=== design 1 ===
==> design_1/final_placement.png <==
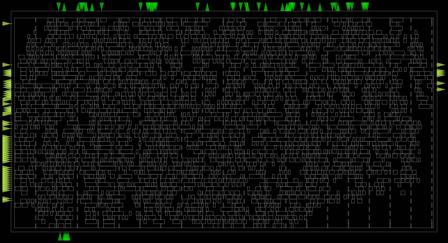

==> src/rtl/muldiv_sequencer.sv <==
// Iterative RV32M multiply/divide unit: XLEN shift-add or restoring shift-subtract
// steps, then a sign-fix cycle. Holds the pipeline through stall until done pulses.
module muldiv_sequencer #(
  parameter int XLEN = 32
) (
  input  logic            clk,
  input  logic            rst_n,
  input  logic            start,
  input  logic [2:0]      Funct3,
  input  logic [XLEN-1:0] rs1,
  input  logic [XLEN-1:0] rs2,
  input  logic            flush,
  output logic            ready,
  output logic            stall,
  output logic            done,
  output logic [XLEN-1:0] result
);
  localparam int CW = $clog2(XLEN);

  typedef enum logic [1:0] {IDLE, BUSY, FIX, DONE} state_t;

  state_t            state_q, state_d;
  logic [2:0]        f3_q, f3_d;
  logic              neg_a_q, neg_a_d, neg_b_q, neg_b_d;
  logic [XLEN-1:0]   b_q, b_d;
  logic [XLEN-1:0]   acc_q, acc_d;   // product upper half / partial remainder
  logic [XLEN-1:0]   lo_q, lo_d;     // product lower half / quotient
  logic [CW-1:0]     cnt_q, cnt_d;
  logic [XLEN-1:0]   result_q, result_d;

  logic              is_div, sgn_a, sgn_b, na, nb;
  logic [XLEN-1:0]   mag_a, mag_b;
  logic [XLEN:0]     sum, r_sh;
  logic [XLEN-1:0]   q_sh, quo, rem, fix_res;
  logic [2*XLEN-1:0] prod;

  always_comb begin
    is_div = Funct3[2];
    sgn_a  = is_div ? ~Funct3[0] : (Funct3 == 3'b001 || Funct3 == 3'b010);
    sgn_b  = is_div ? ~Funct3[0] : (Funct3 == 3'b001);
    na     = sgn_a & rs1[XLEN-1];
    nb     = sgn_b & rs2[XLEN-1];
    mag_a  = na ? -rs1 : rs1;
    mag_b  = nb ? -rs2 : rs2;

    // Multiply step: conditional add into upper half, then shift the whole product right.
    sum  = {1'b0, acc_q} + (lo_q[0] ? {1'b0, b_q} : '0);
    // Divide step: shift {R,Q} left; remainder never exceeds XLEN bits after restore.
    r_sh = {acc_q, lo_q[XLEN-1]};
    q_sh = {lo_q[XLEN-2:0], 1'b0};

    prod = {acc_q, lo_q};
    if (neg_a_q ^ neg_b_q) prod = -prod;
    quo  = (neg_a_q ^ neg_b_q) ? -lo_q : lo_q;
    rem  = neg_a_q ? -acc_q : acc_q;
    if (f3_q[2])             fix_res = f3_q[1] ? rem : quo;
    else if (f3_q == 3'b000) fix_res = prod[XLEN-1:0];
    else                     fix_res = prod[2*XLEN-1:XLEN];
  end

  always_comb begin
    state_d  = state_q;
    f3_d     = f3_q;
    neg_a_d  = neg_a_q;
    neg_b_d  = neg_b_q;
    b_d      = b_q;
    acc_d    = acc_q;
    lo_d     = lo_q;
    cnt_d    = cnt_q;
    result_d = result_q;
    ready    = (state_q == IDLE);
    done     = (state_q == DONE);
    stall    = (start && ready) || state_q == BUSY || state_q == FIX;

    case (state_q)
      IDLE: if (start && !flush) begin
        f3_d    = Funct3;
        neg_a_d = na;
        neg_b_d = nb;
        b_d     = mag_b;
        acc_d   = '0;
        lo_d    = mag_a;
        cnt_d   = '0;
        if (is_div && rs2 == '0) begin
          result_d = Funct3[1] ? rs1 : '1;
          state_d  = DONE;
        end else if (is_div && !Funct3[0] && rs1 == {1'b1, {(XLEN-1){1'b0}}} && rs2 == '1) begin
          result_d = Funct3[1] ? '0 : rs1;
          state_d  = DONE;
        end else begin
          state_d  = BUSY;
        end
      end
      BUSY: if (flush) begin
        state_d = IDLE;
      end else begin
        if (f3_q[2]) begin
          if (r_sh >= {1'b0, b_q}) begin
            acc_d = XLEN'(r_sh - {1'b0, b_q});
            lo_d  = q_sh | 1'b1;
          end else begin
            acc_d = r_sh[XLEN-1:0];
            lo_d  = q_sh;
          end
        end else begin
          acc_d = sum[XLEN:1];
          lo_d  = {sum[0], lo_q[XLEN-1:1]};
        end
        cnt_d = cnt_q + 1'b1;
        if (cnt_q == CW'(XLEN-1)) state_d = FIX;
      end
      FIX: if (flush) begin
        state_d = IDLE;
      end else begin
        result_d = fix_res;
        state_d  = DONE;
      end
      default: state_d = IDLE;
    endcase
  end

  always_ff @(posedge clk) begin
    if (!rst_n) begin
      state_q  <= IDLE;
      f3_q     <= '0;
      neg_a_q  <= 1'b0;
      neg_b_q  <= 1'b0;
      b_q      <= '0;
      acc_q    <= '0;
      lo_q     <= '0;
      cnt_q    <= '0;
      result_q <= '0;
    end else begin
      state_q  <= state_d;
      f3_q     <= f3_d;
      neg_a_q  <= neg_a_d;
      neg_b_q  <= neg_b_d;
      b_q      <= b_d;
      acc_q    <= acc_d;
      lo_q     <= lo_d;
      cnt_q    <= cnt_d;
      result_q <= result_d;
    end
  end

  assign result = result_q;
endmodule
==> config.mk <==
export PLATFORM = sky130hd
export DESIGN_NAME = muldiv_sequencer
export DESIGN_NICKNAME = d
export VERILOG_FILES = /design/src/rtl/muldiv_sequencer.sv
export SDC_FILE = /design/constraint.sdc
export NUM_CORES = 1
export LEC_CHECK = 0
export CAP_MARGIN = 25
export CELL_PAD_IN_SITES_DETAIL_PLACEMENT = 1
export CELL_PAD_IN_SITES_GLOBAL_PLACEMENT = 2
export CORE_AREA = 2 2 280 144
export CTS_BUF_LIST = sky130_fd_sc_hd__clkbuf_16
export DETAILED_ROUTE_END_ITERATION = 10
export DIE_AREA = 0 0 282 146
export GPL_ROUTABILITY_DRIVEN = 0
export GPL_TIMING_DRIVEN = 0
export PLACE_DENSITY = 0.84
export SYNTH_ARGS = -nofsm -noshare
export SYNTH_HDL_FRONTEND = slang
export SYNTH_SLANG_ARGS = --single-unit
==> constraint.sdc <==
create_clock -name clk -period 7.2 [get_ports clk]
set_clock_uncertainty 0.2 [all_clocks]
set_input_delay 0.72 -clock clk [delete_from_list [all_inputs] [get_ports clk]]
set_output_delay 0.72 -clock clk [all_outputs]
set_load 0.02 [all_outputs]
=== design 2 ===
File: config.mk
export PLATFORM = sky130hd
export DESIGN_NAME = extend_arbiter
export DESIGN_NICKNAME = d
export VERILOG_FILES = /design/src/rtl/extend_arbiter.sv
export SDC_FILE = /design/constraint.sdc
export NUM_CORES = 1
export LEC_CHECK = 0
export CAP_MARGIN = 10
export CORE_MARGIN = 5
export CORE_UTILIZATION = 24
export DETAILED_ROUTE_END_ITERATION = 6
export REMOVE_ABC_BUFFERS = 1
export SLEW_MARGIN = 20
export SYNTH_ARGS = -nofsm -noshare
export SYNTH_HDL_FRONTEND = slang
export SYNTH_SLANG_ARGS = --single-unit
File: constraint.sdc
create_clock -name clk -period 3.89 [get_ports clk]
set_input_delay 0.778 -clock clk [delete_from_list [all_inputs] [get_ports clk]]
set_output_delay 0.778 -clock clk [all_outputs]
set_load 0.03 [all_outputs]
File: src/rtl/extend_arbiter.sv
// Round-robin arbiter sharing one external 16->32 extend unit between N_REQ requesters.
// Each granted result is registered together with the requester ID behind a valid/ready output slot.
module extend_arbiter #(
    parameter int unsigned N_REQ = 2,
    parameter int unsigned IN_W  = 16,
    parameter int unsigned OUT_W = 32,
    parameter int unsigned CNT_W = 16,
    localparam int unsigned ID_W = $clog2(N_REQ)
) (
    input  logic                    clk,
    input  logic                    rst,
    input  logic [N_REQ-1:0]        req_valid,
    output logic [N_REQ-1:0]        req_ready,
    input  logic [N_REQ*IN_W-1:0]   req_a,
    input  logic [N_REQ-1:0]        req_sext,
    output logic [IN_W-1:0]         ext_a,
    output logic                    ext_sext,
    input  logic [OUT_W-1:0]        ext_b,
    output logic                    out_valid,
    input  logic                    out_ready,
    output logic [OUT_W-1:0]        out_b,
    output logic [ID_W-1:0]         out_id,
    output logic [CNT_W-1:0]        xfer_cnt
);

    typedef enum logic {IDLE, FULL} state_t;

    state_t            state_q, state_d;
    logic [OUT_W-1:0]  out_b_q, out_b_d;
    logic [ID_W-1:0]   out_id_q, out_id_d;
    logic [ID_W-1:0]   last_q, last_d;
    logic [CNT_W-1:0]  cnt_q, cnt_d;

    logic              slot_free;
    logic              found;
    logic [ID_W-1:0]   gnt_idx;

    always_ff @(posedge clk or posedge rst) begin
        if (rst) begin
            state_q  <= IDLE;
            out_b_q  <= '0;
            out_id_q <= '0;
            last_q   <= ID_W'(N_REQ - 1);
            cnt_q    <= '0;
        end else begin
            state_q  <= state_d;
            out_b_q  <= out_b_d;
            out_id_q <= out_id_d;
            last_q   <= last_d;
            cnt_q    <= cnt_d;
        end
    end

    always_comb begin
        state_d = state_q;
        unique case (state_q)
            IDLE:    if (found) state_d = FULL;
            FULL:    if (out_ready && !found) state_d = IDLE;
            default: state_d = IDLE;
        endcase
    end

    always_comb begin
        out_valid = (state_q == FULL);
        out_b     = out_b_q;
        out_id    = out_id_q;
        xfer_cnt  = cnt_q;
    end

    assign slot_free = !out_valid || out_ready;

    // Search starts one past the last grant; first valid hit wins.
    always_comb begin
        int unsigned idx;
        logic [ID_W-1:0] cand;
        found   = 1'b0;
        gnt_idx = '0;
        idx     = 0;
        cand    = '0;
        if (slot_free && !rst) begin
            for (int unsigned k = 1; k <= N_REQ; k++) begin
                idx  = (32'(last_q) + k) % N_REQ;
                cand = ID_W'(idx);
                if (!found && req_valid[cand]) begin
                    found   = 1'b1;
                    gnt_idx = cand;
                end
            end
        end
    end

    always_comb begin
        req_ready = '0;
        ext_a     = '0;
        ext_sext  = 1'b0;
        for (int unsigned i = 0; i < N_REQ; i++) begin
            if (found && gnt_idx == ID_W'(i)) begin
                req_ready[i] = 1'b1;
                ext_a        = req_a[i*IN_W +: IN_W];
                ext_sext     = req_sext[i];
            end
        end
    end

    always_comb begin
        out_b_d  = out_b_q;
        out_id_d = out_id_q;
        last_d   = last_q;
        cnt_d    = cnt_q;
        if (found) begin
            out_b_d  = ext_b;
            out_id_d = gnt_idx;
            last_d   = gnt_idx;
            cnt_d    = cnt_q + 1'b1;
        end
    end

endmodule

=== design 3 ===
## config.mk

```make
export PLATFORM = sky130hd
export DESIGN_NAME = dsp_addsub_multiword_flat
export DESIGN_NICKNAME = d
export VERILOG_FILES = /design/src/rtl/dsp_addsub_multiword_pkg.sv /design/src/rtl/dsp_addsub_multiword_if.sv /design/src/rtl/dsp_addsub_multiword_add32.sv /design/src/rtl/dsp_addsub_multiword.sv /design/src/flat_wrapper.sv
export SDC_FILE = /design/constraint.sdc
export NUM_CORES = 1
export LEC_CHECK = 0
export CORE_AREA = 2 2 159 145
export CTS_CLUSTER_DIAMETER = 40
export DETAILED_ROUTE_END_ITERATION = 8
export DIE_AREA = 0 0 161 147
export HOLD_SLACK_MARGIN = 0.06
export PLACE_DENSITY = 0.76
export SKIP_LAST_GASP = 1
export SYNTH_ARGS = -nofsm -noshare
export SYNTH_HDL_FRONTEND = slang
export SYNTH_HIERARCHICAL = 1
export SYNTH_SLANG_ARGS = --single-unit
```

## constraint.sdc

```tcl
create_clock -name clk -period 7.1 [get_ports clk]
set_input_delay 1.42 -clock clk [delete_from_list [all_inputs] [get_ports clk]]
set_output_delay 1.42 -clock clk [all_outputs]
set_load 0.01 [all_outputs]
```

## src/rtl/dsp_addsub_multiword_pkg.sv

```systemverilog
// Shared constants and type definitions for the multi-word add/subtract unit.
package dsp_addsub_multiword_pkg;

  localparam int unsigned LIMB_W = 32;

  typedef enum logic {
    DSP_OP_ADD = 1'b0,
    DSP_OP_SUB = 1'b1
  } dsp_op_e;

  typedef enum logic [1:0] {
    IDLE = 2'd0,
    CALC = 2'd1,
    DONE = 2'd2
  } state_e;

endpackage

```

## src/rtl/dsp_addsub_multiword_if.sv

```systemverilog
// Operand/result handshake bundle of the multi-word add/subtract unit.
interface dsp_addsub_multiword_if #(
  parameter int unsigned WIDTH = 64
);
  logic             in_valid;
  logic             in_ready;
  logic             op;
  logic [WIDTH-1:0] input1;
  logic [WIDTH-1:0] input2;
  logic             out_valid;
  logic             out_ready;
  logic [WIDTH-1:0] out;
  logic             co;
  logic             ovf;
  logic             zero;

  modport master (
    output in_valid, op, input1, input2, out_ready,
    input  in_ready, out_valid, out, co, ovf, zero
  );

  modport slave (
    input  in_valid, op, input1, input2, out_ready,
    output in_ready, out_valid, out, co, ovf, zero
  );
endinterface

```

## src/rtl/dsp_addsub_multiword_add32.sv

```systemverilog
// 32-bit adder with carry-in; combinational equivalent of one SB_MAC16 in 32-bit add mode.
module dsp_add32
  import dsp_addsub_multiword_pkg::*;
(
  input  logic [LIMB_W-1:0] a,
  input  logic [LIMB_W-1:0] b,
  input  logic              ci,
  output logic [LIMB_W-1:0] s,
  output logic              co
);
  localparam int unsigned HALF = LIMB_W / 2;

  logic [HALF-1:0] s_lo;
  logic [HALF-1:0] s_hi;
  logic            c_lo;

  // Bottom-half carry cascades into the top half, as with TOPADDSUB_CARRYSELECT=2.
  always_comb begin
    {c_lo, s_lo} = {1'b0, a[HALF-1:0]} + {1'b0, b[HALF-1:0]} + {{HALF{1'b0}}, ci};
    {co, s_hi}   = {1'b0, a[LIMB_W-1:HALF]} + {1'b0, b[LIMB_W-1:HALF]} + {{HALF{1'b0}}, c_lo};
    s            = {s_hi, s_lo};
  end
endmodule

```

## src/rtl/dsp_addsub_multiword.sv

```systemverilog
// Multi-precision add/subtract: one 32-bit limb per cycle through dsp_add32, LS limb first.
module dsp_addsub_multiword
  import dsp_addsub_multiword_pkg::*;
#(
  parameter int unsigned WIDTH = 64
) (
  input logic                     clk,
  input logic                     reset,
  dsp_addsub_multiword_if.slave   bus
);
  localparam int unsigned NLIMB = WIDTH / LIMB_W;
  localparam int unsigned IDXW  = (NLIMB > 1) ? $clog2(NLIMB) : 1;

  if ((WIDTH % LIMB_W) != 0 || WIDTH < LIMB_W) begin : g_bad_width
    $error("dsp_addsub_multiword: WIDTH must be a multiple of 32 and >= 32");
  end

  state_e            state, state_nxt;
  logic [WIDTH-1:0]  a_sh, b_sh, result;
  logic [IDXW-1:0]   idx;
  logic              carry, zacc;
  logic              co_q, ovf_q, zero_q;
  logic [LIMB_W-1:0] sum;
  logic              sum_co;
  logic              last;

  dsp_add32 u_add (
    .a  (a_sh[LIMB_W-1:0]),
    .b  (b_sh[LIMB_W-1:0]),
    .ci (carry),
    .s  (sum),
    .co (sum_co)
  );

  assign last = (idx == IDXW'(NLIMB - 1));

  always_ff @(posedge clk or posedge reset) begin
    if (reset) state <= IDLE;
    else       state <= state_nxt;
  end

  always_comb begin
    state_nxt = state;
    case (state)
      IDLE:    if (bus.in_valid) state_nxt = CALC;
      CALC:    if (last) state_nxt = DONE;
      DONE:    if (bus.out_ready) state_nxt = IDLE;
      default: state_nxt = IDLE;
    endcase
  end

  always_ff @(posedge clk or posedge reset) begin
    if (reset) begin
      a_sh   <= '0;
      b_sh   <= '0;
      result <= '0;
      idx    <= '0;
      carry  <= 1'b0;
      zacc   <= 1'b0;
      co_q   <= 1'b0;
      ovf_q  <= 1'b0;
      zero_q <= 1'b0;
    end else begin
      case (state)
        IDLE: if (bus.in_valid) begin
          a_sh  <= bus.input1;
          b_sh  <= (bus.op == DSP_OP_SUB) ? ~bus.input2 : bus.input2;
          carry <= bus.op;
          idx   <= '0;
          zacc  <= 1'b0;
        end
        CALC: begin
          result[idx*LIMB_W +: LIMB_W] <= sum;
          carry <= sum_co;
          a_sh  <= a_sh >> LIMB_W;
          b_sh  <= b_sh >> LIMB_W;
          idx   <= idx + 1'b1;
          zacc  <= zacc | (|sum);
          // On the last limb the shifters hold the top limb, so bit 31 is the operand sign.
          if (last) begin
            co_q   <= sum_co;
            ovf_q  <= (a_sh[LIMB_W-1] == b_sh[LIMB_W-1]) & (sum[LIMB_W-1] != a_sh[LIMB_W-1]);
            zero_q <= ~(zacc | (|sum));
          end
        end
        default: ;
      endcase
    end
  end

  assign bus.in_ready  = (state == IDLE);
  assign bus.out_valid = (state == DONE);
  assign bus.out       = result;
  assign bus.co        = co_q;
  assign bus.ovf       = ovf_q;
  assign bus.zero      = zero_q;
endmodule

```

## src/flat_wrapper.sv

```systemverilog
// flat-port wrapper written by rule: the top's interface ports become plain ports
module dsp_addsub_multiword_flat import dsp_addsub_multiword_pkg::*;
#(
  parameter int unsigned WIDTH = 64
)
  (clk, reset, bus_in_valid, bus_op, bus_input1, bus_input2, bus_out_ready, bus_in_ready, bus_out_valid, bus_out, bus_co, bus_ovf, bus_zero);
  dsp_addsub_multiword_if #(.WIDTH(WIDTH)) bus_i ();
  input logic clk;
  input logic reset;
  input wire logic [$bits(bus_i.in_valid)-1:0] bus_in_valid;
  input wire logic [$bits(bus_i.op)-1:0] bus_op;
  input wire logic [$bits(bus_i.input1)-1:0] bus_input1;
  input wire logic [$bits(bus_i.input2)-1:0] bus_input2;
  input wire logic [$bits(bus_i.out_ready)-1:0] bus_out_ready;
  output wire logic [$bits(bus_i.in_ready)-1:0] bus_in_ready;
  output wire logic [$bits(bus_i.out_valid)-1:0] bus_out_valid;
  output wire logic [$bits(bus_i.out)-1:0] bus_out;
  output wire logic [$bits(bus_i.co)-1:0] bus_co;
  output wire logic [$bits(bus_i.ovf)-1:0] bus_ovf;
  output wire logic [$bits(bus_i.zero)-1:0] bus_zero;
  assign bus_i.in_valid = bus_in_valid;
  assign bus_i.op = bus_op;
  assign bus_i.input1 = bus_input1;
  assign bus_i.input2 = bus_input2;
  assign bus_i.out_ready = bus_out_ready;
  assign bus_in_ready = bus_i.in_ready;
  assign bus_out_valid = bus_i.out_valid;
  assign bus_out = bus_i.out;
  assign bus_co = bus_i.co;
  assign bus_ovf = bus_i.ovf;
  assign bus_zero = bus_i.zero;
  dsp_addsub_multiword #(.WIDTH(WIDTH)) u_core (.clk(clk), .reset(reset), .bus(bus_i));
endmodule
```

=== design 4 ===
===== src/rtl/alu_scheduler.sv =====
// Round-robin scheduler that shares one combinational ALU between NREQ requesters.
// Each request is granted, executed for one cycle, then held as a response until accepted.
module alu_scheduler #(
   parameter int NREQ = 2,
   parameter int W    = 8,
   localparam int IDW = (NREQ > 1) ? $clog2(NREQ) : 1
) (
   input  logic                clk,
   input  logic                rst_n,
   input  logic [NREQ-1:0]     req_valid,
   output logic [NREQ-1:0]     req_ready,
   input  logic [4*NREQ-1:0]   req_op,
   input  logic [W*NREQ-1:0]   req_a,
   input  logic [W*NREQ-1:0]   req_b,
   output logic [3:0]          alu_op,
   output logic [W-1:0]        alu_a,
   output logic [W-1:0]        alu_b,
   input  logic [W-1:0]        alu_result,
   output logic                rsp_valid,
   input  logic                rsp_ready,
   output logic [IDW-1:0]      rsp_id,
   output logic [W-1:0]        rsp_data,
   output logic                rsp_err,
   output logic                busy
);

   typedef enum logic [1:0] {IDLE, EXEC, RESP} stateE;

   stateE          state, stateNext;
   logic [IDW-1:0] lastGrant, winner, scanIdx;
   logic           found, grant;
   logic [3:0]     issueOp;
   logic [W-1:0]   issueA, issueB;
   logic [IDW-1:0] issueId;
   logic           opIllegal;

   // Scan from the requester after the last winner so every requester gets a turn.
   always_comb begin
      winner  = '0;
      found   = 1'b0;
      scanIdx = '0;
      for (int k = 1; k <= NREQ; k++) begin
         scanIdx = IDW'((int'(lastGrant) + k) % NREQ);
         if (!found && req_valid[scanIdx]) begin
            found  = 1'b1;
            winner = scanIdx;
         end
      end
   end

   assign grant = (state == IDLE) && found;

   always_comb begin
      req_ready = '0;
      if (grant) req_ready[winner] = 1'b1;
   end

   always_ff @(posedge clk or negedge rst_n) begin
      if (!rst_n) state <= IDLE;
      else        state <= stateNext;
   end

   always_comb begin
      stateNext = state;
      case (state)
         IDLE:    if (grant) stateNext = EXEC;
         EXEC:    stateNext = RESP;
         RESP:    if (rsp_ready) stateNext = IDLE;
         default: stateNext = IDLE;
      endcase
   end

   assign opIllegal = (issueOp > 4'h9);

   always_ff @(posedge clk or negedge rst_n) begin
      if (!rst_n) begin
         lastGrant <= IDW'(NREQ - 1);
         issueOp   <= '0;
         issueA    <= '0;
         issueB    <= '0;
         issueId   <= '0;
         rsp_data  <= '0;
         rsp_id    <= '0;
         rsp_err   <= 1'b0;
      end else begin
         if (grant) begin
            issueOp   <= req_op[4*int'(winner) +: 4];
            issueA    <= req_a[W*int'(winner) +: W];
            issueB    <= req_b[W*int'(winner) +: W];
            issueId   <= winner;
            lastGrant <= winner;
         end
         // The ALU output is valid one cycle after issue; illegal opcodes report zero data.
         if (state == EXEC) begin
            rsp_data <= opIllegal ? '0 : alu_result;
            rsp_id   <= issueId;
            rsp_err  <= opIllegal;
         end
      end
   end

   assign alu_op    = issueOp;
   assign alu_a     = issueA;
   assign alu_b     = issueB;
   assign rsp_valid = (state == RESP);
   assign busy      = (state != IDLE);

endmodule


===== config.mk =====
export PLATFORM = sky130hd
export DESIGN_NAME = alu_scheduler
export DESIGN_NICKNAME = d
export VERILOG_FILES = /design/src/rtl/alu_scheduler.sv
export SDC_FILE = /design/constraint.sdc
export NUM_CORES = 1
export LEC_CHECK = 0
export CAP_MARGIN = 20
export CORE_ASPECT_RATIO = 2
export CORE_MARGIN = 2
export CORE_UTILIZATION = 25
export DETAILED_ROUTE_END_ITERATION = 16
export PLACE_DENSITY = 0.68
export SLEW_MARGIN = 20
export SYNTH_ARGS = -nofsm -noshare
export SYNTH_HDL_FRONTEND = slang
export SYNTH_SLANG_ARGS = --single-unit

===== constraint.sdc =====
create_clock -name clk -period 1.48 [get_ports clk]
set_input_delay 0.444 -clock clk [delete_from_list [all_inputs] [get_ports clk]]
set_output_delay 0.444 -clock clk [all_outputs]
set_load 0.1 [all_outputs]

=== design 5 ===
--- src/rtl/n64_poll_ctrl.sv ---
// N64 controller poll engine: sends the 0x01 status command periodically or on request and captures the reply.
// Define N64_POLL_ERRCNT_EN to add the saturating timeout counter output err_cnt.
module n64_poll_ctrl #(
    parameter int POLL_TICKS    = 66667,
    parameter int TIMEOUT_TICKS = 800,
    parameter int GAP_TICKS     = 8
) (
    input  logic        clk_4M,
    input  logic        reset,
    input  logic        poll_req,
    input  logic        rx_done,
    input  logic [31:0] rx_state,
    output logic        dout,
    output logic        dout_oe,
    output logic        rx_enable,
    output logic        busy,
    output logic [31:0] ctrl_state,
    output logic        state_valid,
    output logic        timeout_err,
`ifdef N64_POLL_ERRCNT_EN
    output logic [7:0]  err_cnt,
`endif
    output logic [2:0]  dbg_state
);

    localparam int PW = 17;
    localparam int TW = (TIMEOUT_TICKS > 1) ? $clog2(TIMEOUT_TICKS) : 1;
    localparam int GW = (GAP_TICKS > 1) ? $clog2(GAP_TICKS) : 1;
    localparam logic [7:0] POLL_CMD = 8'h01;

    // dbg_state exposes this encoding directly; IDLE is 0.
    typedef enum logic [2:0] {
        S_IDLE      = 3'd0,
        S_TX_BIT    = 3'd1,
        S_TX_STOP   = 3'd2,
        S_WAIT_RESP = 3'd3,
        S_GAP       = 3'd4
    } state_t;

    state_t          state, state_next;
    logic [PW-1:0]   period_cnt;
    logic [1:0]      sync_ff;
    logic            sync_q;
    logic [4:0]      tx_cnt;
    logic [TW-1:0]   wait_cnt;
    logic [GW-1:0]   gap_cnt;

    logic wrap, trigger, done, cmd_bit;
    logic take_resp, take_tout;

    // No back-pressure anywhere: poll_req is a one-cycle strobe honoured only in IDLE,
    // and rx_done is treated as a level whose synchronised rising edge means "reply ready".
    assign wrap    = (period_cnt == PW'(POLL_TICKS - 1));
    assign trigger = wrap | poll_req;
    assign done    = sync_ff[1] & ~sync_q;
    assign cmd_bit = POLL_CMD[3'd7 - tx_cnt[4:2]];

    assign dbg_state = state;

    always_comb begin
        state_next = state;
        take_resp  = 1'b0;
        take_tout  = 1'b0;
        dout       = 1'b1;
        dout_oe    = 1'b0;
        rx_enable  = 1'b0;
        busy       = 1'b1;
        case (state)
            S_IDLE: begin
                busy = 1'b0;
                if (trigger) state_next = S_TX_BIT;
            end
            S_TX_BIT: begin
                dout_oe = 1'b1;
                case (tx_cnt[1:0])
                    2'd0:    dout = 1'b0;
                    2'd3:    dout = 1'b1;
                    default: dout = cmd_bit;
                endcase
                if (tx_cnt == 5'd31) state_next = S_TX_STOP;
            end
            S_TX_STOP: begin
                dout_oe    = 1'b1;
                dout       = 1'b0;
                state_next = S_WAIT_RESP;
            end
            S_WAIT_RESP: begin
                rx_enable = 1'b1;
                // A reply arriving on the final wait cycle still counts as a reply.
                if (done) begin
                    take_resp  = 1'b1;
                    state_next = S_GAP;
                end else if (wait_cnt == TW'(TIMEOUT_TICKS - 1)) begin
                    take_tout  = 1'b1;
                    state_next = S_GAP;
                end
            end
            S_GAP: begin
                if (gap_cnt == GW'(GAP_TICKS - 1)) state_next = S_IDLE;
            end
            default: state_next = S_IDLE;
        endcase
    end

    always_ff @(posedge clk_4M) begin
        if (reset) begin
            state       <= S_IDLE;
            period_cnt  <= '0;
            sync_ff     <= 2'b00;
            sync_q      <= 1'b0;
            tx_cnt      <= 5'd0;
            wait_cnt    <= '0;
            gap_cnt     <= '0;
            ctrl_state  <= 32'h0;
            state_valid <= 1'b0;
            timeout_err <= 1'b0;
        end else begin
            state       <= state_next;
            period_cnt  <= wrap ? '0 : period_cnt + PW'(1);
            sync_ff     <= {sync_ff[0], rx_done};
            sync_q      <= sync_ff[1];
            tx_cnt      <= (state == S_TX_BIT) ? tx_cnt + 5'd1 : 5'd0;
            wait_cnt    <= (state == S_WAIT_RESP) ? wait_cnt + TW'(1) : '0;
            gap_cnt     <= (state == S_GAP) ? gap_cnt + GW'(1) : '0;
            state_valid <= take_resp;
            timeout_err <= take_tout;
            if (take_resp) ctrl_state <= rx_state;
        end
    end

`ifdef N64_POLL_ERRCNT_EN
    always_ff @(posedge clk_4M) begin
        if (reset) begin
            err_cnt <= 8'd0;
        end else if (take_resp) begin
            err_cnt <= 8'd0;
        end else if (take_tout && (err_cnt != 8'hFF)) begin
            err_cnt <= err_cnt + 8'd1;
        end
    end
`endif

endmodule

--- config.mk ---
export PLATFORM = sky130hd
export DESIGN_NAME = n64_poll_ctrl
export DESIGN_NICKNAME = d
export VERILOG_FILES = /design/src/rtl/n64_poll_ctrl.sv
export SDC_FILE = /design/constraint.sdc
export NUM_CORES = 1
export LEC_CHECK = 0
export CAP_MARGIN = 20
export CORE_ASPECT_RATIO = 0.8
export CORE_MARGIN = 2
export CORE_UTILIZATION = 45
export DETAILED_ROUTE_END_ITERATION = 16
export PLACE_DENSITY = 0.74
export SLEW_MARGIN = 10
export SYNTH_ARGS = -nofsm -noshare
export SYNTH_HDL_FRONTEND = slang
export SYNTH_SLANG_ARGS = --single-unit
--- constraint.sdc ---
create_clock -name clk_4M -period 3.9 [get_ports clk_4M]
set_clock_uncertainty 0.1 [all_clocks]
set_input_delay 0.585 -clock clk_4M [delete_from_list [all_inputs] [get_ports clk_4M]]
set_output_delay 0.585 -clock clk_4M [all_outputs]
set_load 0.01 [all_outputs]
==> design_1/registers.png <==
Other sequential cells in the stronger grey, the rest of the logic in the fainter grey.
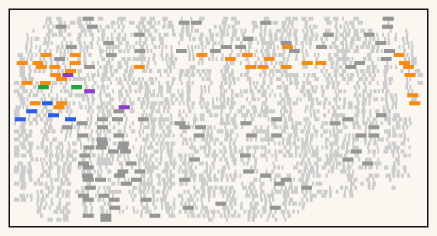
legend:
  purple:
    signal: f3_q
    placed_flops: 3
  orange:
    signal: result
    placed_flops: 32
    where: a band across the top
  blue:
    signal: cnt_q
    placed_flops: 5
    where: middle left
  green:
    signal: state_q
    placed_flops: 2

Notes on design_1/final_placement.png above:
sequential cell count: 140
final standard cell utilization of the core: 42.9%
number of fill cells: 4913
placement row count: 51

==> out/highlights.md, design 1 <==
## Yosys
* 77 — Yosys cell types
* sky130_fd_sc_hd__dfxtp_1 — top cell type by total area after synthesis
* 2197 — Post-Synthesis Net Count

## Cells and area
* sky130_fd_sc_hd__nor2_1 (248), sky130_fd_sc_hd__a21oi_1 (210), sky130_fd_sc_hd__nand2_1 (188) — top logic cells by instance count in the layout
* 16500 um2 — Layout Cell Area excl Fill
* 3.61% — Clock-cell share
* 16.3% — area growth from synthesis to layout

## Final timing
* 0 — endpoints failing setup

## Global routing
* 0 — total grt overflow

## Detailed routing
* 36600 um — total routed wire length on the met1 layer
* 25500 um — met2 routed wirelength
* 27.3 um — per-cell routed wire length

## Worst hold path
* result[24]$_SDFFE_PN0P_ — hold path endpoint

## Setup path
* flop — kind of end point of the critical path
* 10 — Crit Path Max Fanout
* rs1[8] — worst setup path startpoint
* result[17]$_SDFFE_PN0P_ — capturing instance or port of the critical path
* lo_q[0]$_SDFFE_PN0P_ — origin of the critical flop-to-flop path

## Outcome
* completed — run status

-- design 1: kinds of logic after synthesis --
family / count (synthesis)
adder cells (fa/ha/maj): 73
buffers and inverters: 232
flip-flops: 140
AND/OR/NAND/NOR: 690
XOR/XNOR: 179
multiplexers: 22
AND-OR/OR-AND: 717
-- design 1: stage by stage --
stage / worst slack, ns
after global placement: 1.76
after detailed placement: 1.72
after global routing: 1.73
final: 1.85
after CTS: 2.17
after floorplan: 3.78
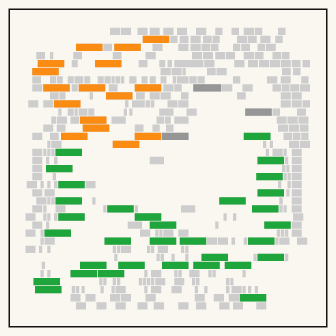
(design_2/registers.png)
Other sequential cells in the stronger grey, the rest of the logic in the fainter grey.
legend:
  orange:
    signal: xfer_cnt
    placed_flops: 16
  green:
    signal: out_b
    placed_flops: 32
not coloured: 3

==> out/highlights.md, design 2 <==
## Cells and area
* 69.1% — area growth from synthesis to layout
* 144 — number of non-clock buffers in the layout
* 480 — fin cells
* 2.02% — Clock-cell share
* 10.0% — fraction of final layout cells sized beyond drive strength 1
* 893 um2 — Multi-input gate area

## CTS
* sky130_fd_sc_hd__clkbuf_8 — Root Buffer Master
* 0.30 ns — clock network latency to the later pin of the worst-skew pair

## Global routing
* 2161 — vias in the first global route
* 52 — largest net degree at the start of global routing
* 20.9% — M2 GR Usage

## Final timing
* 0.00403 ns — clock skew after layout
* no — setup repair after global routing missed its margin

## Detailed routing
* 2079 — vias post-DR

## Yosys
* simple AND/OR/NAND/NOR gates — dominant kind of combinational cell
* 0 — warnings from Yosys
* 51 — synthesis-stage register bit count

## Die
* 24.4% — initial standard-cell utilization of the core

## Setup path
* output port — kind of end point of the critical path
* 5 — number of cells on the critical path
* 18 — Crit Path Max Fanout

## Placed design
* 0.710 — gpl congestion

## Outcome
* completed — run status

## Worst hold path
* reg -> reg — classification of the worst-slack hold path

design 2: sequential cells by signal (all words and copies together), names as in the netlist:
signal / cells
out_id: 1
out_b: 32
last_q: 1
out_valid: 1
xfer_cnt: 16
design 2: cell families after synthesis:
family          after synthesis
simple gates                129
flops                        51
compound gates               21
xor+xnor                     15
buf+inv                      14
fa+ha+maj                     1
design 2: stage by stage:
step	hold slack [ns]	util (%)
finish	0.479	41.3
global route	0.506	41.3
CTS	0.484	41.3
detailed placement	0.461	40.4
global placement	0.458	40.4
floorplan	0.513	-
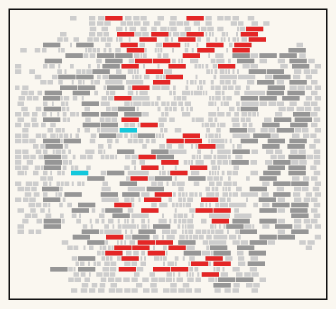
(design_3/registers.png)
Other sequential cells in the stronger grey, the rest of the logic in the fainter grey.
legend:
  cyan:
    signal: u_core/state
    placed_flops: 2
  red:
    signal: u_core/a_sh
    placed_flops: 64

==> out/highlights.md, design 3 <==
## Final timing
* 0 ns — final-layout setup total negative slack
* 34.4% — relative max-transition margin
* 0.496 ns — minimum hold slack
* no — setup repair after global routing missed its margin

## Yosys
* 17.1% — and-or/or-and share of the synthesized area
* 10.5 um2 — average size of a mapped cell
* 49.1% — sequential cell area fraction in the yosys report
* 1135 — Post-Synthesis Net Count
* 6 — warnings from Yosys

## Cells and area
* 5000 um2 — Reg area
* 58.9% — final standard cell utilization of the core
* 1 — Antenna diodes
* 4850 um2 — Multi-input gate area

## Outcome
* completed — run status

## Worst hold path
* reg -> reg — classification of the worst-slack hold path
* 1 — Cells on Worst Hold Path

## Detailed routing
* 0 — tally of nets with antenna violations remaining after routing
* 1420 um — Routed met3 length

## CTS
* 0.43 ns — clock network latency to the later pin of the worst-skew pair

## Die
* 161 um — horizontal die dimension

## Setup path
* 5.70 ns — data arrival time of the critical path

-- design 3: state kept, by name, summed over array words and instances, names as in the netlist --
register and cells:
u_core/bus.out 64, u_core/a_sh 64, u_core/carry 1, u_core/bus.co 1, u_core/b_sh 64, u_core/bus.zero 1
u_core/state 2, u_core/zacc 1, u_core/bus.ovf 1, u_core/idx 1
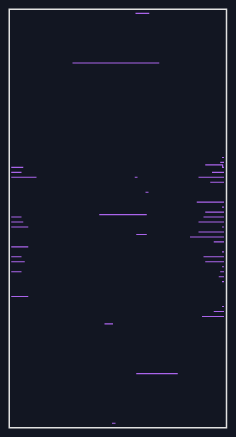
(design_4/met3.png)
main direction: horizontal
wire length on this layer: 179 um
longest straight run: 23.5 um
share of all routed wire: 3.5%
nets with wire on the layer: 40

==> out/highlights.md, design 4 <==
## Outcome
* complete, but fails checks — run status
* setup timing — violations in the final reports

## Yosys
* 1520 um2 — cell area after synthesis
* 0 — warnings from Yosys

## Detailed routing
* 4.79 — Vias per Instance

## Setup path
* 7 — cell count of the worst reg-to-reg path

## Final timing
* 0.372 ns — worst slew pin tran
* 4 — endpoints failing setup
* yes — setup repair after global routing missed its margin
* -0.248 ns — worst setup slack after layout
* 579 MHz — timing-limited maximum frequency
* 0.0703 ns — minimum hold slack

## CTS
* 0.28 ns — clock network latency to the later pin of the worst-skew pair

## Cells and area
* 99 — number of non-clock buffers in the layout
* 4.57% — Clock-cell share

## Global routing
* 7600 um — global-route wire length before repair
* 2.26% — met3 track demand over resource

## Die
* 87 — ports placed on the boundary

## design 4: through the flow
step / util (%) / cells
2_1_floorplan: - / 154
3_3_place_gp: 48.0 / 303
3_5_place_dp: 48.0 / 303
4_1_cts: 51.2 / 313
5_1_grt: 54.2 / 315
6_report: 54.2 / 315
## design 4: critical path: cells and delay by family, from the launching register on
family	cells	cell delay [ns]
buffers and inverters	2	0.26
and+or+nand+nor	2	0.21
DFF	1	0.53
## design 4: flip-flops by register name (all words and copies together), names as in the netlist, 2 cells and up
| signal | count |
|---|---|
| alu_a | 8 |
| alu_b | 8 |
| rsp_data | 8 |
| alu_op | 4 |
| state | 2 |
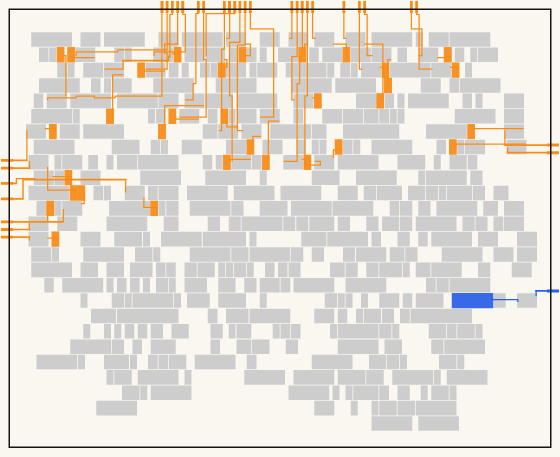
(design_5/port_nets.png)
legend:
  blue:
    port: timeout_err
    bits: 1
    direction: output
    end_cells: 1
    buffers: 1
    wire: 8.20 um
  orange:
    port: rx_state
    bits: 32
    direction: input
    end_cells: 32
    buffers: 32
    wire: 648 um

==> out/highlights.md, design 5 <==
## Outcome
* completed — run status

## Cells and area
* 0 — Antenna diodes
* 34.8% — multi-input gate share of total cell area
* 34.8% — area growth from synthesis to layout
* flip-flops and latches — cell class with the largest area share
* 7.26% — fraction of final layout cells sized beyond drive strength 1
* 75 — sequential cell count
* 32 — Largest register FFs

## Yosys
* 348 — number of cell instances after yosys synthesis
* sky130_fd_sc_hd__dfxtp_1 (50%), sky130_fd_sc_hd__nand2_1 (9.1%), sky130_fd_sc_hd__a21oi_1 (6.5%), sky130_fd_sc_hd__nor2_1 (3.4%), sky130_fd_sc_hd__xnor2_1 (3.2%) — synth top area cells
* 0 — number of enable-type register cells in the synthesized netlist
* 0.497% — fraction of synthesized area in multiplexers

## CTS
* 0 — cell resize tally after clock tree synthesis

## Die
* 46.9% — initial standard-cell utilization of the core
* 6440 um2 — core region area

## Setup path
* period_cnt[0]$_SDFF_PP0_ — origin of the critical flop-to-flop path
* output port — kind of end point of the critical path
* 1.87 ns — slack of the worst reg-to-reg path
* 5 — number of cells on the critical path

## Global routing
* 10700 um — global-route wire length before repair
* met2 — grt peak-use layer

## Placed design
* 0.749 — gpl congestion

## Job
* 27 — tool warnings

## design 5: stage by stage
step	worst slack (ns)	cells	hold WS [ns]	cell area, um2
6_report	1.35	511	0.334	4070
5_1_grt	1.25	511	0.365	4070
4_1_cts	1.33	510	0.340	4050
3_5_place_dp	1.72	494	0.323	3830
3_3_place_gp	1.76	494	0.319	3830
2_1_floorplan	2.01	348	0.307	3020

=== design 6 ===
==> design_6/met3.png <==
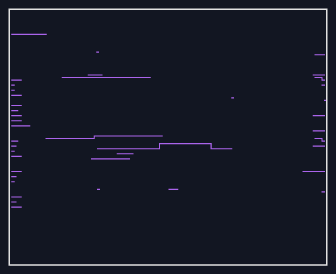

File: src/rtl/cla_serial_pkg.sv
// rtl/cla_serial_pkg.sv - shared constants, state type and helpers for the nibble-serial CLA adder
package cla_serial_pkg;

    localparam int NIBBLE_W = 4;

    typedef enum logic {
        IDLE = 1'b0,
        RUN  = 1'b1
    } state_t;

    function automatic int nib_count(input int width);
        return width / NIBBLE_W;
    endfunction

endpackage

File: src/rtl/cla4_slice.sv
// rtl/cla4_slice.sv - combinational 4-bit carry-lookahead slice; CLA_SERIAL_OVF_EN exposes c3
module cla4_slice
    import cla_serial_pkg::*;
(
    input  logic [NIBBLE_W-1:0] x,
    input  logic [NIBBLE_W-1:0] y,
    input  logic                ci,
    output logic [NIBBLE_W-1:0] sum,
`ifdef CLA_SERIAL_OVF_EN
    output logic                c3,
`endif
    output logic                co
);

    logic [3:0] g;
    logic [3:0] p;
    logic [4:0] c;

    assign g = x & y;
    assign p = x ^ y;

    // Every carry is flattened from ci, g and p so no carry waits on another.
    assign c[0] = ci;
    assign c[1] = g[0] | (p[0] & ci);
    assign c[2] = g[1] | (p[1] & g[0]) | (p[1] & p[0] & ci);
    assign c[3] = g[2] | (p[2] & g[1]) | (p[2] & p[1] & g[0]) | (p[2] & p[1] & p[0] & ci);
    assign c[4] = g[3] | (p[3] & g[2]) | (p[3] & p[2] & g[1]) | (p[3] & p[2] & p[1] & g[0])
                | (p[3] & p[2] & p[1] & p[0] & ci);

    assign sum = p ^ c[3:0];
    assign co  = c[4];
`ifdef CLA_SERIAL_OVF_EN
    assign c3  = c[3];
`endif

endmodule

File: src/rtl/cla_nibble_serial_adder.sv
// rtl/cla_nibble_serial_adder.sv - WIDTH-bit adder reusing one CLA slice, one nibble per clock, LSB nibble first
// Optional signed-overflow output is enabled by defining CLA_SERIAL_OVF_EN.
module cla_nibble_serial_adder
    import cla_serial_pkg::*;
#(
    parameter int WIDTH = 16
) (
    input  logic             clk,
    input  logic             rst_n,
    input  logic             start,
    input  logic [WIDTH-1:0] a,
    input  logic [WIDTH-1:0] b,
    input  logic             cin,
    output logic             busy,
    output logic             done,
    output logic [WIDTH-1:0] s,
`ifdef CLA_SERIAL_OVF_EN
    output logic             ovf,
`endif
    output logic             cout
);

    localparam int NIB   = nib_count(WIDTH);
    localparam int IDX_W = (NIB > 1) ? $clog2(NIB) : 1;

    if (WIDTH < NIBBLE_W || (WIDTH % NIBBLE_W) != 0) begin : g_bad_width
        $error("cla_nibble_serial_adder: WIDTH must be a multiple of 4 and at least 4");
    end

    state_t             state;
    state_t             state_next;
    logic               accept;
    logic               last;
    logic [WIDTH-1:0]   a_reg;
    logic [WIDTH-1:0]   b_reg;
    logic [WIDTH-1:0]   s_reg;
    logic [IDX_W-1:0]   idx;
    logic               carry;
    logic               cout_reg;
    logic               done_reg;
    logic [NIBBLE_W-1:0] x_nib;
    logic [NIBBLE_W-1:0] y_nib;
    logic [NIBBLE_W-1:0] sum_nib;
    logic               co_nib;
`ifdef CLA_SERIAL_OVF_EN
    logic               c3_nib;
    logic               ovf_reg;
`endif

    assign x_nib = a_reg[NIBBLE_W*idx +: NIBBLE_W];
    assign y_nib = b_reg[NIBBLE_W*idx +: NIBBLE_W];
    assign last  = (idx == IDX_W'(NIB - 1));

    cla4_slice u_slice (
        .x   (x_nib),
        .y   (y_nib),
        .ci  (carry),
        .sum (sum_nib),
`ifdef CLA_SERIAL_OVF_EN
        .c3  (c3_nib),
`endif
        .co  (co_nib)
    );

    always_ff @(posedge clk) begin
        if (!rst_n) begin
            state <= IDLE;
        end else begin
            state <= state_next;
        end
    end

    always_comb begin
        state_next = state;
        accept     = 1'b0;
        case (state)
            IDLE: begin
                if (start) begin
                    accept     = 1'b1;
                    state_next = RUN;
                end
            end
            RUN: begin
                if (last) begin
                    state_next = IDLE;
                end
            end
            default: state_next = IDLE;
        endcase
    end

    always_ff @(posedge clk) begin
        if (!rst_n) begin
            a_reg    <= '0;
            b_reg    <= '0;
            s_reg    <= '0;
            idx      <= '0;
            carry    <= 1'b0;
            cout_reg <= 1'b0;
            done_reg <= 1'b0;
`ifdef CLA_SERIAL_OVF_EN
            ovf_reg  <= 1'b0;
`endif
        end else begin
            done_reg <= 1'b0;
            if (accept) begin
                a_reg <= a;
                b_reg <= b;
                carry <= cin;
                idx   <= '0;
                s_reg <= '0;
            end else if (state == RUN) begin
                s_reg[NIBBLE_W*idx +: NIBBLE_W] <= sum_nib;
                carry <= co_nib;
                if (last) begin
                    idx      <= '0;
                    cout_reg <= co_nib;
                    done_reg <= 1'b1;
`ifdef CLA_SERIAL_OVF_EN
                    // Carry into the MSB differing from carry out of it is signed overflow.
                    ovf_reg  <= c3_nib ^ co_nib;
`endif
                end else begin
                    idx <= idx + 1'b1;
                end
            end
        end
    end

    assign busy = (state == RUN);
    assign done = done_reg;
    assign s    = s_reg;
    assign cout = cout_reg;
`ifdef CLA_SERIAL_OVF_EN
    assign ovf  = ovf_reg;
`endif

endmodule

File: config.mk
export PLATFORM = sky130hd
export DESIGN_NAME = cla_nibble_serial_adder
export DESIGN_NICKNAME = d
export VERILOG_FILES = /design/src/rtl/cla_serial_pkg.sv /design/src/rtl/cla4_slice.sv /design/src/rtl/cla_nibble_serial_adder.sv
export SDC_FILE = /design/constraint.sdc
export NUM_CORES = 1
export LEC_CHECK = 0
export ABC_AREA = 1
export CORE_ASPECT_RATIO = 0.8
export CORE_UTILIZATION = 45
export CTS_CLUSTER_SIZE = 20
export DETAILED_ROUTE_END_ITERATION = 8
export PLACE_DENSITY = 0.74
export RECOVER_POWER = 100
export SLEW_MARGIN = 40
export SYNTH_ARGS = -nofsm -noshare
export SYNTH_HDL_FRONTEND = slang
export SYNTH_SLANG_ARGS = --single-unit
File: constraint.sdc
create_clock -name clk -period 2.4 [get_ports clk]
set_clock_uncertainty 0.15 [all_clocks]
set_input_delay 0.36 -clock clk [delete_from_list [all_inputs] [get_ports clk]]
set_output_delay 0.36 -clock clk [all_outputs]
set_load 0.02 [all_outputs]
=== design 7 ===
`src/rtl/key_intr_port.sv`:
```
// key_intr_port: keypad-to-MCU bridge. Synchronizes the scanner's key-valid
// level, queues key codes in a 4-deep FIFO, exposes key/status bytes on the
// MCU input port and raises a fixed-length interrupt per pending key.
module key_intr_port #(
  parameter logic [7:0] KEY_PORT_ID  = 8'h30,
  parameter logic [7:0] STAT_PORT_ID = 8'h31,
  parameter int         INTR_LEN     = 4
) (
  input  logic       CLK,
  input  logic       RST,
  input  logic [3:0] KEY_DATA,
  input  logic       KEY_PRESS,
  input  logic [7:0] PORT_ID,
  input  logic       RD_STRB,
  output logic [7:0] IN_PORT,
  output logic       INTR
);

  localparam logic [3:0] LEN_LOAD = 4'(INTR_LEN - 1);

  typedef enum logic [1:0] {
    IDLE    = 2'd0,
    ASSERT  = 2'd1,
    WAIT_RD = 2'd2
  } state_t;

  // Synchronizer chain; the third flop only exists for edge detection.
  logic       sync1_q, sync2_q, sync3_q;

  // FIFO storage and bookkeeping.
  logic [3:0] mem_q [4];
  logic [3:0] mem_d [4];
  logic [1:0] wptr_q, wptr_d;
  logic [1:0] rptr_q, rptr_d;
  logic [2:0] count_q, count_d;
  logic       ovf_q, ovf_d;

  // Interrupt sequencer.
  state_t     state_q, state_d;
  logic [3:0] cnt_q, cnt_d;
  logic       popped_q, popped_d;
  logic       intr_q, intr_d;

  logic       push, pop, full, wr_en, overflow;
  logic       key_sel, stat_sel, stat_rd;

  // Decode of the MCU access and the FIFO push/pop qualifiers.
  always_comb begin
    key_sel  = (PORT_ID == KEY_PORT_ID);
    stat_sel = (PORT_ID == STAT_PORT_ID);
    stat_rd  = RD_STRB & stat_sel;
    push     = sync2_q & ~sync3_q;
    pop      = RD_STRB & key_sel & (count_q != 3'd0);
    full     = (count_q == 3'd4);
    // A pop on the same edge frees the slot, so a push into a full FIFO
    // still lands when the head is being read out.
    wr_en    = push & (~full | pop);
    overflow = push & full & ~pop;
  end

  // Per-entry write enables; only the slot under the write pointer changes.
  generate
    for (genvar gi = 0; gi < 4; gi++) begin : g_mem
      always_comb begin
        mem_d[gi] = mem_q[gi];
        if (wr_en && (wptr_q == 2'(gi))) begin
          mem_d[gi] = KEY_DATA;
        end
      end
    end
  endgenerate

  // Pointer, occupancy and sticky-overflow next-state.
  always_comb begin
    wptr_d  = wptr_q + 2'(wr_en);
    rptr_d  = rptr_q + 2'(pop);
    count_d = count_q;
    case ({wr_en, pop})
      2'b10:   count_d = count_q + 3'd1;
      2'b01:   count_d = count_q - 3'd1;
      default: count_d = count_q;
    endcase
    // Overflow is evaluated after the clear so a same-edge overflow wins.
    ovf_d = ovf_q;
    if (stat_rd) begin
      ovf_d = 1'b0;
    end
    if (overflow) begin
      ovf_d = 1'b1;
    end
  end

  // Interrupt sequencer next-state: one pulse of INTR_LEN cycles per key,
  // then wait for the MCU to read before issuing the next one.
  always_comb begin
    state_d  = state_q;
    cnt_d    = cnt_q;
    popped_d = popped_q;
    case (state_q)
      IDLE: begin
        if (count_q != 3'd0) begin
          state_d  = ASSERT;
          cnt_d    = LEN_LOAD;
          popped_d = 1'b0;
        end
      end
      ASSERT: begin
        if (cnt_q == 4'd0) begin
          // A read seen during the pulse already acknowledged it.
          state_d  = (popped_q | pop) ? IDLE : WAIT_RD;
          popped_d = 1'b0;
        end else begin
          cnt_d    = cnt_q - 4'd1;
          popped_d = popped_q | pop;
        end
      end
      WAIT_RD: begin
        if (pop) begin
          state_d = IDLE;
        end
      end
      default: begin
        state_d  = IDLE;
        popped_d = 1'b0;
      end
    endcase
    intr_d = (state_d == ASSERT);
  end

  // Read mux toward the MCU.
  always_comb begin
    IN_PORT = 8'h00;
    if (key_sel) begin
      IN_PORT = (count_q != 3'd0) ? {4'h0, mem_q[rptr_q]} : 8'h00;
    end else if (stat_sel) begin
      IN_PORT = {ovf_q, 4'b0000, count_q};
    end
  end

  assign INTR = intr_q;

  // FIFO storage: contents need no reset, emptiness is tracked by count_q.
  always_ff @(posedge CLK) begin
    for (int i = 0; i < 4; i++) begin
      mem_q[i] <= mem_d[i];
    end
  end

  // Control state: reset overrides push, pop, clear and any running pulse.
  always_ff @(posedge CLK) begin
    if (RST) begin
      sync1_q  <= 1'b0;
      sync2_q  <= 1'b0;
      sync3_q  <= 1'b0;
      wptr_q   <= 2'd0;
      rptr_q   <= 2'd0;
      count_q  <= 3'd0;
      ovf_q    <= 1'b0;
      state_q  <= IDLE;
      cnt_q    <= 4'd0;
      popped_q <= 1'b0;
      intr_q   <= 1'b0;
    end else begin
      sync1_q  <= KEY_PRESS;
      sync2_q  <= sync1_q;
      sync3_q  <= sync2_q;
      wptr_q   <= wptr_d;
      rptr_q   <= rptr_d;
      count_q  <= count_d;
      ovf_q    <= ovf_d;
      state_q  <= state_d;
      cnt_q    <= cnt_d;
      popped_q <= popped_d;
      intr_q   <= intr_d;
    end
  end

endmodule
```
`config.mk`:
```
export PLATFORM = sky130hd
export DESIGN_NAME = key_intr_port
export DESIGN_NICKNAME = d
export VERILOG_FILES = /design/src/rtl/key_intr_port.sv
export SDC_FILE = /design/constraint.sdc
export NUM_CORES = 1
export LEC_CHECK = 0
export CAP_MARGIN = 40
export CELL_PAD_IN_SITES_DETAIL_PLACEMENT = 0
export CELL_PAD_IN_SITES_GLOBAL_PLACEMENT = 1
export CORE_ASPECT_RATIO = 1.4
export CORE_UTILIZATION = 37
export DETAILED_ROUTE_END_ITERATION = 7
export PLACE_DENSITY = 0.77
export SKIP_LAST_GASP = 1
export SLEW_MARGIN = 10
export SYNTH_ARGS = -nofsm -noshare
export SYNTH_HDL_FRONTEND = slang
export SYNTH_SLANG_ARGS = --single-unit
```
`constraint.sdc`:
```
create_clock -name CLK -period 2.4 [get_ports CLK]
set_input_delay 0.48 -clock CLK [delete_from_list [all_inputs] [get_ports CLK]]
set_output_delay 0.48 -clock CLK [all_outputs]
set_load 0.005 [all_outputs]
```
=== design 8 ===
[src/rtl/mouse_board_cursor_if.sv]
// Mouse report input bus and cursor / board-selection result bus.
interface mouse_board_cursor_if #(
  parameter int unsigned POS_W     = 10,
  parameter int unsigned DISP_W    = 8,
  parameter int unsigned N_BUTTONS = 3
);
  logic                 report_valid;
  logic [DISP_W-1:0]    x_disp;
  logic [DISP_W-1:0]    y_disp;
  logic [N_BUTTONS-1:0] button_status;

  logic [POS_W-1:0]     cursor_x;
  logic [POS_W-1:0]     cursor_y;
  logic [2:0]           sq_col;
  logic [2:0]           sq_row;
  logic                 sq_valid;
  logic [N_BUTTONS-1:0] btn_press;
  logic [N_BUTTONS-1:0] btn_release;
  logic                 selected;
  logic [2:0]           from_col;
  logic [2:0]           from_row;
  logic                 move_valid;
  logic [2:0]           to_col;
  logic [2:0]           to_row;

  // Report source (PIO side / testbench)
  modport master (
    output report_valid, x_disp, y_disp, button_status,
    input  cursor_x, cursor_y, sq_col, sq_row, sq_valid, btn_press, btn_release,
    input  selected, from_col, from_row, move_valid, to_col, to_row
  );

  // Cursor / board block
  modport slave (
    input  report_valid, x_disp, y_disp, button_status,
    output cursor_x, cursor_y, sq_col, sq_row, sq_valid, btn_press, btn_release,
    output selected, from_col, from_row, move_valid, to_col, to_row
  );
endinterface

[src/rtl/mouse_board_cursor.sv]
// Mouse reports -> clamped cursor -> board square -> click-to-move selection FSM.
// Stage 1 updates cursor and button edges; stage 2 maps the square and runs the FSM.
module mouse_board_cursor #(
  parameter int unsigned SCREEN_W  = 640,
  parameter int unsigned SCREEN_H  = 480,
  parameter int unsigned POS_W     = 10,
  parameter int unsigned DISP_W    = 8,
  parameter int unsigned N_BUTTONS = 3,
  parameter int unsigned BOARD_X0  = 80,
  parameter int unsigned BOARD_Y0  = 0,
  parameter int unsigned SQUARE    = 60,
  parameter int unsigned BOARD_N   = 8
) (
  input  logic           clk,
  input  logic           reset_n,
  mouse_board_cursor_if.slave mb
);

  localparam int unsigned SW = POS_W + 2;

  localparam int BX0  = int'(BOARD_X0);
  localparam int BY0  = int'(BOARD_Y0);
  localparam int SQ   = int'(SQUARE);
  localparam int BN   = int'(BOARD_N);
  localparam int SPAN = BN * SQ;
  localparam int CX   = int'(SCREEN_W / 2);
  localparam int CY   = int'(SCREEN_H / 2);

  localparam bit RST_ON  = (CX >= BX0) && (CX < BX0 + SPAN) && (CY >= BY0) && (CY < BY0 + SPAN);
  localparam int RST_COL = RST_ON ? (CX - BX0) / SQ : 0;
  localparam int RST_ROW = RST_ON ? (CY - BY0) / SQ : 0;

  localparam logic signed [SW-1:0] XMAX_S = SW'(SCREEN_W - 1);
  localparam logic signed [SW-1:0] YMAX_S = SW'(SCREEN_H - 1);
  localparam logic [POS_W-1:0]     XMAX   = POS_W'(SCREEN_W - 1);
  localparam logic [POS_W-1:0]     YMAX   = POS_W'(SCREEN_H - 1);

  typedef enum logic [0:0] {S_IDLE, S_ARMED} state_t;

  // Stage 1 state
  logic [POS_W-1:0]     r_cursor_x, r_cursor_y;
  logic [N_BUTTONS-1:0] r_prev_btn, r_press, r_release;

  // Stage 2 state
  logic [2:0]           r_sq_col, r_sq_row;
  logic                 r_sq_valid;
  state_t               r_state, w_state_nxt;
  logic                 r_selected, w_selected_nxt;
  logic [2:0]           r_from_col, r_from_row, w_from_col_nxt, w_from_row_nxt;
  logic [2:0]           r_to_col, r_to_row, w_to_col_nxt, w_to_row_nxt;
  logic                 r_move_valid, w_move_valid_nxt;

  logic signed [SW-1:0] w_sum_x, w_sum_y;
  logic [POS_W-1:0]     w_nx, w_ny;
  int                   w_offx, w_offy;
  logic                 w_on;
  logic [2:0]           w_col, w_row;
  logic                 w_left, w_right;

  assign w_sum_x = $signed({2'b00, r_cursor_x}) + SW'($signed(mb.x_disp));
  assign w_sum_y = $signed({2'b00, r_cursor_y}) + SW'($signed(mb.y_disp));

  // Clamp the displaced position to the visible screen
  always_comb begin
    w_nx = w_sum_x[POS_W-1:0];
    w_ny = w_sum_y[POS_W-1:0];
    if (w_sum_x[SW-1])          w_nx = '0;
    else if (w_sum_x > XMAX_S)  w_nx = XMAX;
    if (w_sum_y[SW-1])          w_ny = '0;
    else if (w_sum_y > YMAX_S)  w_ny = YMAX;
  end

  // Stage 1: cursor update and button edge detection on each report
  always_ff @(posedge clk or negedge reset_n) begin
    if (!reset_n) begin
      r_cursor_x <= POS_W'(CX);
      r_cursor_y <= POS_W'(CY);
      r_prev_btn <= '0;
      r_press    <= '0;
      r_release  <= '0;
    end else if (mb.report_valid) begin
      r_cursor_x <= w_nx;
      r_cursor_y <= w_ny;
      r_press    <= mb.button_status & ~r_prev_btn;
      r_release  <= ~mb.button_status & r_prev_btn;
      r_prev_btn <= mb.button_status;
    end else begin
      r_press    <= '0;
      r_release  <= '0;
    end
  end

  // Board hit test and square index via constant threshold chain
  always_comb begin
    w_offx = int'(r_cursor_x) - BX0;
    w_offy = int'(r_cursor_y) - BY0;
    w_on   = (w_offx >= 0) && (w_offx < SPAN) && (w_offy >= 0) && (w_offy < SPAN);
    w_col  = '0;
    w_row  = '0;
    for (int k = 1; k < BN; k++) begin
      if (w_offx >= k * SQ) w_col = 3'(k);
      if (w_offy >= k * SQ) w_row = 3'(k);
    end
  end

  assign w_left = r_press[0];

  // Cancel button exists only with two or more buttons
  if (N_BUTTONS > 1) begin : g_right
    assign w_right = r_press[1];
  end else begin : g_no_right
    assign w_right = 1'b0;
  end

  // Selection FSM next state and outputs
  always_comb begin
    w_state_nxt      = r_state;
    w_selected_nxt   = r_selected;
    w_from_col_nxt   = r_from_col;
    w_from_row_nxt   = r_from_row;
    w_to_col_nxt     = r_to_col;
    w_to_row_nxt     = r_to_row;
    w_move_valid_nxt = 1'b0;
    case (r_state)
      S_IDLE: begin
        if (w_left && w_on) begin
          w_state_nxt    = S_ARMED;
          w_selected_nxt = 1'b1;
          w_from_col_nxt = w_col;
          w_from_row_nxt = w_row;
        end
      end
      S_ARMED: begin
        if (w_right) begin
          w_state_nxt    = S_IDLE;
          w_selected_nxt = 1'b0;
        end else if (w_left) begin
          w_state_nxt    = S_IDLE;
          w_selected_nxt = 1'b0;
          // Clicking the held square or off-board just deselects
          if (w_on && ((w_col != r_from_col) || (w_row != r_from_row))) begin
            w_move_valid_nxt = 1'b1;
            w_to_col_nxt     = w_col;
            w_to_row_nxt     = w_row;
          end
        end
      end
      default: begin
        w_state_nxt    = S_IDLE;
        w_selected_nxt = 1'b0;
      end
    endcase
  end

  // Stage 2 registers: square outputs and FSM state/outputs
  always_ff @(posedge clk or negedge reset_n) begin
    if (!reset_n) begin
      r_sq_col     <= 3'(RST_COL);
      r_sq_row     <= 3'(RST_ROW);
      r_sq_valid   <= RST_ON;
      r_state      <= S_IDLE;
      r_selected   <= 1'b0;
      r_from_col   <= '0;
      r_from_row   <= '0;
      r_to_col     <= '0;
      r_to_row     <= '0;
      r_move_valid <= 1'b0;
    end else begin
      if (w_on) begin
        r_sq_col <= w_col;
        r_sq_row <= w_row;
      end
      r_sq_valid   <= w_on;
      r_state      <= w_state_nxt;
      r_selected   <= w_selected_nxt;
      r_from_col   <= w_from_col_nxt;
      r_from_row   <= w_from_row_nxt;
      r_to_col     <= w_to_col_nxt;
      r_to_row     <= w_to_row_nxt;
      r_move_valid <= w_move_valid_nxt;
    end
  end

  assign mb.cursor_x    = r_cursor_x;
  assign mb.cursor_y    = r_cursor_y;
  assign mb.sq_col      = r_sq_col;
  assign mb.sq_row      = r_sq_row;
  assign mb.sq_valid    = r_sq_valid;
  assign mb.btn_press   = r_press;
  assign mb.btn_release = r_release;
  assign mb.selected    = r_selected;
  assign mb.from_col    = r_from_col;
  assign mb.from_row    = r_from_row;
  assign mb.move_valid  = r_move_valid;
  assign mb.to_col      = r_to_col;
  assign mb.to_row      = r_to_row;

endmodule

[src/flat_wrapper.sv]
// flat-port wrapper written by rule: the top's interface ports become plain ports
module mouse_board_cursor_flat 
#(
  parameter int unsigned SCREEN_W  = 640,
  parameter int unsigned SCREEN_H  = 480,
  parameter int unsigned POS_W     = 10,
  parameter int unsigned DISP_W    = 8,
  parameter int unsigned N_BUTTONS = 3,
  parameter int unsigned BOARD_X0  = 80,
  parameter int unsigned BOARD_Y0  = 0,
  parameter int unsigned SQUARE    = 60,
  parameter int unsigned BOARD_N   = 8
)
  (clk, reset_n, mb_report_valid, mb_x_disp, mb_y_disp, mb_button_status, mb_cursor_x, mb_cursor_y, mb_sq_col, mb_sq_row, mb_sq_valid, mb_btn_press, mb_btn_release, mb_selected, mb_from_col, mb_from_row, mb_move_valid, mb_to_col, mb_to_row);
  mouse_board_cursor_if #(.POS_W(POS_W), .DISP_W(DISP_W), .N_BUTTONS(N_BUTTONS)) mb_i ();
  input  logic clk;
  input  logic reset_n;
  input wire logic [$bits(mb_i.report_valid)-1:0] mb_report_valid;
  input wire logic [$bits(mb_i.x_disp)-1:0] mb_x_disp;
  input wire logic [$bits(mb_i.y_disp)-1:0] mb_y_disp;
  input wire logic [$bits(mb_i.button_status)-1:0] mb_button_status;
  output wire logic [$bits(mb_i.cursor_x)-1:0] mb_cursor_x;
  output wire logic [$bits(mb_i.cursor_y)-1:0] mb_cursor_y;
  output wire logic [$bits(mb_i.sq_col)-1:0] mb_sq_col;
  output wire logic [$bits(mb_i.sq_row)-1:0] mb_sq_row;
  output wire logic [$bits(mb_i.sq_valid)-1:0] mb_sq_valid;
  output wire logic [$bits(mb_i.btn_press)-1:0] mb_btn_press;
  output wire logic [$bits(mb_i.btn_release)-1:0] mb_btn_release;
  output wire logic [$bits(mb_i.selected)-1:0] mb_selected;
  output wire logic [$bits(mb_i.from_col)-1:0] mb_from_col;
  output wire logic [$bits(mb_i.from_row)-1:0] mb_from_row;
  output wire logic [$bits(mb_i.move_valid)-1:0] mb_move_valid;
  output wire logic [$bits(mb_i.to_col)-1:0] mb_to_col;
  output wire logic [$bits(mb_i.to_row)-1:0] mb_to_row;
  assign mb_i.report_valid = mb_report_valid;
  assign mb_i.x_disp = mb_x_disp;
  assign mb_i.y_disp = mb_y_disp;
  assign mb_i.button_status = mb_button_status;
  assign mb_cursor_x = mb_i.cursor_x;
  assign mb_cursor_y = mb_i.cursor_y;
  assign mb_sq_col = mb_i.sq_col;
  assign mb_sq_row = mb_i.sq_row;
  assign mb_sq_valid = mb_i.sq_valid;
  assign mb_btn_press = mb_i.btn_press;
  assign mb_btn_release = mb_i.btn_release;
  assign mb_selected = mb_i.selected;
  assign mb_from_col = mb_i.from_col;
  assign mb_from_row = mb_i.from_row;
  assign mb_move_valid = mb_i.move_valid;
  assign mb_to_col = mb_i.to_col;
  assign mb_to_row = mb_i.to_row;
  mouse_board_cursor #(.SCREEN_W(SCREEN_W), .SCREEN_H(SCREEN_H), .POS_W(POS_W), .DISP_W(DISP_W), .N_BUTTONS(N_BUTTONS), .BOARD_X0(BOARD_X0), .BOARD_Y0(BOARD_Y0), .SQUARE(SQUARE), .BOARD_N(BOARD_N)) u_core (.clk(clk), .reset_n(reset_n), .mb(mb_i));
endmodule
[config.mk]
export PLATFORM = sky130hd
export DESIGN_NAME = mouse_board_cursor_flat
export DESIGN_NICKNAME = d
export VERILOG_FILES = /design/src/rtl/mouse_board_cursor_if.sv /design/src/rtl/mouse_board_cursor.sv /design/src/flat_wrapper.sv
export SDC_FILE = /design/constraint.sdc
export NUM_CORES = 1
export LEC_CHECK = 0
export CAP_MARGIN = 10
export CORE_UTILIZATION = 57
export DETAILED_ROUTE_END_ITERATION = 6
export PLACE_DENSITY = 0.89
export SETUP_SLACK_MARGIN = 0.3
export SYNTH_ARGS = -nofsm -noshare
export SYNTH_HDL_FRONTEND = slang
export SYNTH_SLANG_ARGS = --single-unit
[constraint.sdc]
create_clock -name clk -period 6.2 [get_ports clk]
set_input_delay 1.24 -clock clk [delete_from_list [all_inputs] [get_ports clk]]
set_output_delay 1.24 -clock clk [all_outputs]
set_load 0.05 [all_outputs]
=== design 9 ===
File: src/rtl/uart_pkg.sv
// Shared UART definitions for uart_tx and uart_rx: frame geometry, FSM state
// type and the baud divisor helper.
package uart_pkg;

  localparam int unsigned UART_DATA_BITS = 8;
  localparam int unsigned UART_STOP_BITS = 1;

  typedef enum logic [1:0] {
    IDLE,
    START,
    DATA,
    STOP
  } uart_state_t;

  function automatic int unsigned clks_per_bit(input int unsigned clk_freq,
                                               input int unsigned baud);
    return clk_freq / baud;
  endfunction

endpackage

File: src/rtl/uart_bit_timer.sv
// Bit-period counter: counts 0..CLKS_PER_BIT-1 while enabled and pulses
// bit_done on the last cycle of each bit. clear restarts the period.
module uart_bit_timer #(
  parameter int unsigned CLKS_PER_BIT = 16
) (
  input  logic clk,
  input  logic rst_n,
  input  logic clear,
  input  logic en,
  output logic bit_done
);

  localparam int unsigned CW = $clog2(CLKS_PER_BIT);
  localparam logic [CW-1:0] LAST = CW'(CLKS_PER_BIT - 1);

  logic [CW-1:0] cnt;

  always_ff @(posedge clk or negedge rst_n) begin
    if (!rst_n) begin
      cnt <= '0;
    end else if (clear) begin
      cnt <= '0;
    end else if (en) begin
      cnt <= (cnt == LAST) ? '0 : cnt + 1'b1;
    end
  end

  assign bit_done = en & ~clear & (cnt == LAST);

endmodule

File: src/rtl/uart_tx.sv
// 8N1 UART transmitter: valid/ready byte input, registered serial output,
// start bit, 8 data bits LSB first, one stop bit.
module uart_tx
  import uart_pkg::*;
#(
  parameter int unsigned CLK_FREQ  = 12_000_000,
  parameter int unsigned BAUD_RATE = 115_200
) (
  input  logic       clk,
  input  logic       reset,
  input  logic [7:0] data_in,
  input  logic       valid_in,
  output logic       ready_out,
  output logic       uarttx,
  output logic       busy
);

  localparam int unsigned CLKS_PER_BIT = clks_per_bit(CLK_FREQ, BAUD_RATE);
  localparam logic [2:0]  LAST_BIT     = 3'(UART_DATA_BITS - 1);

  if (CLKS_PER_BIT < 2) begin : g_bad_divisor
    $error("uart_tx: CLKS_PER_BIT must be at least 2");
  end

  uart_state_t state, state_nxt;
  logic [7:0]  shift, shift_nxt;
  logic [2:0]  bit_idx, bit_idx_nxt;
  logic        tx_nxt, ready_nxt, busy_nxt;
  logic        armed;
  logic        accept;
  logic        bit_done;

  // armed stays low for the first edge after reset release, so a request
  // already present at release is only taken on the following edge.
  always_ff @(posedge clk or negedge reset) begin
    if (!reset) armed <= 1'b0;
    else        armed <= 1'b1;
  end

  assign accept = valid_in & ready_out & armed;

  uart_bit_timer #(
    .CLKS_PER_BIT(CLKS_PER_BIT)
  ) u_timer (
    .clk     (clk),
    .rst_n   (reset),
    .clear   (accept),
    .en      (state != IDLE),
    .bit_done(bit_done)
  );

  always_ff @(posedge clk or negedge reset) begin
    if (!reset) begin
      state     <= IDLE;
      shift     <= '0;
      bit_idx   <= '0;
      uarttx    <= 1'b1;
      ready_out <= 1'b1;
      busy      <= 1'b0;
    end else begin
      state     <= state_nxt;
      shift     <= shift_nxt;
      bit_idx   <= bit_idx_nxt;
      uarttx    <= tx_nxt;
      ready_out <= ready_nxt;
      busy      <= busy_nxt;
    end
  end

  always_comb begin
    state_nxt   = state;
    shift_nxt   = shift;
    bit_idx_nxt = bit_idx;
    tx_nxt      = 1'b1;

    case (state)
      IDLE: begin
        if (accept) begin
          state_nxt   = START;
          shift_nxt   = data_in;
          bit_idx_nxt = '0;
        end
      end
      START: begin
        if (bit_done) begin
          state_nxt   = DATA;
          bit_idx_nxt = '0;
        end
      end
      DATA: begin
        if (bit_done) begin
          shift_nxt = shift >> 1;
          if (bit_idx == LAST_BIT) state_nxt = STOP;
          else                     bit_idx_nxt = bit_idx + 3'd1;
        end
      end
      STOP: begin
        if (bit_done) state_nxt = IDLE;
      end
      default: state_nxt = IDLE;
    endcase

    // Outputs are registered, so they are decoded from the state being entered.
    ready_nxt = (state_nxt == IDLE);
    busy_nxt  = !ready_nxt;
    case (state_nxt)
      START:   tx_nxt = 1'b0;
      DATA:    tx_nxt = shift_nxt[0];
      default: tx_nxt = 1'b1;
    endcase
  end

endmodule

File: config.mk
export PLATFORM = sky130hd
export DESIGN_NAME = uart_tx
export DESIGN_NICKNAME = d
export VERILOG_FILES = /design/src/rtl/uart_pkg.sv /design/src/rtl/uart_bit_timer.sv /design/src/rtl/uart_tx.sv
export SDC_FILE = /design/constraint.sdc
export NUM_CORES = 1
export LEC_CHECK = 0
export CAP_MARGIN = 20
export CORE_UTILIZATION = 40
export CTS_CLUSTER_DIAMETER = 40
export DETAILED_ROUTE_END_ITERATION = 6
export MAX_ROUTING_LAYER = met4
export PLACE_DENSITY_LB_ADDON = 0.12
export SETUP_SLACK_MARGIN = 0.02
export SLEW_MARGIN = 40
export SYNTH_ARGS = -nofsm -noshare
export SYNTH_HDL_FRONTEND = slang
export SYNTH_SLANG_ARGS = --single-unit
File: constraint.sdc
create_clock -name clk -period 2 [get_ports clk]
set_input_delay 0.4 -clock clk [delete_from_list [all_inputs] [get_ports clk]]
set_output_delay 0.4 -clock clk [all_outputs]
set_load 0.05 [all_outputs]
==> design_8/final_placement.png <==
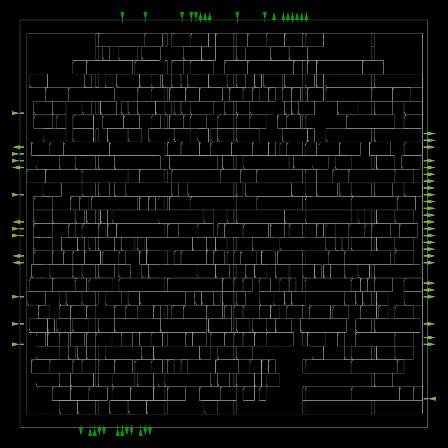
number of fill cells: 429
placement row count: 28

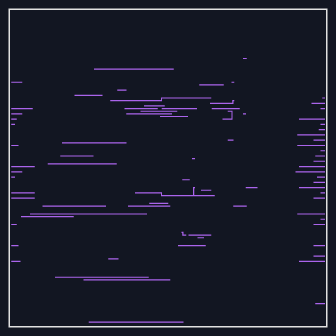
(design_8/met3.png)
nets with wire on the layer: 70
share of all routed wire: 5.9%
main direction: horizontal
wire length on this layer: 497 um

==> out/highlights.md, design 8 <==
## Job
* 0 — Max-Cap Viols

## Pwr
* 9.1% — clock network fraction of total power
* 592 nW/um2 — power density over the cells

## Final timing
* 4.35 ns — post-route minimum period
* 0 ns — final-layout setup total negative slack

## Yosys
* 63 — Yosys cell types
* 0 — number of enable-type register cells in the synthesized netlist
* AND-OR/OR-AND gates — dominant kind of combinational cell

## CTS
* 2 — # H-tree levels
* built — TritonCTS clock tree
* 0 — cell resize tally after clock tree synthesis

## Cells and area
* 51 — sequential cell count
* sky130_fd_sc_hd__clkdlybuf4s50_1 — most frequent standard cell in the layout excluding fill and tap cells

## Die
* 6650 um2 — Die Footprint

## Setup path
* input port — nature of the critical path startpoint

## Outcome
* completed — run status

[design 8: stage by stage]
stage | total power, uW | hold WS (ns) | setup WS [ns] | instance area (um2)
6_report | 2630 | 0.428 | 1.85 | 4440
5_1_grt | 2810 | 0.441 | 1.56 | 4440
4_1_cts | 2620 | 0.427 | 1.87 | 4440
3_5_place_dp | 2370 | 0.415 | 1.55 | 4320
3_3_place_gp | 2320 | 0.410 | 1.72 | 4320
2_1_floorplan | 1920 | 0.401 | 2.48 | 3610
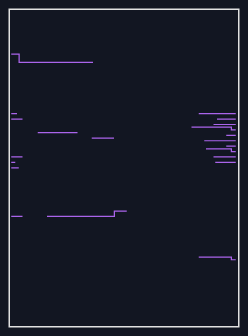
(design_7/met3.png)
longest straight run: 18.4 um
share of all routed wire: 4.7%

==> out/highlights.md, design 7 <==
## Outcome
* complete, but fails checks — run status
* DRC — violations in the final reports

## Placed design
* 2250 um — HPWL reported at the end of detailed placement

## Setup path
* 8 — cell count of the worst reg-to-reg path
* 3 — CP Buf/Inv Count
* sky130_fd_sc_hd__or3_1 — Critical-path top delay cell
* 2.57 ns — required time at the worst-slack endpoint
* in -> reg — critical path type
* count_q[2]$_SDFFE_PP0P_ — origin of the critical flop-to-flop path
* 0.37 ns — delay contributed by the slowest stage of the critical path
* simple AND/OR/NAND/NOR gates — family with the most delay on the worst path

## Die
* 4020 um2 — core region area
* 79.5 um — die y size

## Final timing
* no — setup repair after global routing missed its margin
* 431 MHz — timing-limited maximum frequency

## Yosys
* 138 — cell count after synthesis
* sky130_fd_sc_hd__dfxtp_1 — Dominant flop cell
* 35 — synthesis-stage register bit count
* 30.3% — top cell type's share of synthesized area
* 11.5 um2 — average size of a mapped cell
* 138 — number of cell instances after yosys synthesis
* 1590 um2 — cell area after synthesis

## Pwr
* 1170 uW — Design Power

## Cells and area
* sky130_fd_sc_hd__dfxtp_1 — most frequent standard cell in the layout excluding fill and tap cells
* 52.1% — final standard cell utilization of the core
* 32.2% — area growth from synthesis to layout

## Job
* 0 — Max-Cap Viols

## Detailed routing
* 6 — DRC violation count after routing
* 13.5 um — per-cell routed wire length

## CTS
* 0.28 ns — clock network latency to the later pin of the worst-skew pair

design 7: state kept, by name, indices dropped and copies added (netlist names):
name	flops
mem_q	16
sync3_q	1
state_q	2
INTR	1
count_q	3
sync1_q	1
wptr_q	2
sync2_q	1
rptr_q	2
popped_q	1
ovf_q	1
cnt_q	4
design 7: per-stage QoR:
stage / hold WS, ns / TNS, ns
after global routing: 0.471 / 0
after detailed placement: 0.437 / -2.23
final: 0.446 / 0
after CTS: 0.454 / -0.292
after floorplan: 0.414 / 0
after global placement: 0.426 / -1.94
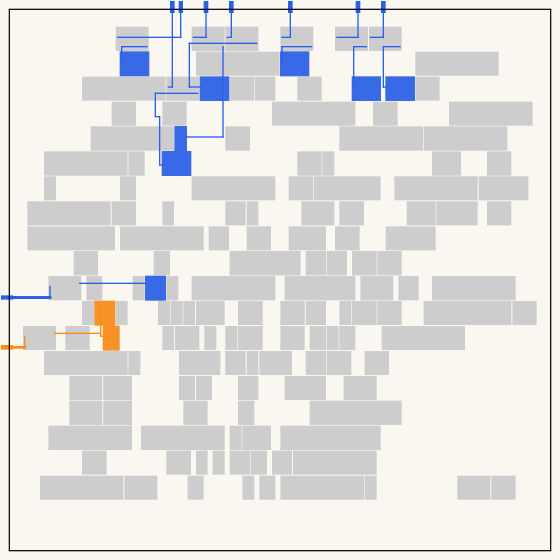
(design_9/port_nets.png)
legend:
  blue:
    port: data_in
    bits: 8
    direction: input
    end_cells: 8
    buffers: 8
    wire: 114 um
  orange:
    port: valid_in
    bits: 1
    direction: input
    end_cells: 2
    buffers: 1
    wire: 12.6 um

==> out/highlights.md, design 9 <==
## Die
* 3050 um2 — core region area

## Cells and area
* 24 — sequential cell count
* sky130_fd_sc_hd__dfrtp_1 (22), sky130_fd_sc_hd__buf_4 (16), sky130_fd_sc_hd__nand2_1 (14) — top logic cells by instance count in the layout
* 603 um2 — Reg area
* 1620 um2 — Layout Cell Area excl Fill

## CTS
* sky130_fd_sc_hd__clkbuf_4 — Root Buffer Master

## Detailed routing
* 0 — tally of nets with antenna violations remaining after routing

## Global routing
* 0 — number of antenna violations at the first check in global routing

## Worst hold path
* in -> async — classification of the worst-slack hold path

## Yosys
* 24 — synthesis-stage register bit count
* 1290 um2 — cell area after synthesis
* simple AND/OR/NAND/NOR gates — dominant kind of combinational cell
* 0 — warnings from Yosys

## Final timing
* 0.122 ns — worst setup slack after layout

## Outcome
* completed — run status

design 9: power by group:
group / switching (uW) / internal (uW) / leakage [uW]
Clock: 146 / 203 / 0.0000279
Sequential: 129 / 632 / 0.000295
Combinational: 189 / 228 / 0.000403
Total: 464 / 1060 / 0.000726
design 9: state kept, by name, indices dropped and copies added (netlist names):
register,flops
state,2
ready_out,1
busy,1
bit_idx,3
shift,8
armed,1
u_timer.cnt,7
uarttx,1
design 9: repair_timing:
action                     CTS  global route
gates resized                0             2
setup endpoints to repair    0             1
buffers inserted             0             3
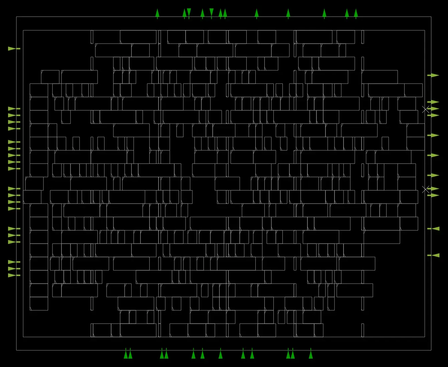
(design_6/final_placement.png)
sequential cell count: 54
proportion of cell area occupied by registers: 34.2%

## Picture notes: design_6/met3.png
nets with wire on the layer: 37
longest straight run: 23.5 um
main direction: horizontal
wire length on this layer: 189 um
share of all routed wire: 3.4%

==> out/highlights.md, design 6 <==
## Final timing
* 0 — Slew Limit Fails
* 0 — endpoints failing setup

## Yosys
* 0% — fraction of synthesized area in multiplexers
* 329 — cell count after synthesis
* 27.3% — post-synthesis share of cell area spent on and, or, nand and nor gates
* 2450 um2 — Yosys chip area
* 329 — number of cell instances after yosys synthesis
* 16.3% — and-or/or-and share of the synthesized area

## Outcome
* complete, but fails checks — run status
* DRC — violations in the final reports

## Setup path
* 16 — Crit Path Max Fanout

## Detailed routing
* 0 — tally of nets with antenna violations remaining after routing
* 2 — DRC violation count after routing

## Worst hold path
* reg -> reg — classification of the worst-slack hold path

## Cells and area
* multi-input combinational cells — cell class with the largest area share
* 39.2% — multi-input gate share of total cell area
* sky130_fd_sc_hd__nor2_1 (91), sky130_fd_sc_hd__dfxtp_1 (53), sky130_fd_sc_hd__o21ai_0 (48) — top logic cells by instance count in the layout

## Die
* 68.1 um — die y size

## Global routing
* 27.4% — met1 demand-to-capacity share in global routing
* 0 — total grt overflow
* 0 — number of antenna violations at the first check in global routing

## Pwr
* 514 uW — power spent charging and discharging nets
* 50.1% — part of the total power dissipated in sequential elements

## Placed design
* 0.151 ns — worst setup timing slack at the placement stage

## design 6: timing repair
item                       4_1_cts  5_1_grt
setup endpoints to repair        0        6
gates resized                    0        4
buffers inserted                 0        0
## design 6: worst paths after layout
path	cells past startpoint	slack, ns	endpoint	start
min reg2reg	2	0.31	s[2]$_SDFFE_PP0P_	s[2]$_SDFFE_PP0P_
max	6	0.14	s[3]$_SDFFE_PP0P_	idx[0]$_SDFFE_PP0P_
min	2	0.31	s[2]$_SDFFE_PP0P_	s[2]$_SDFFE_PP0P_
max reg2reg	6	0.14	s[3]$_SDFFE_PP0P_	idx[0]$_SDFFE_PP0P_

=== design 10 ===
==> design_10/final_placement.png <==
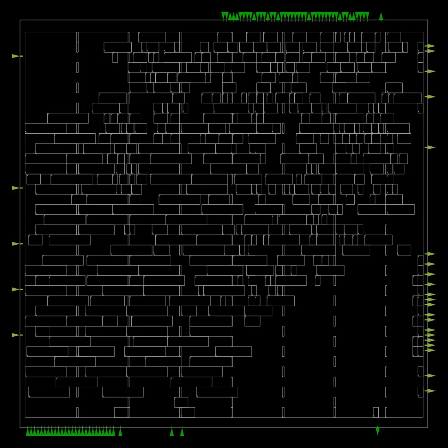

### src/rtl/periph_pkg.sv
// Shared constants and types for the UART transmit peripheral.
// Register map offsets, STATUS bit positions and FSM states.
package periph_pkg;

  localparam logic [31:0] UART_BASE_ADR = 32'h0000_2000;

  localparam logic [1:0] OFF_TXDATA = 2'd0;
  localparam logic [1:0] OFF_STATUS = 2'd1;

  localparam int ST_BUSY    = 0;
  localparam int ST_FULL    = 1;
  localparam int ST_EMPTY   = 2;
  localparam int ST_OVF     = 3;
  localparam int ST_CNT_LSB = 4;

  typedef enum logic [1:0] {
    IDLE,
    START,
    DATA,
    STOP
  } uart_state_t;

endpackage

### src/rtl/fifo_sync.sv
// Single-clock FIFO with a separate occupancy count.
// Push while full succeeds only when a pop happens in the same cycle.
module fifo_sync #(
  parameter  int WIDTH = 8,
  parameter  int DEPTH = 8,
  localparam int AW    = $clog2(DEPTH),
  localparam int NW    = $clog2(DEPTH + 1)
) (
  input  logic             clk_i,
  input  logic             reset_i,
  input  logic             push,
  input  logic             pop,
  input  logic [WIDTH-1:0] din,
  output logic [WIDTH-1:0] dout,
  output logic             full,
  output logic             empty,
  output logic [NW-1:0]    count
);

  logic [WIDTH-1:0] mem [DEPTH];
  logic [AW-1:0]    wr_ptr;
  logic [AW-1:0]    rd_ptr;
  logic             do_push;
  logic             do_pop;

  assign full    = count == NW'(DEPTH);
  assign empty   = count == '0;
  assign do_pop  = pop && !empty;
  assign do_push = push && (!full || do_pop);
  assign dout    = mem[rd_ptr];

  always_ff @(posedge clk_i) begin
    if (do_push) mem[wr_ptr] <= din;
  end

  always_ff @(posedge clk_i) begin
    if (reset_i) begin
      wr_ptr <= '0;
      rd_ptr <= '0;
      count  <= '0;
    end else begin
      if (do_push) wr_ptr <= wr_ptr + AW'(1);
      if (do_pop)  rd_ptr <= rd_ptr + AW'(1);
      case ({do_push, do_pop})
        2'b10:   count <= count + NW'(1);
        2'b01:   count <= count - NW'(1);
        default: count <= count;
      endcase
    end
  end

endmodule

### src/rtl/periph_uart_tx.sv
// Memory-mapped UART transmitter: TXDATA/STATUS registers, byte FIFO, 8N1 framer.
// tx_o is registered from the current state, so the line lags the FSM by one cycle.
module periph_uart_tx
  import periph_pkg::*;
#(
  parameter int unsigned CLK_FREQ_HZ = 10_000_000,
  parameter int unsigned BAUD        = 115200,
  parameter int unsigned FIFO_DEPTH  = 8,
  parameter logic [31:0] BASE_ADR    = UART_BASE_ADR
) (
  input  logic        clk_i,
  input  logic        reset_i,
  input  logic        mem_write_i,
  input  logic [31:0] data_adr_i,
  input  logic [31:0] write_data_i,
  output logic [31:0] read_data_o,
  output logic        tx_o
);

  localparam int unsigned DIV = (CLK_FREQ_HZ + BAUD / 2) / BAUD;
  localparam int          CW  = $clog2(DIV + 1);
  localparam int          NW  = $clog2(FIFO_DEPTH + 1);
  localparam logic [CW-1:0] RELOAD = CW'(DIV - 1);

  uart_state_t   state_q, state_d;
  logic [CW-1:0] cnt_q, cnt_d;
  logic [2:0]    idx_q, idx_d;
  logic [7:0]    shreg_q, shreg_d;
  logic          tx_q, tx_d;
  logic          ovf_q, ovf_d;

  logic          hit;
  logic [1:0]    off;
  logic          wr_tx;
  logic          wr_st;
  logic          pop;
  logic [7:0]    head;
  logic          full;
  logic          empty;
  logic [NW-1:0] fifo_cnt;
  logic [31:0]   status;
  logic          unused;

  assign hit    = data_adr_i[31:4] == BASE_ADR[31:4];
  assign off    = data_adr_i[3:2];
  assign wr_tx  = mem_write_i && hit && off == OFF_TXDATA;
  assign wr_st  = mem_write_i && hit && off == OFF_STATUS;
  assign unused = ^{data_adr_i[1:0], write_data_i[31:8]};

  fifo_sync #(
    .WIDTH (8),
    .DEPTH (FIFO_DEPTH)
  ) u_fifo (
    .clk_i   (clk_i),
    .reset_i (reset_i),
    .push    (wr_tx),
    .pop     (pop),
    .din     (write_data_i[7:0]),
    .dout    (head),
    .full    (full),
    .empty   (empty),
    .count   (fifo_cnt)
  );

  always_comb begin
    state_d = state_q;
    cnt_d   = cnt_q;
    idx_d   = idx_q;
    shreg_d = shreg_q;
    tx_d    = 1'b1;
    pop     = 1'b0;
    unique case (state_q)
      IDLE: begin
        if (!empty) begin
          pop     = 1'b1;
          shreg_d = head;
          cnt_d   = RELOAD;
          state_d = START;
        end
      end
      START: begin
        tx_d = 1'b0;
        if (cnt_q == '0) begin
          cnt_d   = RELOAD;
          idx_d   = 3'd0;
          state_d = DATA;
        end else begin
          cnt_d = cnt_q - CW'(1);
        end
      end
      DATA: begin
        tx_d = shreg_q[idx_q];
        if (cnt_q == '0) begin
          cnt_d = RELOAD;
          if (idx_q == 3'd7) state_d = STOP;
          else idx_d = idx_q + 3'd1;
        end else begin
          cnt_d = cnt_q - CW'(1);
        end
      end
      STOP: begin
        if (cnt_q == '0) state_d = IDLE;
        else cnt_d = cnt_q - CW'(1);
      end
      default: state_d = IDLE;
    endcase
  end

  // A dropped byte in the same cycle as a clear leaves OVF set.
  always_comb begin
    ovf_d = ovf_q;
    if (wr_st && write_data_i[ST_OVF]) ovf_d = 1'b0;
    if (wr_tx && full && !pop) ovf_d = 1'b1;
  end

  always_ff @(posedge clk_i) begin
    if (reset_i) begin
      state_q <= IDLE;
      cnt_q   <= '0;
      idx_q   <= '0;
      shreg_q <= '0;
      tx_q    <= 1'b1;
      ovf_q   <= 1'b0;
    end else begin
      state_q <= state_d;
      cnt_q   <= cnt_d;
      idx_q   <= idx_d;
      shreg_q <= shreg_d;
      tx_q    <= tx_d;
      ovf_q   <= ovf_d;
    end
  end

  always_comb begin
    status                     = '0;
    status[ST_BUSY]            = state_q != IDLE;
    status[ST_FULL]            = full;
    status[ST_EMPTY]           = empty;
    status[ST_OVF]             = ovf_q;
    status[ST_CNT_LSB +: 4]    = 4'(fifo_cnt);
  end

  assign read_data_o = (hit && off == OFF_STATUS) ? status : 32'h0;
  assign tx_o        = tx_q;

endmodule

### config.mk
export PLATFORM = sky130hd
export DESIGN_NAME = periph_uart_tx
export DESIGN_NICKNAME = d
export VERILOG_FILES = /design/src/rtl/periph_pkg.sv /design/src/rtl/fifo_sync.sv /design/src/rtl/periph_uart_tx.sv
export SDC_FILE = /design/constraint.sdc
export NUM_CORES = 1
export LEC_CHECK = 0
export CAP_MARGIN = 40
export CORE_UTILIZATION = 41
export DETAILED_ROUTE_END_ITERATION = 16
export PLACE_DENSITY = 0.67
export SYNTH_ARGS = -nofsm -noshare
export SYNTH_HDL_FRONTEND = slang
export SYNTH_HIERARCHICAL = 1
export SYNTH_SLANG_ARGS = --single-unit
### constraint.sdc
create_clock -name clk_i -period 4.44 [get_ports clk_i]
set_input_delay 0.666 -clock clk_i [delete_from_list [all_inputs] [get_ports clk_i]]
set_output_delay 0.666 -clock clk_i [all_outputs]
set_load 0.01 [all_outputs]
=== design 11 ===
### src/rtl/spi_responder.sv
// SPI mode-0 responder: oversamples the SPI pins in the system clock domain,
// receives one WIDTH-bit word per select window and returns a shadowed word.
module spi_responder #(
   parameter int WIDTH       = 16,
   parameter int SYNC_STAGES = 2
) (
   input  logic             clk_100mhz,
   input  logic             sys_rst,
   input  logic             spi_clk,
   input  logic             spi_ss,
   input  logic             spi_mosi,
   output logic             spi_miso,
   input  logic [WIDTH-1:0] tx_data,
   input  logic             tx_load,
   output logic             tx_ready,
   output logic [WIDTH-1:0] rx_data,
   output logic             rx_valid,
   output logic             busy,
   output logic             frame_err
);

   localparam int CW = $clog2(WIDTH + 1);
   localparam int FW = $clog2(SYNC_STAGES + 1);
   localparam logic [CW-1:0] LAST_BIT  = CW'(WIDTH - 1);
   localparam logic [FW-1:0] FILL_DONE = FW'(SYNC_STAGES);

   typedef enum logic [1:0] {IDLE, SHIFT, WAIT_DESELECT} state_t;

   state_t           state;
   logic [SYNC_STAGES-1:0] clk_sync, ss_sync, mosi_sync;
   logic             clk_d, ss_d;
   logic [FW-1:0]    fill_cnt;
   logic             armed;
   logic [CW-1:0]    bit_cnt;
   logic [WIDTH-1:0] rx_shift, tx_shift, shadow;

   logic clk_s, ss_s, mosi_s;
   logic clk_rise, clk_fall, ss_rise, ss_fall;

   assign clk_s    = clk_sync[SYNC_STAGES-1];
   assign ss_s     = ss_sync[SYNC_STAGES-1];
   assign mosi_s   = mosi_sync[SYNC_STAGES-1];
   assign clk_rise = clk_s & ~clk_d;
   assign clk_fall = ~clk_s & clk_d;
   assign ss_rise  = ss_s & ~ss_d;
   // A fall only counts once a genuine high select has been seen since reset,
   // so a select already low at reset release cannot start a frame.
   assign ss_fall  = ~ss_s & ss_d & armed;

   assign tx_ready = (state == IDLE) && !ss_fall;
   assign busy     = (state != IDLE);

   always_ff @(posedge clk_100mhz) begin
      if (sys_rst) begin
         clk_sync  <= '0;
         ss_sync   <= '1;
         mosi_sync <= '0;
         clk_d     <= 1'b0;
         ss_d      <= 1'b1;
         fill_cnt  <= '0;
         armed     <= 1'b0;
      end else begin
         // NOTE: non-blocking assignments let every stage sample its predecessor's old value.
         clk_sync[0]  <= spi_clk;
         ss_sync[0]   <= spi_ss;
         mosi_sync[0] <= spi_mosi;
         for (int i = 1; i < SYNC_STAGES; i++) begin
            clk_sync[i]  <= clk_sync[i-1];
            ss_sync[i]   <= ss_sync[i-1];
            mosi_sync[i] <= mosi_sync[i-1];
         end
         clk_d <= clk_s;
         ss_d  <= ss_s;
         if (fill_cnt != FILL_DONE) fill_cnt <= fill_cnt + FW'(1);
         else if (ss_s)             armed    <= 1'b1;
      end
   end

   always_ff @(posedge clk_100mhz) begin
      if (sys_rst) begin
         state     <= IDLE;
         bit_cnt   <= '0;
         rx_shift  <= '0;
         tx_shift  <= '0;
         shadow    <= '0;
         rx_data   <= '0;
         rx_valid  <= 1'b0;
         frame_err <= 1'b0;
         spi_miso  <= 1'b0;
      end else begin
         rx_valid  <= 1'b0;
         frame_err <= 1'b0;
         if (tx_load && tx_ready) shadow <= tx_data;

         case (state)
            IDLE: begin
               spi_miso <= 1'b0;
               if (ss_fall) begin
                  state    <= SHIFT;
                  bit_cnt  <= '0;
                  tx_shift <= shadow;
                  spi_miso <= shadow[WIDTH-1];
               end
            end

            SHIFT: begin
               // Deselect wins over a simultaneous clock rise; that bit is dropped.
               if (ss_rise) begin
                  frame_err <= 1'b1;
                  spi_miso  <= 1'b0;
                  state     <= IDLE;
               end else if (clk_rise) begin
                  rx_shift <= {rx_shift[WIDTH-2:0], mosi_s};
                  bit_cnt  <= bit_cnt + CW'(1);
                  if (bit_cnt == LAST_BIT) begin
                     rx_data  <= {rx_shift[WIDTH-2:0], mosi_s};
                     rx_valid <= 1'b1;
                     spi_miso <= 1'b0;
                     state    <= WAIT_DESELECT;
                  end
               end else if (clk_fall && bit_cnt != '0) begin
                  tx_shift <= {tx_shift[WIDTH-2:0], 1'b0};
                  spi_miso <= tx_shift[WIDTH-2];
               end
            end

            WAIT_DESELECT: begin
               spi_miso <= 1'b0;
               if (ss_rise) state <= IDLE;
            end

            default: state <= IDLE;
         endcase
      end
   end

endmodule

### config.mk
export PLATFORM = sky130hd
export DESIGN_NAME = spi_responder
export DESIGN_NICKNAME = d
export VERILOG_FILES = /design/src/rtl/spi_responder.sv
export SDC_FILE = /design/constraint.sdc
export NUM_CORES = 1
export LEC_CHECK = 0
export CAP_MARGIN = 15
export CORE_MARGIN = 2
export CORE_UTILIZATION = 40
export DETAILED_ROUTE_END_ITERATION = 8
export SYNTH_ARGS = -nofsm -noshare
export SYNTH_HDL_FRONTEND = slang
export SYNTH_SLANG_ARGS = --single-unit
### constraint.sdc
create_clock -name clk_100mhz -period 4.65 [get_ports clk_100mhz]
set_clock_uncertainty 0.2 [all_clocks]
set_input_delay 0.93 -clock clk_100mhz [delete_from_list [all_inputs] [get_ports clk_100mhz]]
set_output_delay 0.93 -clock clk_100mhz [all_outputs]
set_load 0.005 [all_outputs]
=== design 12 ===
--- config.mk ---
export PLATFORM = sky130hd
export DESIGN_NAME = id_ex_hazard_ctrl
export DESIGN_NICKNAME = d
export VERILOG_FILES = /design/src/rtl/id_ex_hazard_ctrl.sv
export SDC_FILE = /design/constraint.sdc
export NUM_CORES = 1
export LEC_CHECK = 0
export CAP_MARGIN = 15
export CELL_PAD_IN_SITES_DETAIL_PLACEMENT = 1
export CELL_PAD_IN_SITES_GLOBAL_PLACEMENT = 2
export CORE_ASPECT_RATIO = 0.5
export CORE_UTILIZATION = 29
export DETAILED_ROUTE_END_ITERATION = 7
export PLACE_DENSITY_LB_ADDON = 0.1
export SYNTH_ARGS = -nofsm -noshare
export SYNTH_HDL_FRONTEND = slang
export SYNTH_SLANG_ARGS = --single-unit
--- constraint.sdc ---
create_clock -name clk -period 4.3 [get_ports clk]
set_input_delay 0.86 -clock clk [delete_from_list [all_inputs] [get_ports clk]]
set_output_delay 0.86 -clock clk [all_outputs]
set_load 0.05 [all_outputs]
--- src/rtl/id_ex_hazard_ctrl.sv ---
// ID/EX hazard controller: load-use stall, redirect flush,
// EX operand forwarding and saturating hazard counters.
module id_ex_hazard_ctrl #(
  parameter int REG_ADDR_W         = 3,
  parameter int FLUSH_CYCLES       = 1,
  parameter int STACK_FLUSH_CYCLES = 2,
  parameter int CNT_W              = 16
) (
  input  logic                  clk,
  input  logic                  rst,
  input  logic                  id_valid,
  input  logic [REG_ADDR_W-1:0] id_rs1,
  input  logic [REG_ADDR_W-1:0] id_rs2,
  input  logic                  id_rs2_used,
  input  logic [REG_ADDR_W-1:0] ex_rd,
  input  logic                  ex_mem_read,
  input  logic                  ex_rf_write_en,
  input  logic                  ex_redirect,
  input  logic                  ex_redirect_stack,
  input  logic [REG_ADDR_W-1:0] ex_rs1,
  input  logic [REG_ADDR_W-1:0] ex_rs2,
  input  logic [REG_ADDR_W-1:0] mem_rd,
  input  logic [REG_ADDR_W-1:0] wb_rd,
  input  logic                  mem_rf_write_en,
  input  logic                  wb_rf_write_en,
  input  logic                  clr_cnt,
  output logic                  stall_pc,
  output logic                  stall_if_id,
  output logic                  flush_if_id,
  output logic                  bubble_id_ex,
  output logic [1:0]            fwd_a,
  output logic [1:0]            fwd_b,
  output logic [CNT_W-1:0]      stall_cnt,
  output logic [CNT_W-1:0]      flush_cnt
);

  localparam int MAXF = (STACK_FLUSH_CYCLES > FLUSH_CYCLES) ?
                        STACK_FLUSH_CYCLES : FLUSH_CYCLES;
  localparam int FL_W = (MAXF < 1) ? 1 : $clog2(MAXF + 1);

  localparam logic [FL_W-1:0] C_FL  = FL_W'(FLUSH_CYCLES);
  localparam logic [FL_W-1:0] C_SFL = FL_W'(STACK_FLUSH_CYCLES);

  localparam logic [1:0] RUN        = 2'd0;
  localparam logic [1:0] LOAD_STALL = 2'd1;
  localparam logic [1:0] FLUSH      = 2'd2;

  localparam logic [1:0] FWD_RF  = 2'b00;
  localparam logic [1:0] FWD_MEM = 2'b01;
  localparam logic [1:0] FWD_WB  = 2'b10;

  logic [1:0]       r_state;
  logic [FL_W-1:0]  r_left;
  logic [CNT_W-1:0] r_stall_cnt;
  logic [CNT_W-1:0] r_flush_cnt;

  logic [1:0]      w_state_nx;
  logic [FL_W-1:0] w_left_nx;
  logic            w_redir;
  logic            w_match;
  logic            w_load_use;
  logic [FL_W-1:0] w_load_cnt;

  assign w_redir = ex_redirect | ex_redirect_stack;

  assign w_match = (ex_rd == id_rs1) |
                   (id_rs2_used & (ex_rd == id_rs2));

  assign w_load_use = (r_state == RUN) & ~w_redir &
                      id_valid & ex_mem_read &
                      ex_rf_write_en & w_match;

  assign w_load_cnt = ex_redirect_stack ? C_SFL : C_FL;

  assign stall_pc     = w_load_use;
  assign stall_if_id  = w_load_use;
  assign flush_if_id  = w_redir | (r_state == FLUSH);
  assign bubble_id_ex = flush_if_id | w_load_use;

  always_comb begin
    w_state_nx = RUN;
    w_left_nx  = '0;
    if (w_redir) begin
      // A zero-length flush needs only the redirect cycle itself
      if (w_load_cnt != '0) begin
        w_state_nx = FLUSH;
        w_left_nx  = w_load_cnt;
      end
    end else begin
      unique case (r_state)
        RUN: begin
          if (w_load_use) w_state_nx = LOAD_STALL;
        end
        LOAD_STALL: w_state_nx = RUN;
        FLUSH: begin
          if (r_left > FL_W'(1)) begin
            w_state_nx = FLUSH;
            w_left_nx  = r_left - FL_W'(1);
          end
        end
        default: w_state_nx = RUN;
      endcase
    end
  end

  always_ff @(posedge clk or posedge rst) begin
    if (rst) begin
      r_state <= RUN;
      r_left  <= '0;
    end else begin
      r_state <= w_state_nx;
      r_left  <= w_left_nx;
    end
  end

  always_ff @(posedge clk or posedge rst) begin
    if (rst) begin
      r_stall_cnt <= '0;
      r_flush_cnt <= '0;
    end else if (clr_cnt) begin
      r_stall_cnt <= '0;
      r_flush_cnt <= '0;
    end else begin
      if (stall_pc && r_stall_cnt != '1)
        r_stall_cnt <= r_stall_cnt + 1'b1;
      if (flush_if_id && r_flush_cnt != '1)
        r_flush_cnt <= r_flush_cnt + 1'b1;
    end
  end

  assign stall_cnt = r_stall_cnt;
  assign flush_cnt = r_flush_cnt;

  always_comb begin
    fwd_a = FWD_RF;
    if (mem_rf_write_en && mem_rd == ex_rs1)
      fwd_a = FWD_MEM;
    else if (wb_rf_write_en && wb_rd == ex_rs1)
      fwd_a = FWD_WB;
  end

  always_comb begin
    fwd_b = FWD_RF;
    if (mem_rf_write_en && mem_rd == ex_rs2)
      fwd_b = FWD_MEM;
    else if (wb_rf_write_en && wb_rd == ex_rs2)
      fwd_b = FWD_WB;
  end

endmodule

==> design_11/port_nets.png <==
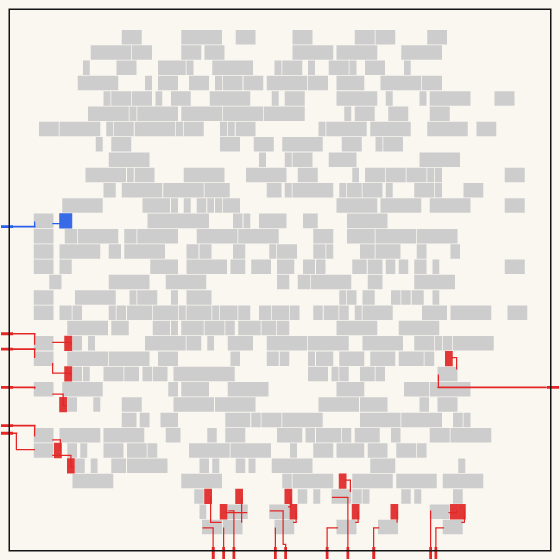
legend:
  blue:
    port: spi_mosi
    bits: 1
    direction: input
    end_cells: 1
    buffers: 1
    wire: 6.10 um
  red:
    port: tx_data
    bits: 16
    direction: input
    end_cells: 16
    buffers: 16
    wire: 168 um

==> out/highlights.md, design 11 <==
## Outcome
* completed — run status

## Cells and area
* 489 — fin cells
* 230 — multi-input combinational gate total
* flip-flops and latches — cell class with the largest area share
* 49.3% — final standard cell utilization of the core

## Yosys
* 0% — share of synthesized registers carrying an async set or reset
* sky130_fd_sc_hd__dfxtp_1 — most repeated cell in the gate-level netlist after synthesis
* 9.75 um2 — average size of a mapped cell
* 0 — warnings from Yosys
* 12.6% — and-or/or-and share of the synthesized area
* 49.1% — top cell type's share of synthesized area
* 347 — cell count after synthesis

## Setup path
* 0.51 ns — delay contributed by the slowest stage of the critical path
* 3 — CP Buf/Inv Count

## Pwr
* 1590 uW — Design Power
* 0.000193 V — peak ir drop on the vdd network

## Placed design
* 0.781 — gpl congestion

## Detailed routing
* 0 — DRC violation count after routing
* 6100 um — Total Wirelength

## Final timing
* 348 MHz — timing-limited maximum frequency

## Job
* 30 — tool warnings

## Die
* 41.2% — initial standard-cell utilization of the core
* 105 — Tap Cells

## Global routing
* 2375 — vias in the first global route

-- design 11: registers in the layout, indices dropped and copies added, names as in the netlist --
register   count
rx_data       16
rx_valid       1
spi_miso       1
mosi_sync      2
frame_err      1
fill_cnt       2
armed          1
shadow        16
rx_shift      15
ss_sync        2
bit_cnt        5
clk_sync       2
clk_d          1
tx_shift      15
state          2
ss_d           1
-- design 11: metal layers --
| metal | share of wire (%) | wire length [um] |
|---|---|---|
| met1 | 52 | 3190 |
| met2 | 41 | 2480 |
| met3 | 5.2 | 316 |
| met4 | 1.6 | 100 |
| met5 | 0 | 0 |
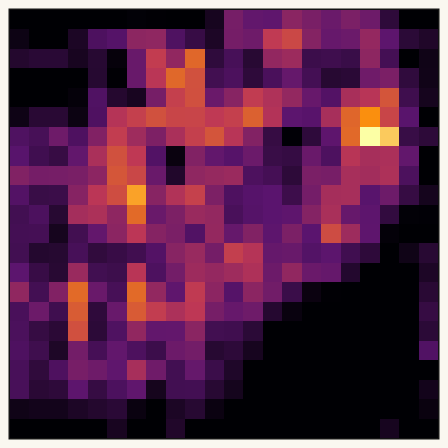
(design_10/wire_density.png)
The die is cut into 22 by 22 equal tiles; black is low, pale yellow is high, scaled to the fullest tile. Values are wire area over tile area, all layers added.
tiles over half the peak: 8.9%
mean over tiles: 0.12
densest ninth of the die: top centre
fullest tile: 0.53
emptiest ninth of the die: lower right

Notes on design_10/final_placement.png above:
core region area: 11000 um2
number of fill cells: 955
proportion of cell area occupied by registers: 46.4%
placement row count: 38
Tap Cells: 140

==> out/highlights.md, design 10 <==
## CTS
* 99 — clock sink count
* 0 — number of hold buffers added after cts

## Yosys
* 6 — warnings from Yosys
* 4720 um2 — Yosys chip area
* multiplexers — dominant kind of combinational cell
* 13.5% — fraction of synthesized area in multiplexers

## Global routing
* 15.8% — Overall Global Routing Usage
* 0 — number of antenna violations at the first check in global routing

## Detailed routing
* 267 um — Routed met3 length

## Job
* 0 — Max-Cap Viols

## Outcome
* completed — run status

## Pwr
* 407 nW/um2 — power density over the cells

## Final timing
* 3.42 ns — post-route minimum period

## Cells and area
* 19.7% — area growth from synthesis to layout
* 64 — Largest register FFs

## Die
* 109 um — horizontal die dimension

## Placed design
* 6130 um — HPWL reported at the end of detailed placement

## Setup path
* buffers and inverters — family with the most delay on the worst path

[design 10: cell type report]
cell class                      instances  area (um2)  share of cell area, %
Timing Repair Buffer                   63         603                   10.7
Clock inverter                          7        97.6                   1.73
Inverter                               14        52.6                  0.930
Tap cell                              140         175                   3.10
Clock buffer                            9         225                   3.98
Multi-Input combinational cell        243        1880                   33.2
Sequential cell                        99        2620                   46.4
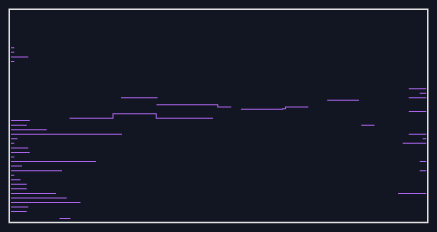
(design_12/met3.png)
longest straight run: 32.9 um
main direction: horizontal
wire length on this layer: 342 um
nets with wire on the layer: 39
share of all routed wire: 5.5%

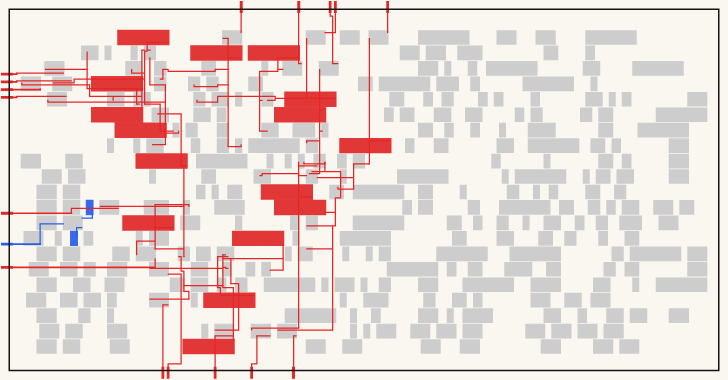
(design_12/port_nets.png)
legend:
  red:
    port: flush_cnt
    bits: 16
    direction: output
    end_cells: 16
    buffers: 16
    wire: 787 um
  blue:
    port: mem_rf_write_en
    bits: 1
    direction: input
    end_cells: 2
    buffers: 1
    wire: 19.0 um

==> out/highlights.md, design 12 <==
## Outcome
* completed — run status

## Detailed routing
* 341 um — Routed met3 length
* met4 — top sig layer
* 2900 um — total routed wire length on the met1 layer

## Final timing
* 0 — Slew Limit Fails

## Placed design
* 0.384 ns — worst setup timing slack at the placement stage
* 0.708 — gpl congestion

## CTS
* 0 — number of hold buffers added after cts
* sky130_fd_sc_hd__clkbuf_16 — Root Buffer Master
* 5 — number of buffers added by the clock tree synthesis step

## Cells and area
* 806 — number of fill cells
* 5.79% — fraction of final layout cells sized beyond drive strength 1

## Yosys
* sky130_fd_sc_hd__dfrtp_1 — most repeated cell in the gate-level netlist after synthesis
* sky130_fd_sc_hd__dfrtp_1 (41%), sky130_fd_sc_hd__xnor2_1 (6.8%), sky130_fd_sc_hd__xor2_1 (4.4%), sky130_fd_sc_hd__nor2_1 (4.1%), sky130_fd_sc_hd__nand4_1 (4.0%) — synth top area cells

## Die
* 125 um — horizontal die dimension
* 6960 um2 — core region area

## Global routing
* 0 — total grt overflow

## Pwr
* 266 nW/um2 — power density over the cells

## Setup path
* in -> out — critical path type
* 2.05 ns — slack of the worst reg-to-reg path

design 12: report_power, final:
part / total (uW) / switching [uW] / internal, uW / leakage (uW)
clock network: 380 / 137 / 243 / 0.0000760
registers: 348 / 5.02 / 343 / 0.000492
logic: 109 / 57.1 / 52.2 / 0.000630
total: 838 / 199 / 639 / 0.00120
design 12: cell type report:
cell class / count / share of cell area, %
clock buffers: 7 / 4.85
flip-flops and latches: 36 / 28.6
inverters: 5 / 0.596
multi-input cells: 188 / 38.6
repair buffers: 75 / 23.7
well taps: 92 / 3.66

=== design 13 ===
===== src/rtl/tail_light_scheduler.sv =====
// Tail-light scheduler: request arbitration, phase timebase and LED drive.
// Optional COMFORT_BLINK_EN holds LEFT/RIGHT for three full pattern wraps.
module tail_light_scheduler #(
   parameter int TICK_DIV    = 25000000,
   parameter int SYNC_STAGES = 2
) (
   input  logic       clock,
   input  logic       reset_n,
   input  logic       sw_hazard,
   input  logic       sw_left,
   input  logic       sw_brake,
   input  logic       key_right_n,
   output logic [9:0] LEDR,
   output logic [2:0] mode,
   output logic [1:0] phase,
   output logic       busy
);

   localparam int CW = (TICK_DIV > 2) ? $clog2(TICK_DIV) : 1;

   localparam logic [2:0] M_IDLE   = 3'd0;
   localparam logic [2:0] M_LEFT   = 3'd1;
   localparam logic [2:0] M_RIGHT  = 3'd2;
   localparam logic [2:0] M_HAZARD = 3'd3;
   localparam logic [2:0] M_BRAKE  = 3'd4;
   localparam logic [2:0] M_BLEFT  = 3'd5;
   localparam logic [2:0] M_BRIGHT = 3'd6;

   logic [SYNC_STAGES-1:0] r_sync_h;
   logic [SYNC_STAGES-1:0] r_sync_l;
   logic [SYNC_STAGES-1:0] r_sync_b;
   logic [SYNC_STAGES-1:0] r_sync_r;

   logic [CW-1:0] r_cnt;
   logic [2:0]    r_mode;
   logic [1:0]    r_phase;
   logic          r_busy;
   logic [9:0]    r_ledr;

   logic          w_h;
   logic          w_l;
   logic          w_b;
   logic          w_r;
   logic          w_tick;
   logic [2:0]    w_req;
   logic [2:0]    w_mode_nx;
   logic [1:0]    w_phase_nx;
   logic [9:0]    w_led_nx;
   logic [2:0]    w_lpat;
   logic [2:0]    w_rpat;

   // Right request is kept active-high in its chain so a cleared chain
   // means "no request" coming out of reset.
   always_ff @(posedge clock or negedge reset_n) begin
      if (!reset_n) begin
         r_sync_h <= '0;
         r_sync_l <= '0;
         r_sync_b <= '0;
         r_sync_r <= '0;
      end else begin
         r_sync_h <= {r_sync_h[SYNC_STAGES-2:0], sw_hazard};
         r_sync_l <= {r_sync_l[SYNC_STAGES-2:0], sw_left};
         r_sync_b <= {r_sync_b[SYNC_STAGES-2:0], sw_brake};
         r_sync_r <= {r_sync_r[SYNC_STAGES-2:0], ~key_right_n};
      end
   end

   assign w_h = r_sync_h[SYNC_STAGES-1];
   assign w_l = r_sync_l[SYNC_STAGES-1];
   assign w_b = r_sync_b[SYNC_STAGES-1];
   assign w_r = r_sync_r[SYNC_STAGES-1];

   always_comb begin
      w_req = M_IDLE;
      if (w_h || (w_l && w_r))
         w_req = M_HAZARD;
      else if (w_l && w_b)
         w_req = M_BLEFT;
      else if (w_r && w_b)
         w_req = M_BRIGHT;
      else if (w_l)
         w_req = M_LEFT;
      else if (w_r)
         w_req = M_RIGHT;
      else if (w_b)
         w_req = M_BRAKE;
   end

   assign w_tick = (r_cnt == CW'(TICK_DIV - 1));

   always_ff @(posedge clock or negedge reset_n) begin
      if (!reset_n)
         r_cnt <= '0;
      else if (r_mode == M_IDLE || w_tick)
         r_cnt <= '0;
      else
         r_cnt <= r_cnt + CW'(1);
   end

`ifdef COMFORT_BLINK_EN
   logic [1:0] r_wraps;
   logic [1:0] w_wraps_nx;
   logic       w_hold;

   assign w_hold = (r_mode == M_LEFT || r_mode == M_RIGHT)
                && (w_req == M_IDLE)
                && (r_wraps != 2'd3)
                && !(r_wraps == 2'd2 && r_phase == 2'd3);

   always_ff @(posedge clock or negedge reset_n) begin
      if (!reset_n)
         r_wraps <= '0;
      else
         r_wraps <= w_wraps_nx;
   end
`endif

   always_ff @(posedge clock or negedge reset_n) begin
      if (!reset_n) begin
         r_mode  <= M_IDLE;
         r_phase <= '0;
         r_busy  <= 1'b0;
      end else begin
         r_mode  <= w_mode_nx;
         r_phase <= w_phase_nx;
         r_busy  <= (w_mode_nx != M_IDLE);
      end
   end

   always_comb begin
      w_mode_nx  = r_mode;
      w_phase_nx = r_phase;
`ifdef COMFORT_BLINK_EN
      w_wraps_nx = r_wraps;
`endif
      if (r_mode == M_IDLE) begin
         w_mode_nx  = w_req;
         w_phase_nx = 2'd0;
`ifdef COMFORT_BLINK_EN
         w_wraps_nx = 2'd0;
`endif
      end else if (w_tick) begin
`ifdef COMFORT_BLINK_EN
         if (w_req == r_mode || w_hold) begin
            w_phase_nx = r_phase + 2'd1;
            if (r_phase == 2'd3 && r_wraps != 2'd3)
               w_wraps_nx = r_wraps + 2'd1;
         end else begin
            w_mode_nx  = w_req;
            w_phase_nx = 2'd0;
            w_wraps_nx = 2'd0;
         end
`else
         if (w_req == r_mode) begin
            w_phase_nx = r_phase + 2'd1;
         end else begin
            w_mode_nx  = w_req;
            w_phase_nx = 2'd0;
         end
`endif
      end
   end

   always_comb begin
      w_lpat = 3'b000;
      w_rpat = 3'b000;
      unique case (r_phase)
         2'd0: begin w_lpat = 3'b000; w_rpat = 3'b000; end
         2'd1: begin w_lpat = 3'b001; w_rpat = 3'b100; end
         2'd2: begin w_lpat = 3'b011; w_rpat = 3'b110; end
         2'd3: begin w_lpat = 3'b111; w_rpat = 3'b111; end
         default: begin w_lpat = 3'b000; w_rpat = 3'b000; end
      endcase
   end

   always_comb begin
      w_led_nx = 10'd0;
      unique case (r_mode)
         M_LEFT:   w_led_nx = {w_lpat, 4'b0000, 3'b000};
         M_RIGHT:  w_led_nx = {3'b000, 4'b0000, w_rpat};
         M_HAZARD: w_led_nx = {{3{r_phase[0]}}, {4{w_b}}, {3{r_phase[0]}}};
         M_BRAKE:  w_led_nx = 10'h3FF;
         M_BLEFT:  w_led_nx = {w_lpat, 4'b1111, 3'b111};
         M_BRIGHT: w_led_nx = {3'b111, 4'b1111, w_rpat};
         default:  w_led_nx = 10'd0;
      endcase
   end

   always_ff @(posedge clock or negedge reset_n) begin
      if (!reset_n)
         r_ledr <= '0;
      else
         r_ledr <= w_led_nx;
   end

   assign LEDR  = r_ledr;
   assign mode  = r_mode;
   assign phase = r_phase;
   assign busy  = r_busy;

endmodule

===== config.mk =====
export PLATFORM = sky130hd
export DESIGN_NAME = tail_light_scheduler
export DESIGN_NICKNAME = d
export VERILOG_FILES = /design/src/rtl/tail_light_scheduler.sv
export SDC_FILE = /design/constraint.sdc
export NUM_CORES = 1
export LEC_CHECK = 0
export CAP_MARGIN = 20
export CORE_AREA = 2 2 69 71
export CTS_CLUSTER_DIAMETER = 60
export DETAILED_ROUTE_END_ITERATION = 10
export DIE_AREA = 0 0 71 73
export GPL_TIMING_DRIVEN = 0
export HOLD_SLACK_MARGIN = 0.03
export PLACE_DENSITY = 0.74
export SLEW_MARGIN = 10
export SYNTH_ARGS = -nofsm -noshare
export SYNTH_HDL_FRONTEND = slang
export SYNTH_SLANG_ARGS = --single-unit

===== constraint.sdc =====
create_clock -name clock -period 1.8 [get_ports clock]
set_input_delay 0.36 -clock clock [delete_from_list [all_inputs] [get_ports clock]]
set_output_delay 0.36 -clock clock [all_outputs]
set_load 0.02 [all_outputs]

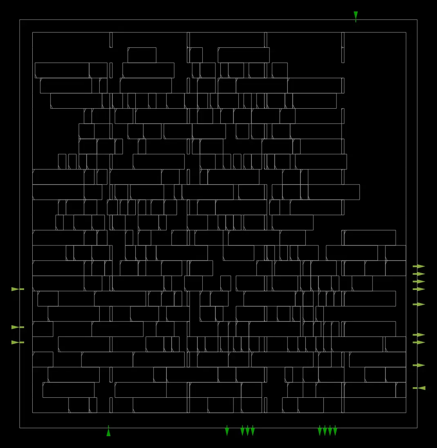
(design_13/final_placement.png)
number of fill cells: 359
final standard cell utilization of the core: 60.8%
Tap Cells: 54
fin cells: 311

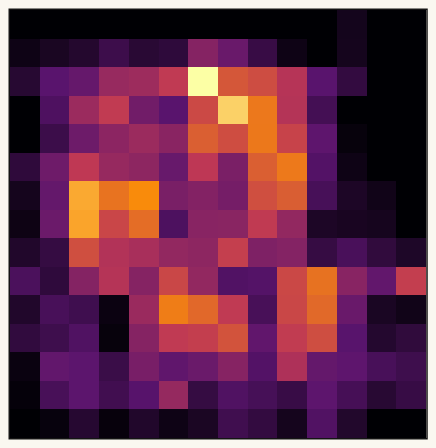
(design_13/wire_density.png)
The die is cut into 14 by 15 equal tiles; black is low, pale yellow is high, scaled to the fullest tile. Values are wire area over tile area, all layers added.
mean over tiles: 0.12
fullest tile: 0.47
nearly empty tiles: 17%

==> out/highlights.md <==
## Final timing
* 28 — endpoints failing setup
* 62.5% — relative max-transition margin
* 0 — Slew Limit Fails
* -0.214 ns — worst setup slack after layout

## Cells and area
* flip-flops and latches — cell class with the largest area share
* r_cnt — top register by number of flip-flops
* 17.5% — fraction of final layout cells sized beyond drive strength 1
* 8 — invs w/o clock

## Pwr
* 19.2% — combinational share of power

## Outcome
* complete, but fails checks — run status
* setup timing — violations in the final reports

## Setup path
* 1.99 ns — required time at the worst-slack endpoint

## Yosys
* 2210 um2 — Yosys chip area

## Die
* 4540 um2 — core region area
* 71 um — horizontal die dimension

==> power by group through the flow <==
| stage | sequential [uW] | combinational [uW] | clock, uW |
|---|---|---|---|
| 4_1_cts | 1240 | 472 | 786 |
| 6_report | 1250 | 480 | 772 |
| 3_3_place_gp | 1270 | 403 | 0 |
| 5_1_grt | 1260 | 539 | 835 |
| 2_1_floorplan | 1260 | 286 | 0 |
| 3_5_place_dp | 1270 | 423 | 0 |
==> routing by layer <==
metal  track usage (%)  up-vias  wire length [um]
li1                  -      811                 -
met4              7.55        0                57
met2              27.6       24              2000
met1              22.4      794              1980
met5                 0        -                 0
met3              4.56        5               108


==> notes/layouts.md <==
Pictures saved along the way, in no particular order.

Placement view.
picture 1
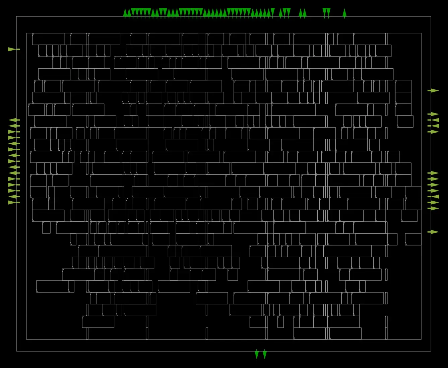
picture 2
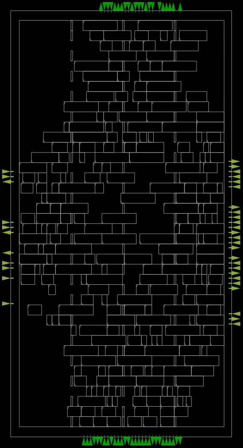
picture 3
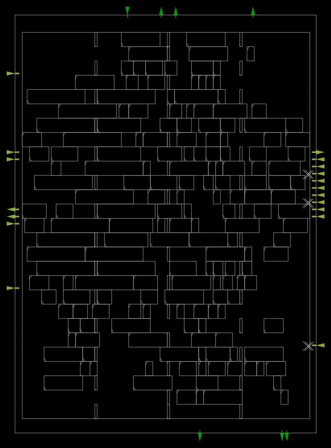
picture 4
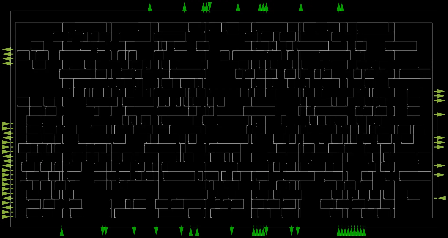
picture 5
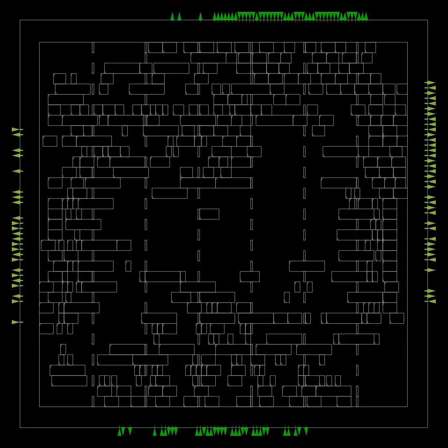
picture 6
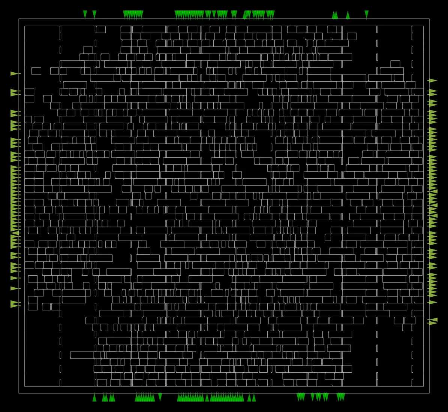
| from | picture |
|---|---|
| design 12 | picture 4 |
| design 7 | picture 3 |
| design 2 | picture 5 |
| design 3 | picture 6 |
| design 5 | picture 1 |
| design 4 | picture 2 |
Of these, most cells: picture 6
Of these, most sequential cells: picture 6


==> layout pictures side by side <==
Metal 3.
panel A
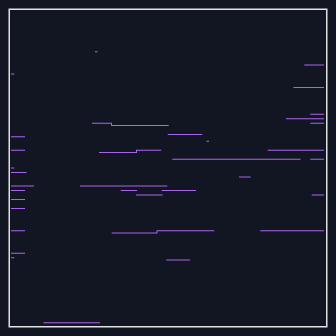
panel B
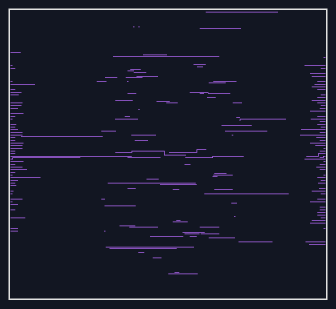
panel C
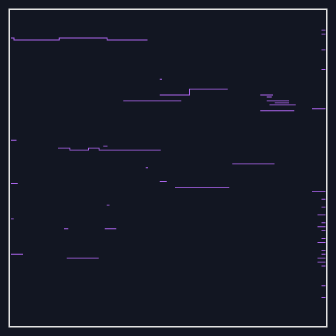
panel D
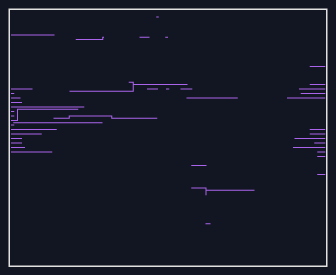
panel E
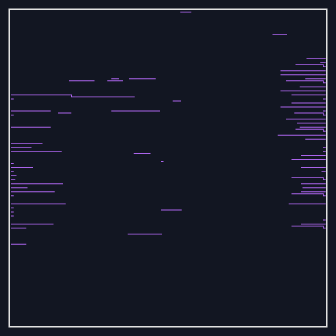
panel F
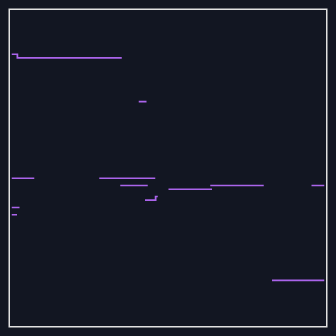
| from | picture |
|---|---|
| design 10 | panel C |
| design 11 | panel A |
| design 3 | panel B |
| design 2 | panel E |
| design 5 | panel D |
| design 9 | panel F |

Key to panel D:
longest straight run: 26.7 um
share of all routed wire: 5.3%
main direction: horizontal
nets with wire on the layer: 35

Power and IR drop assume default switching activity.
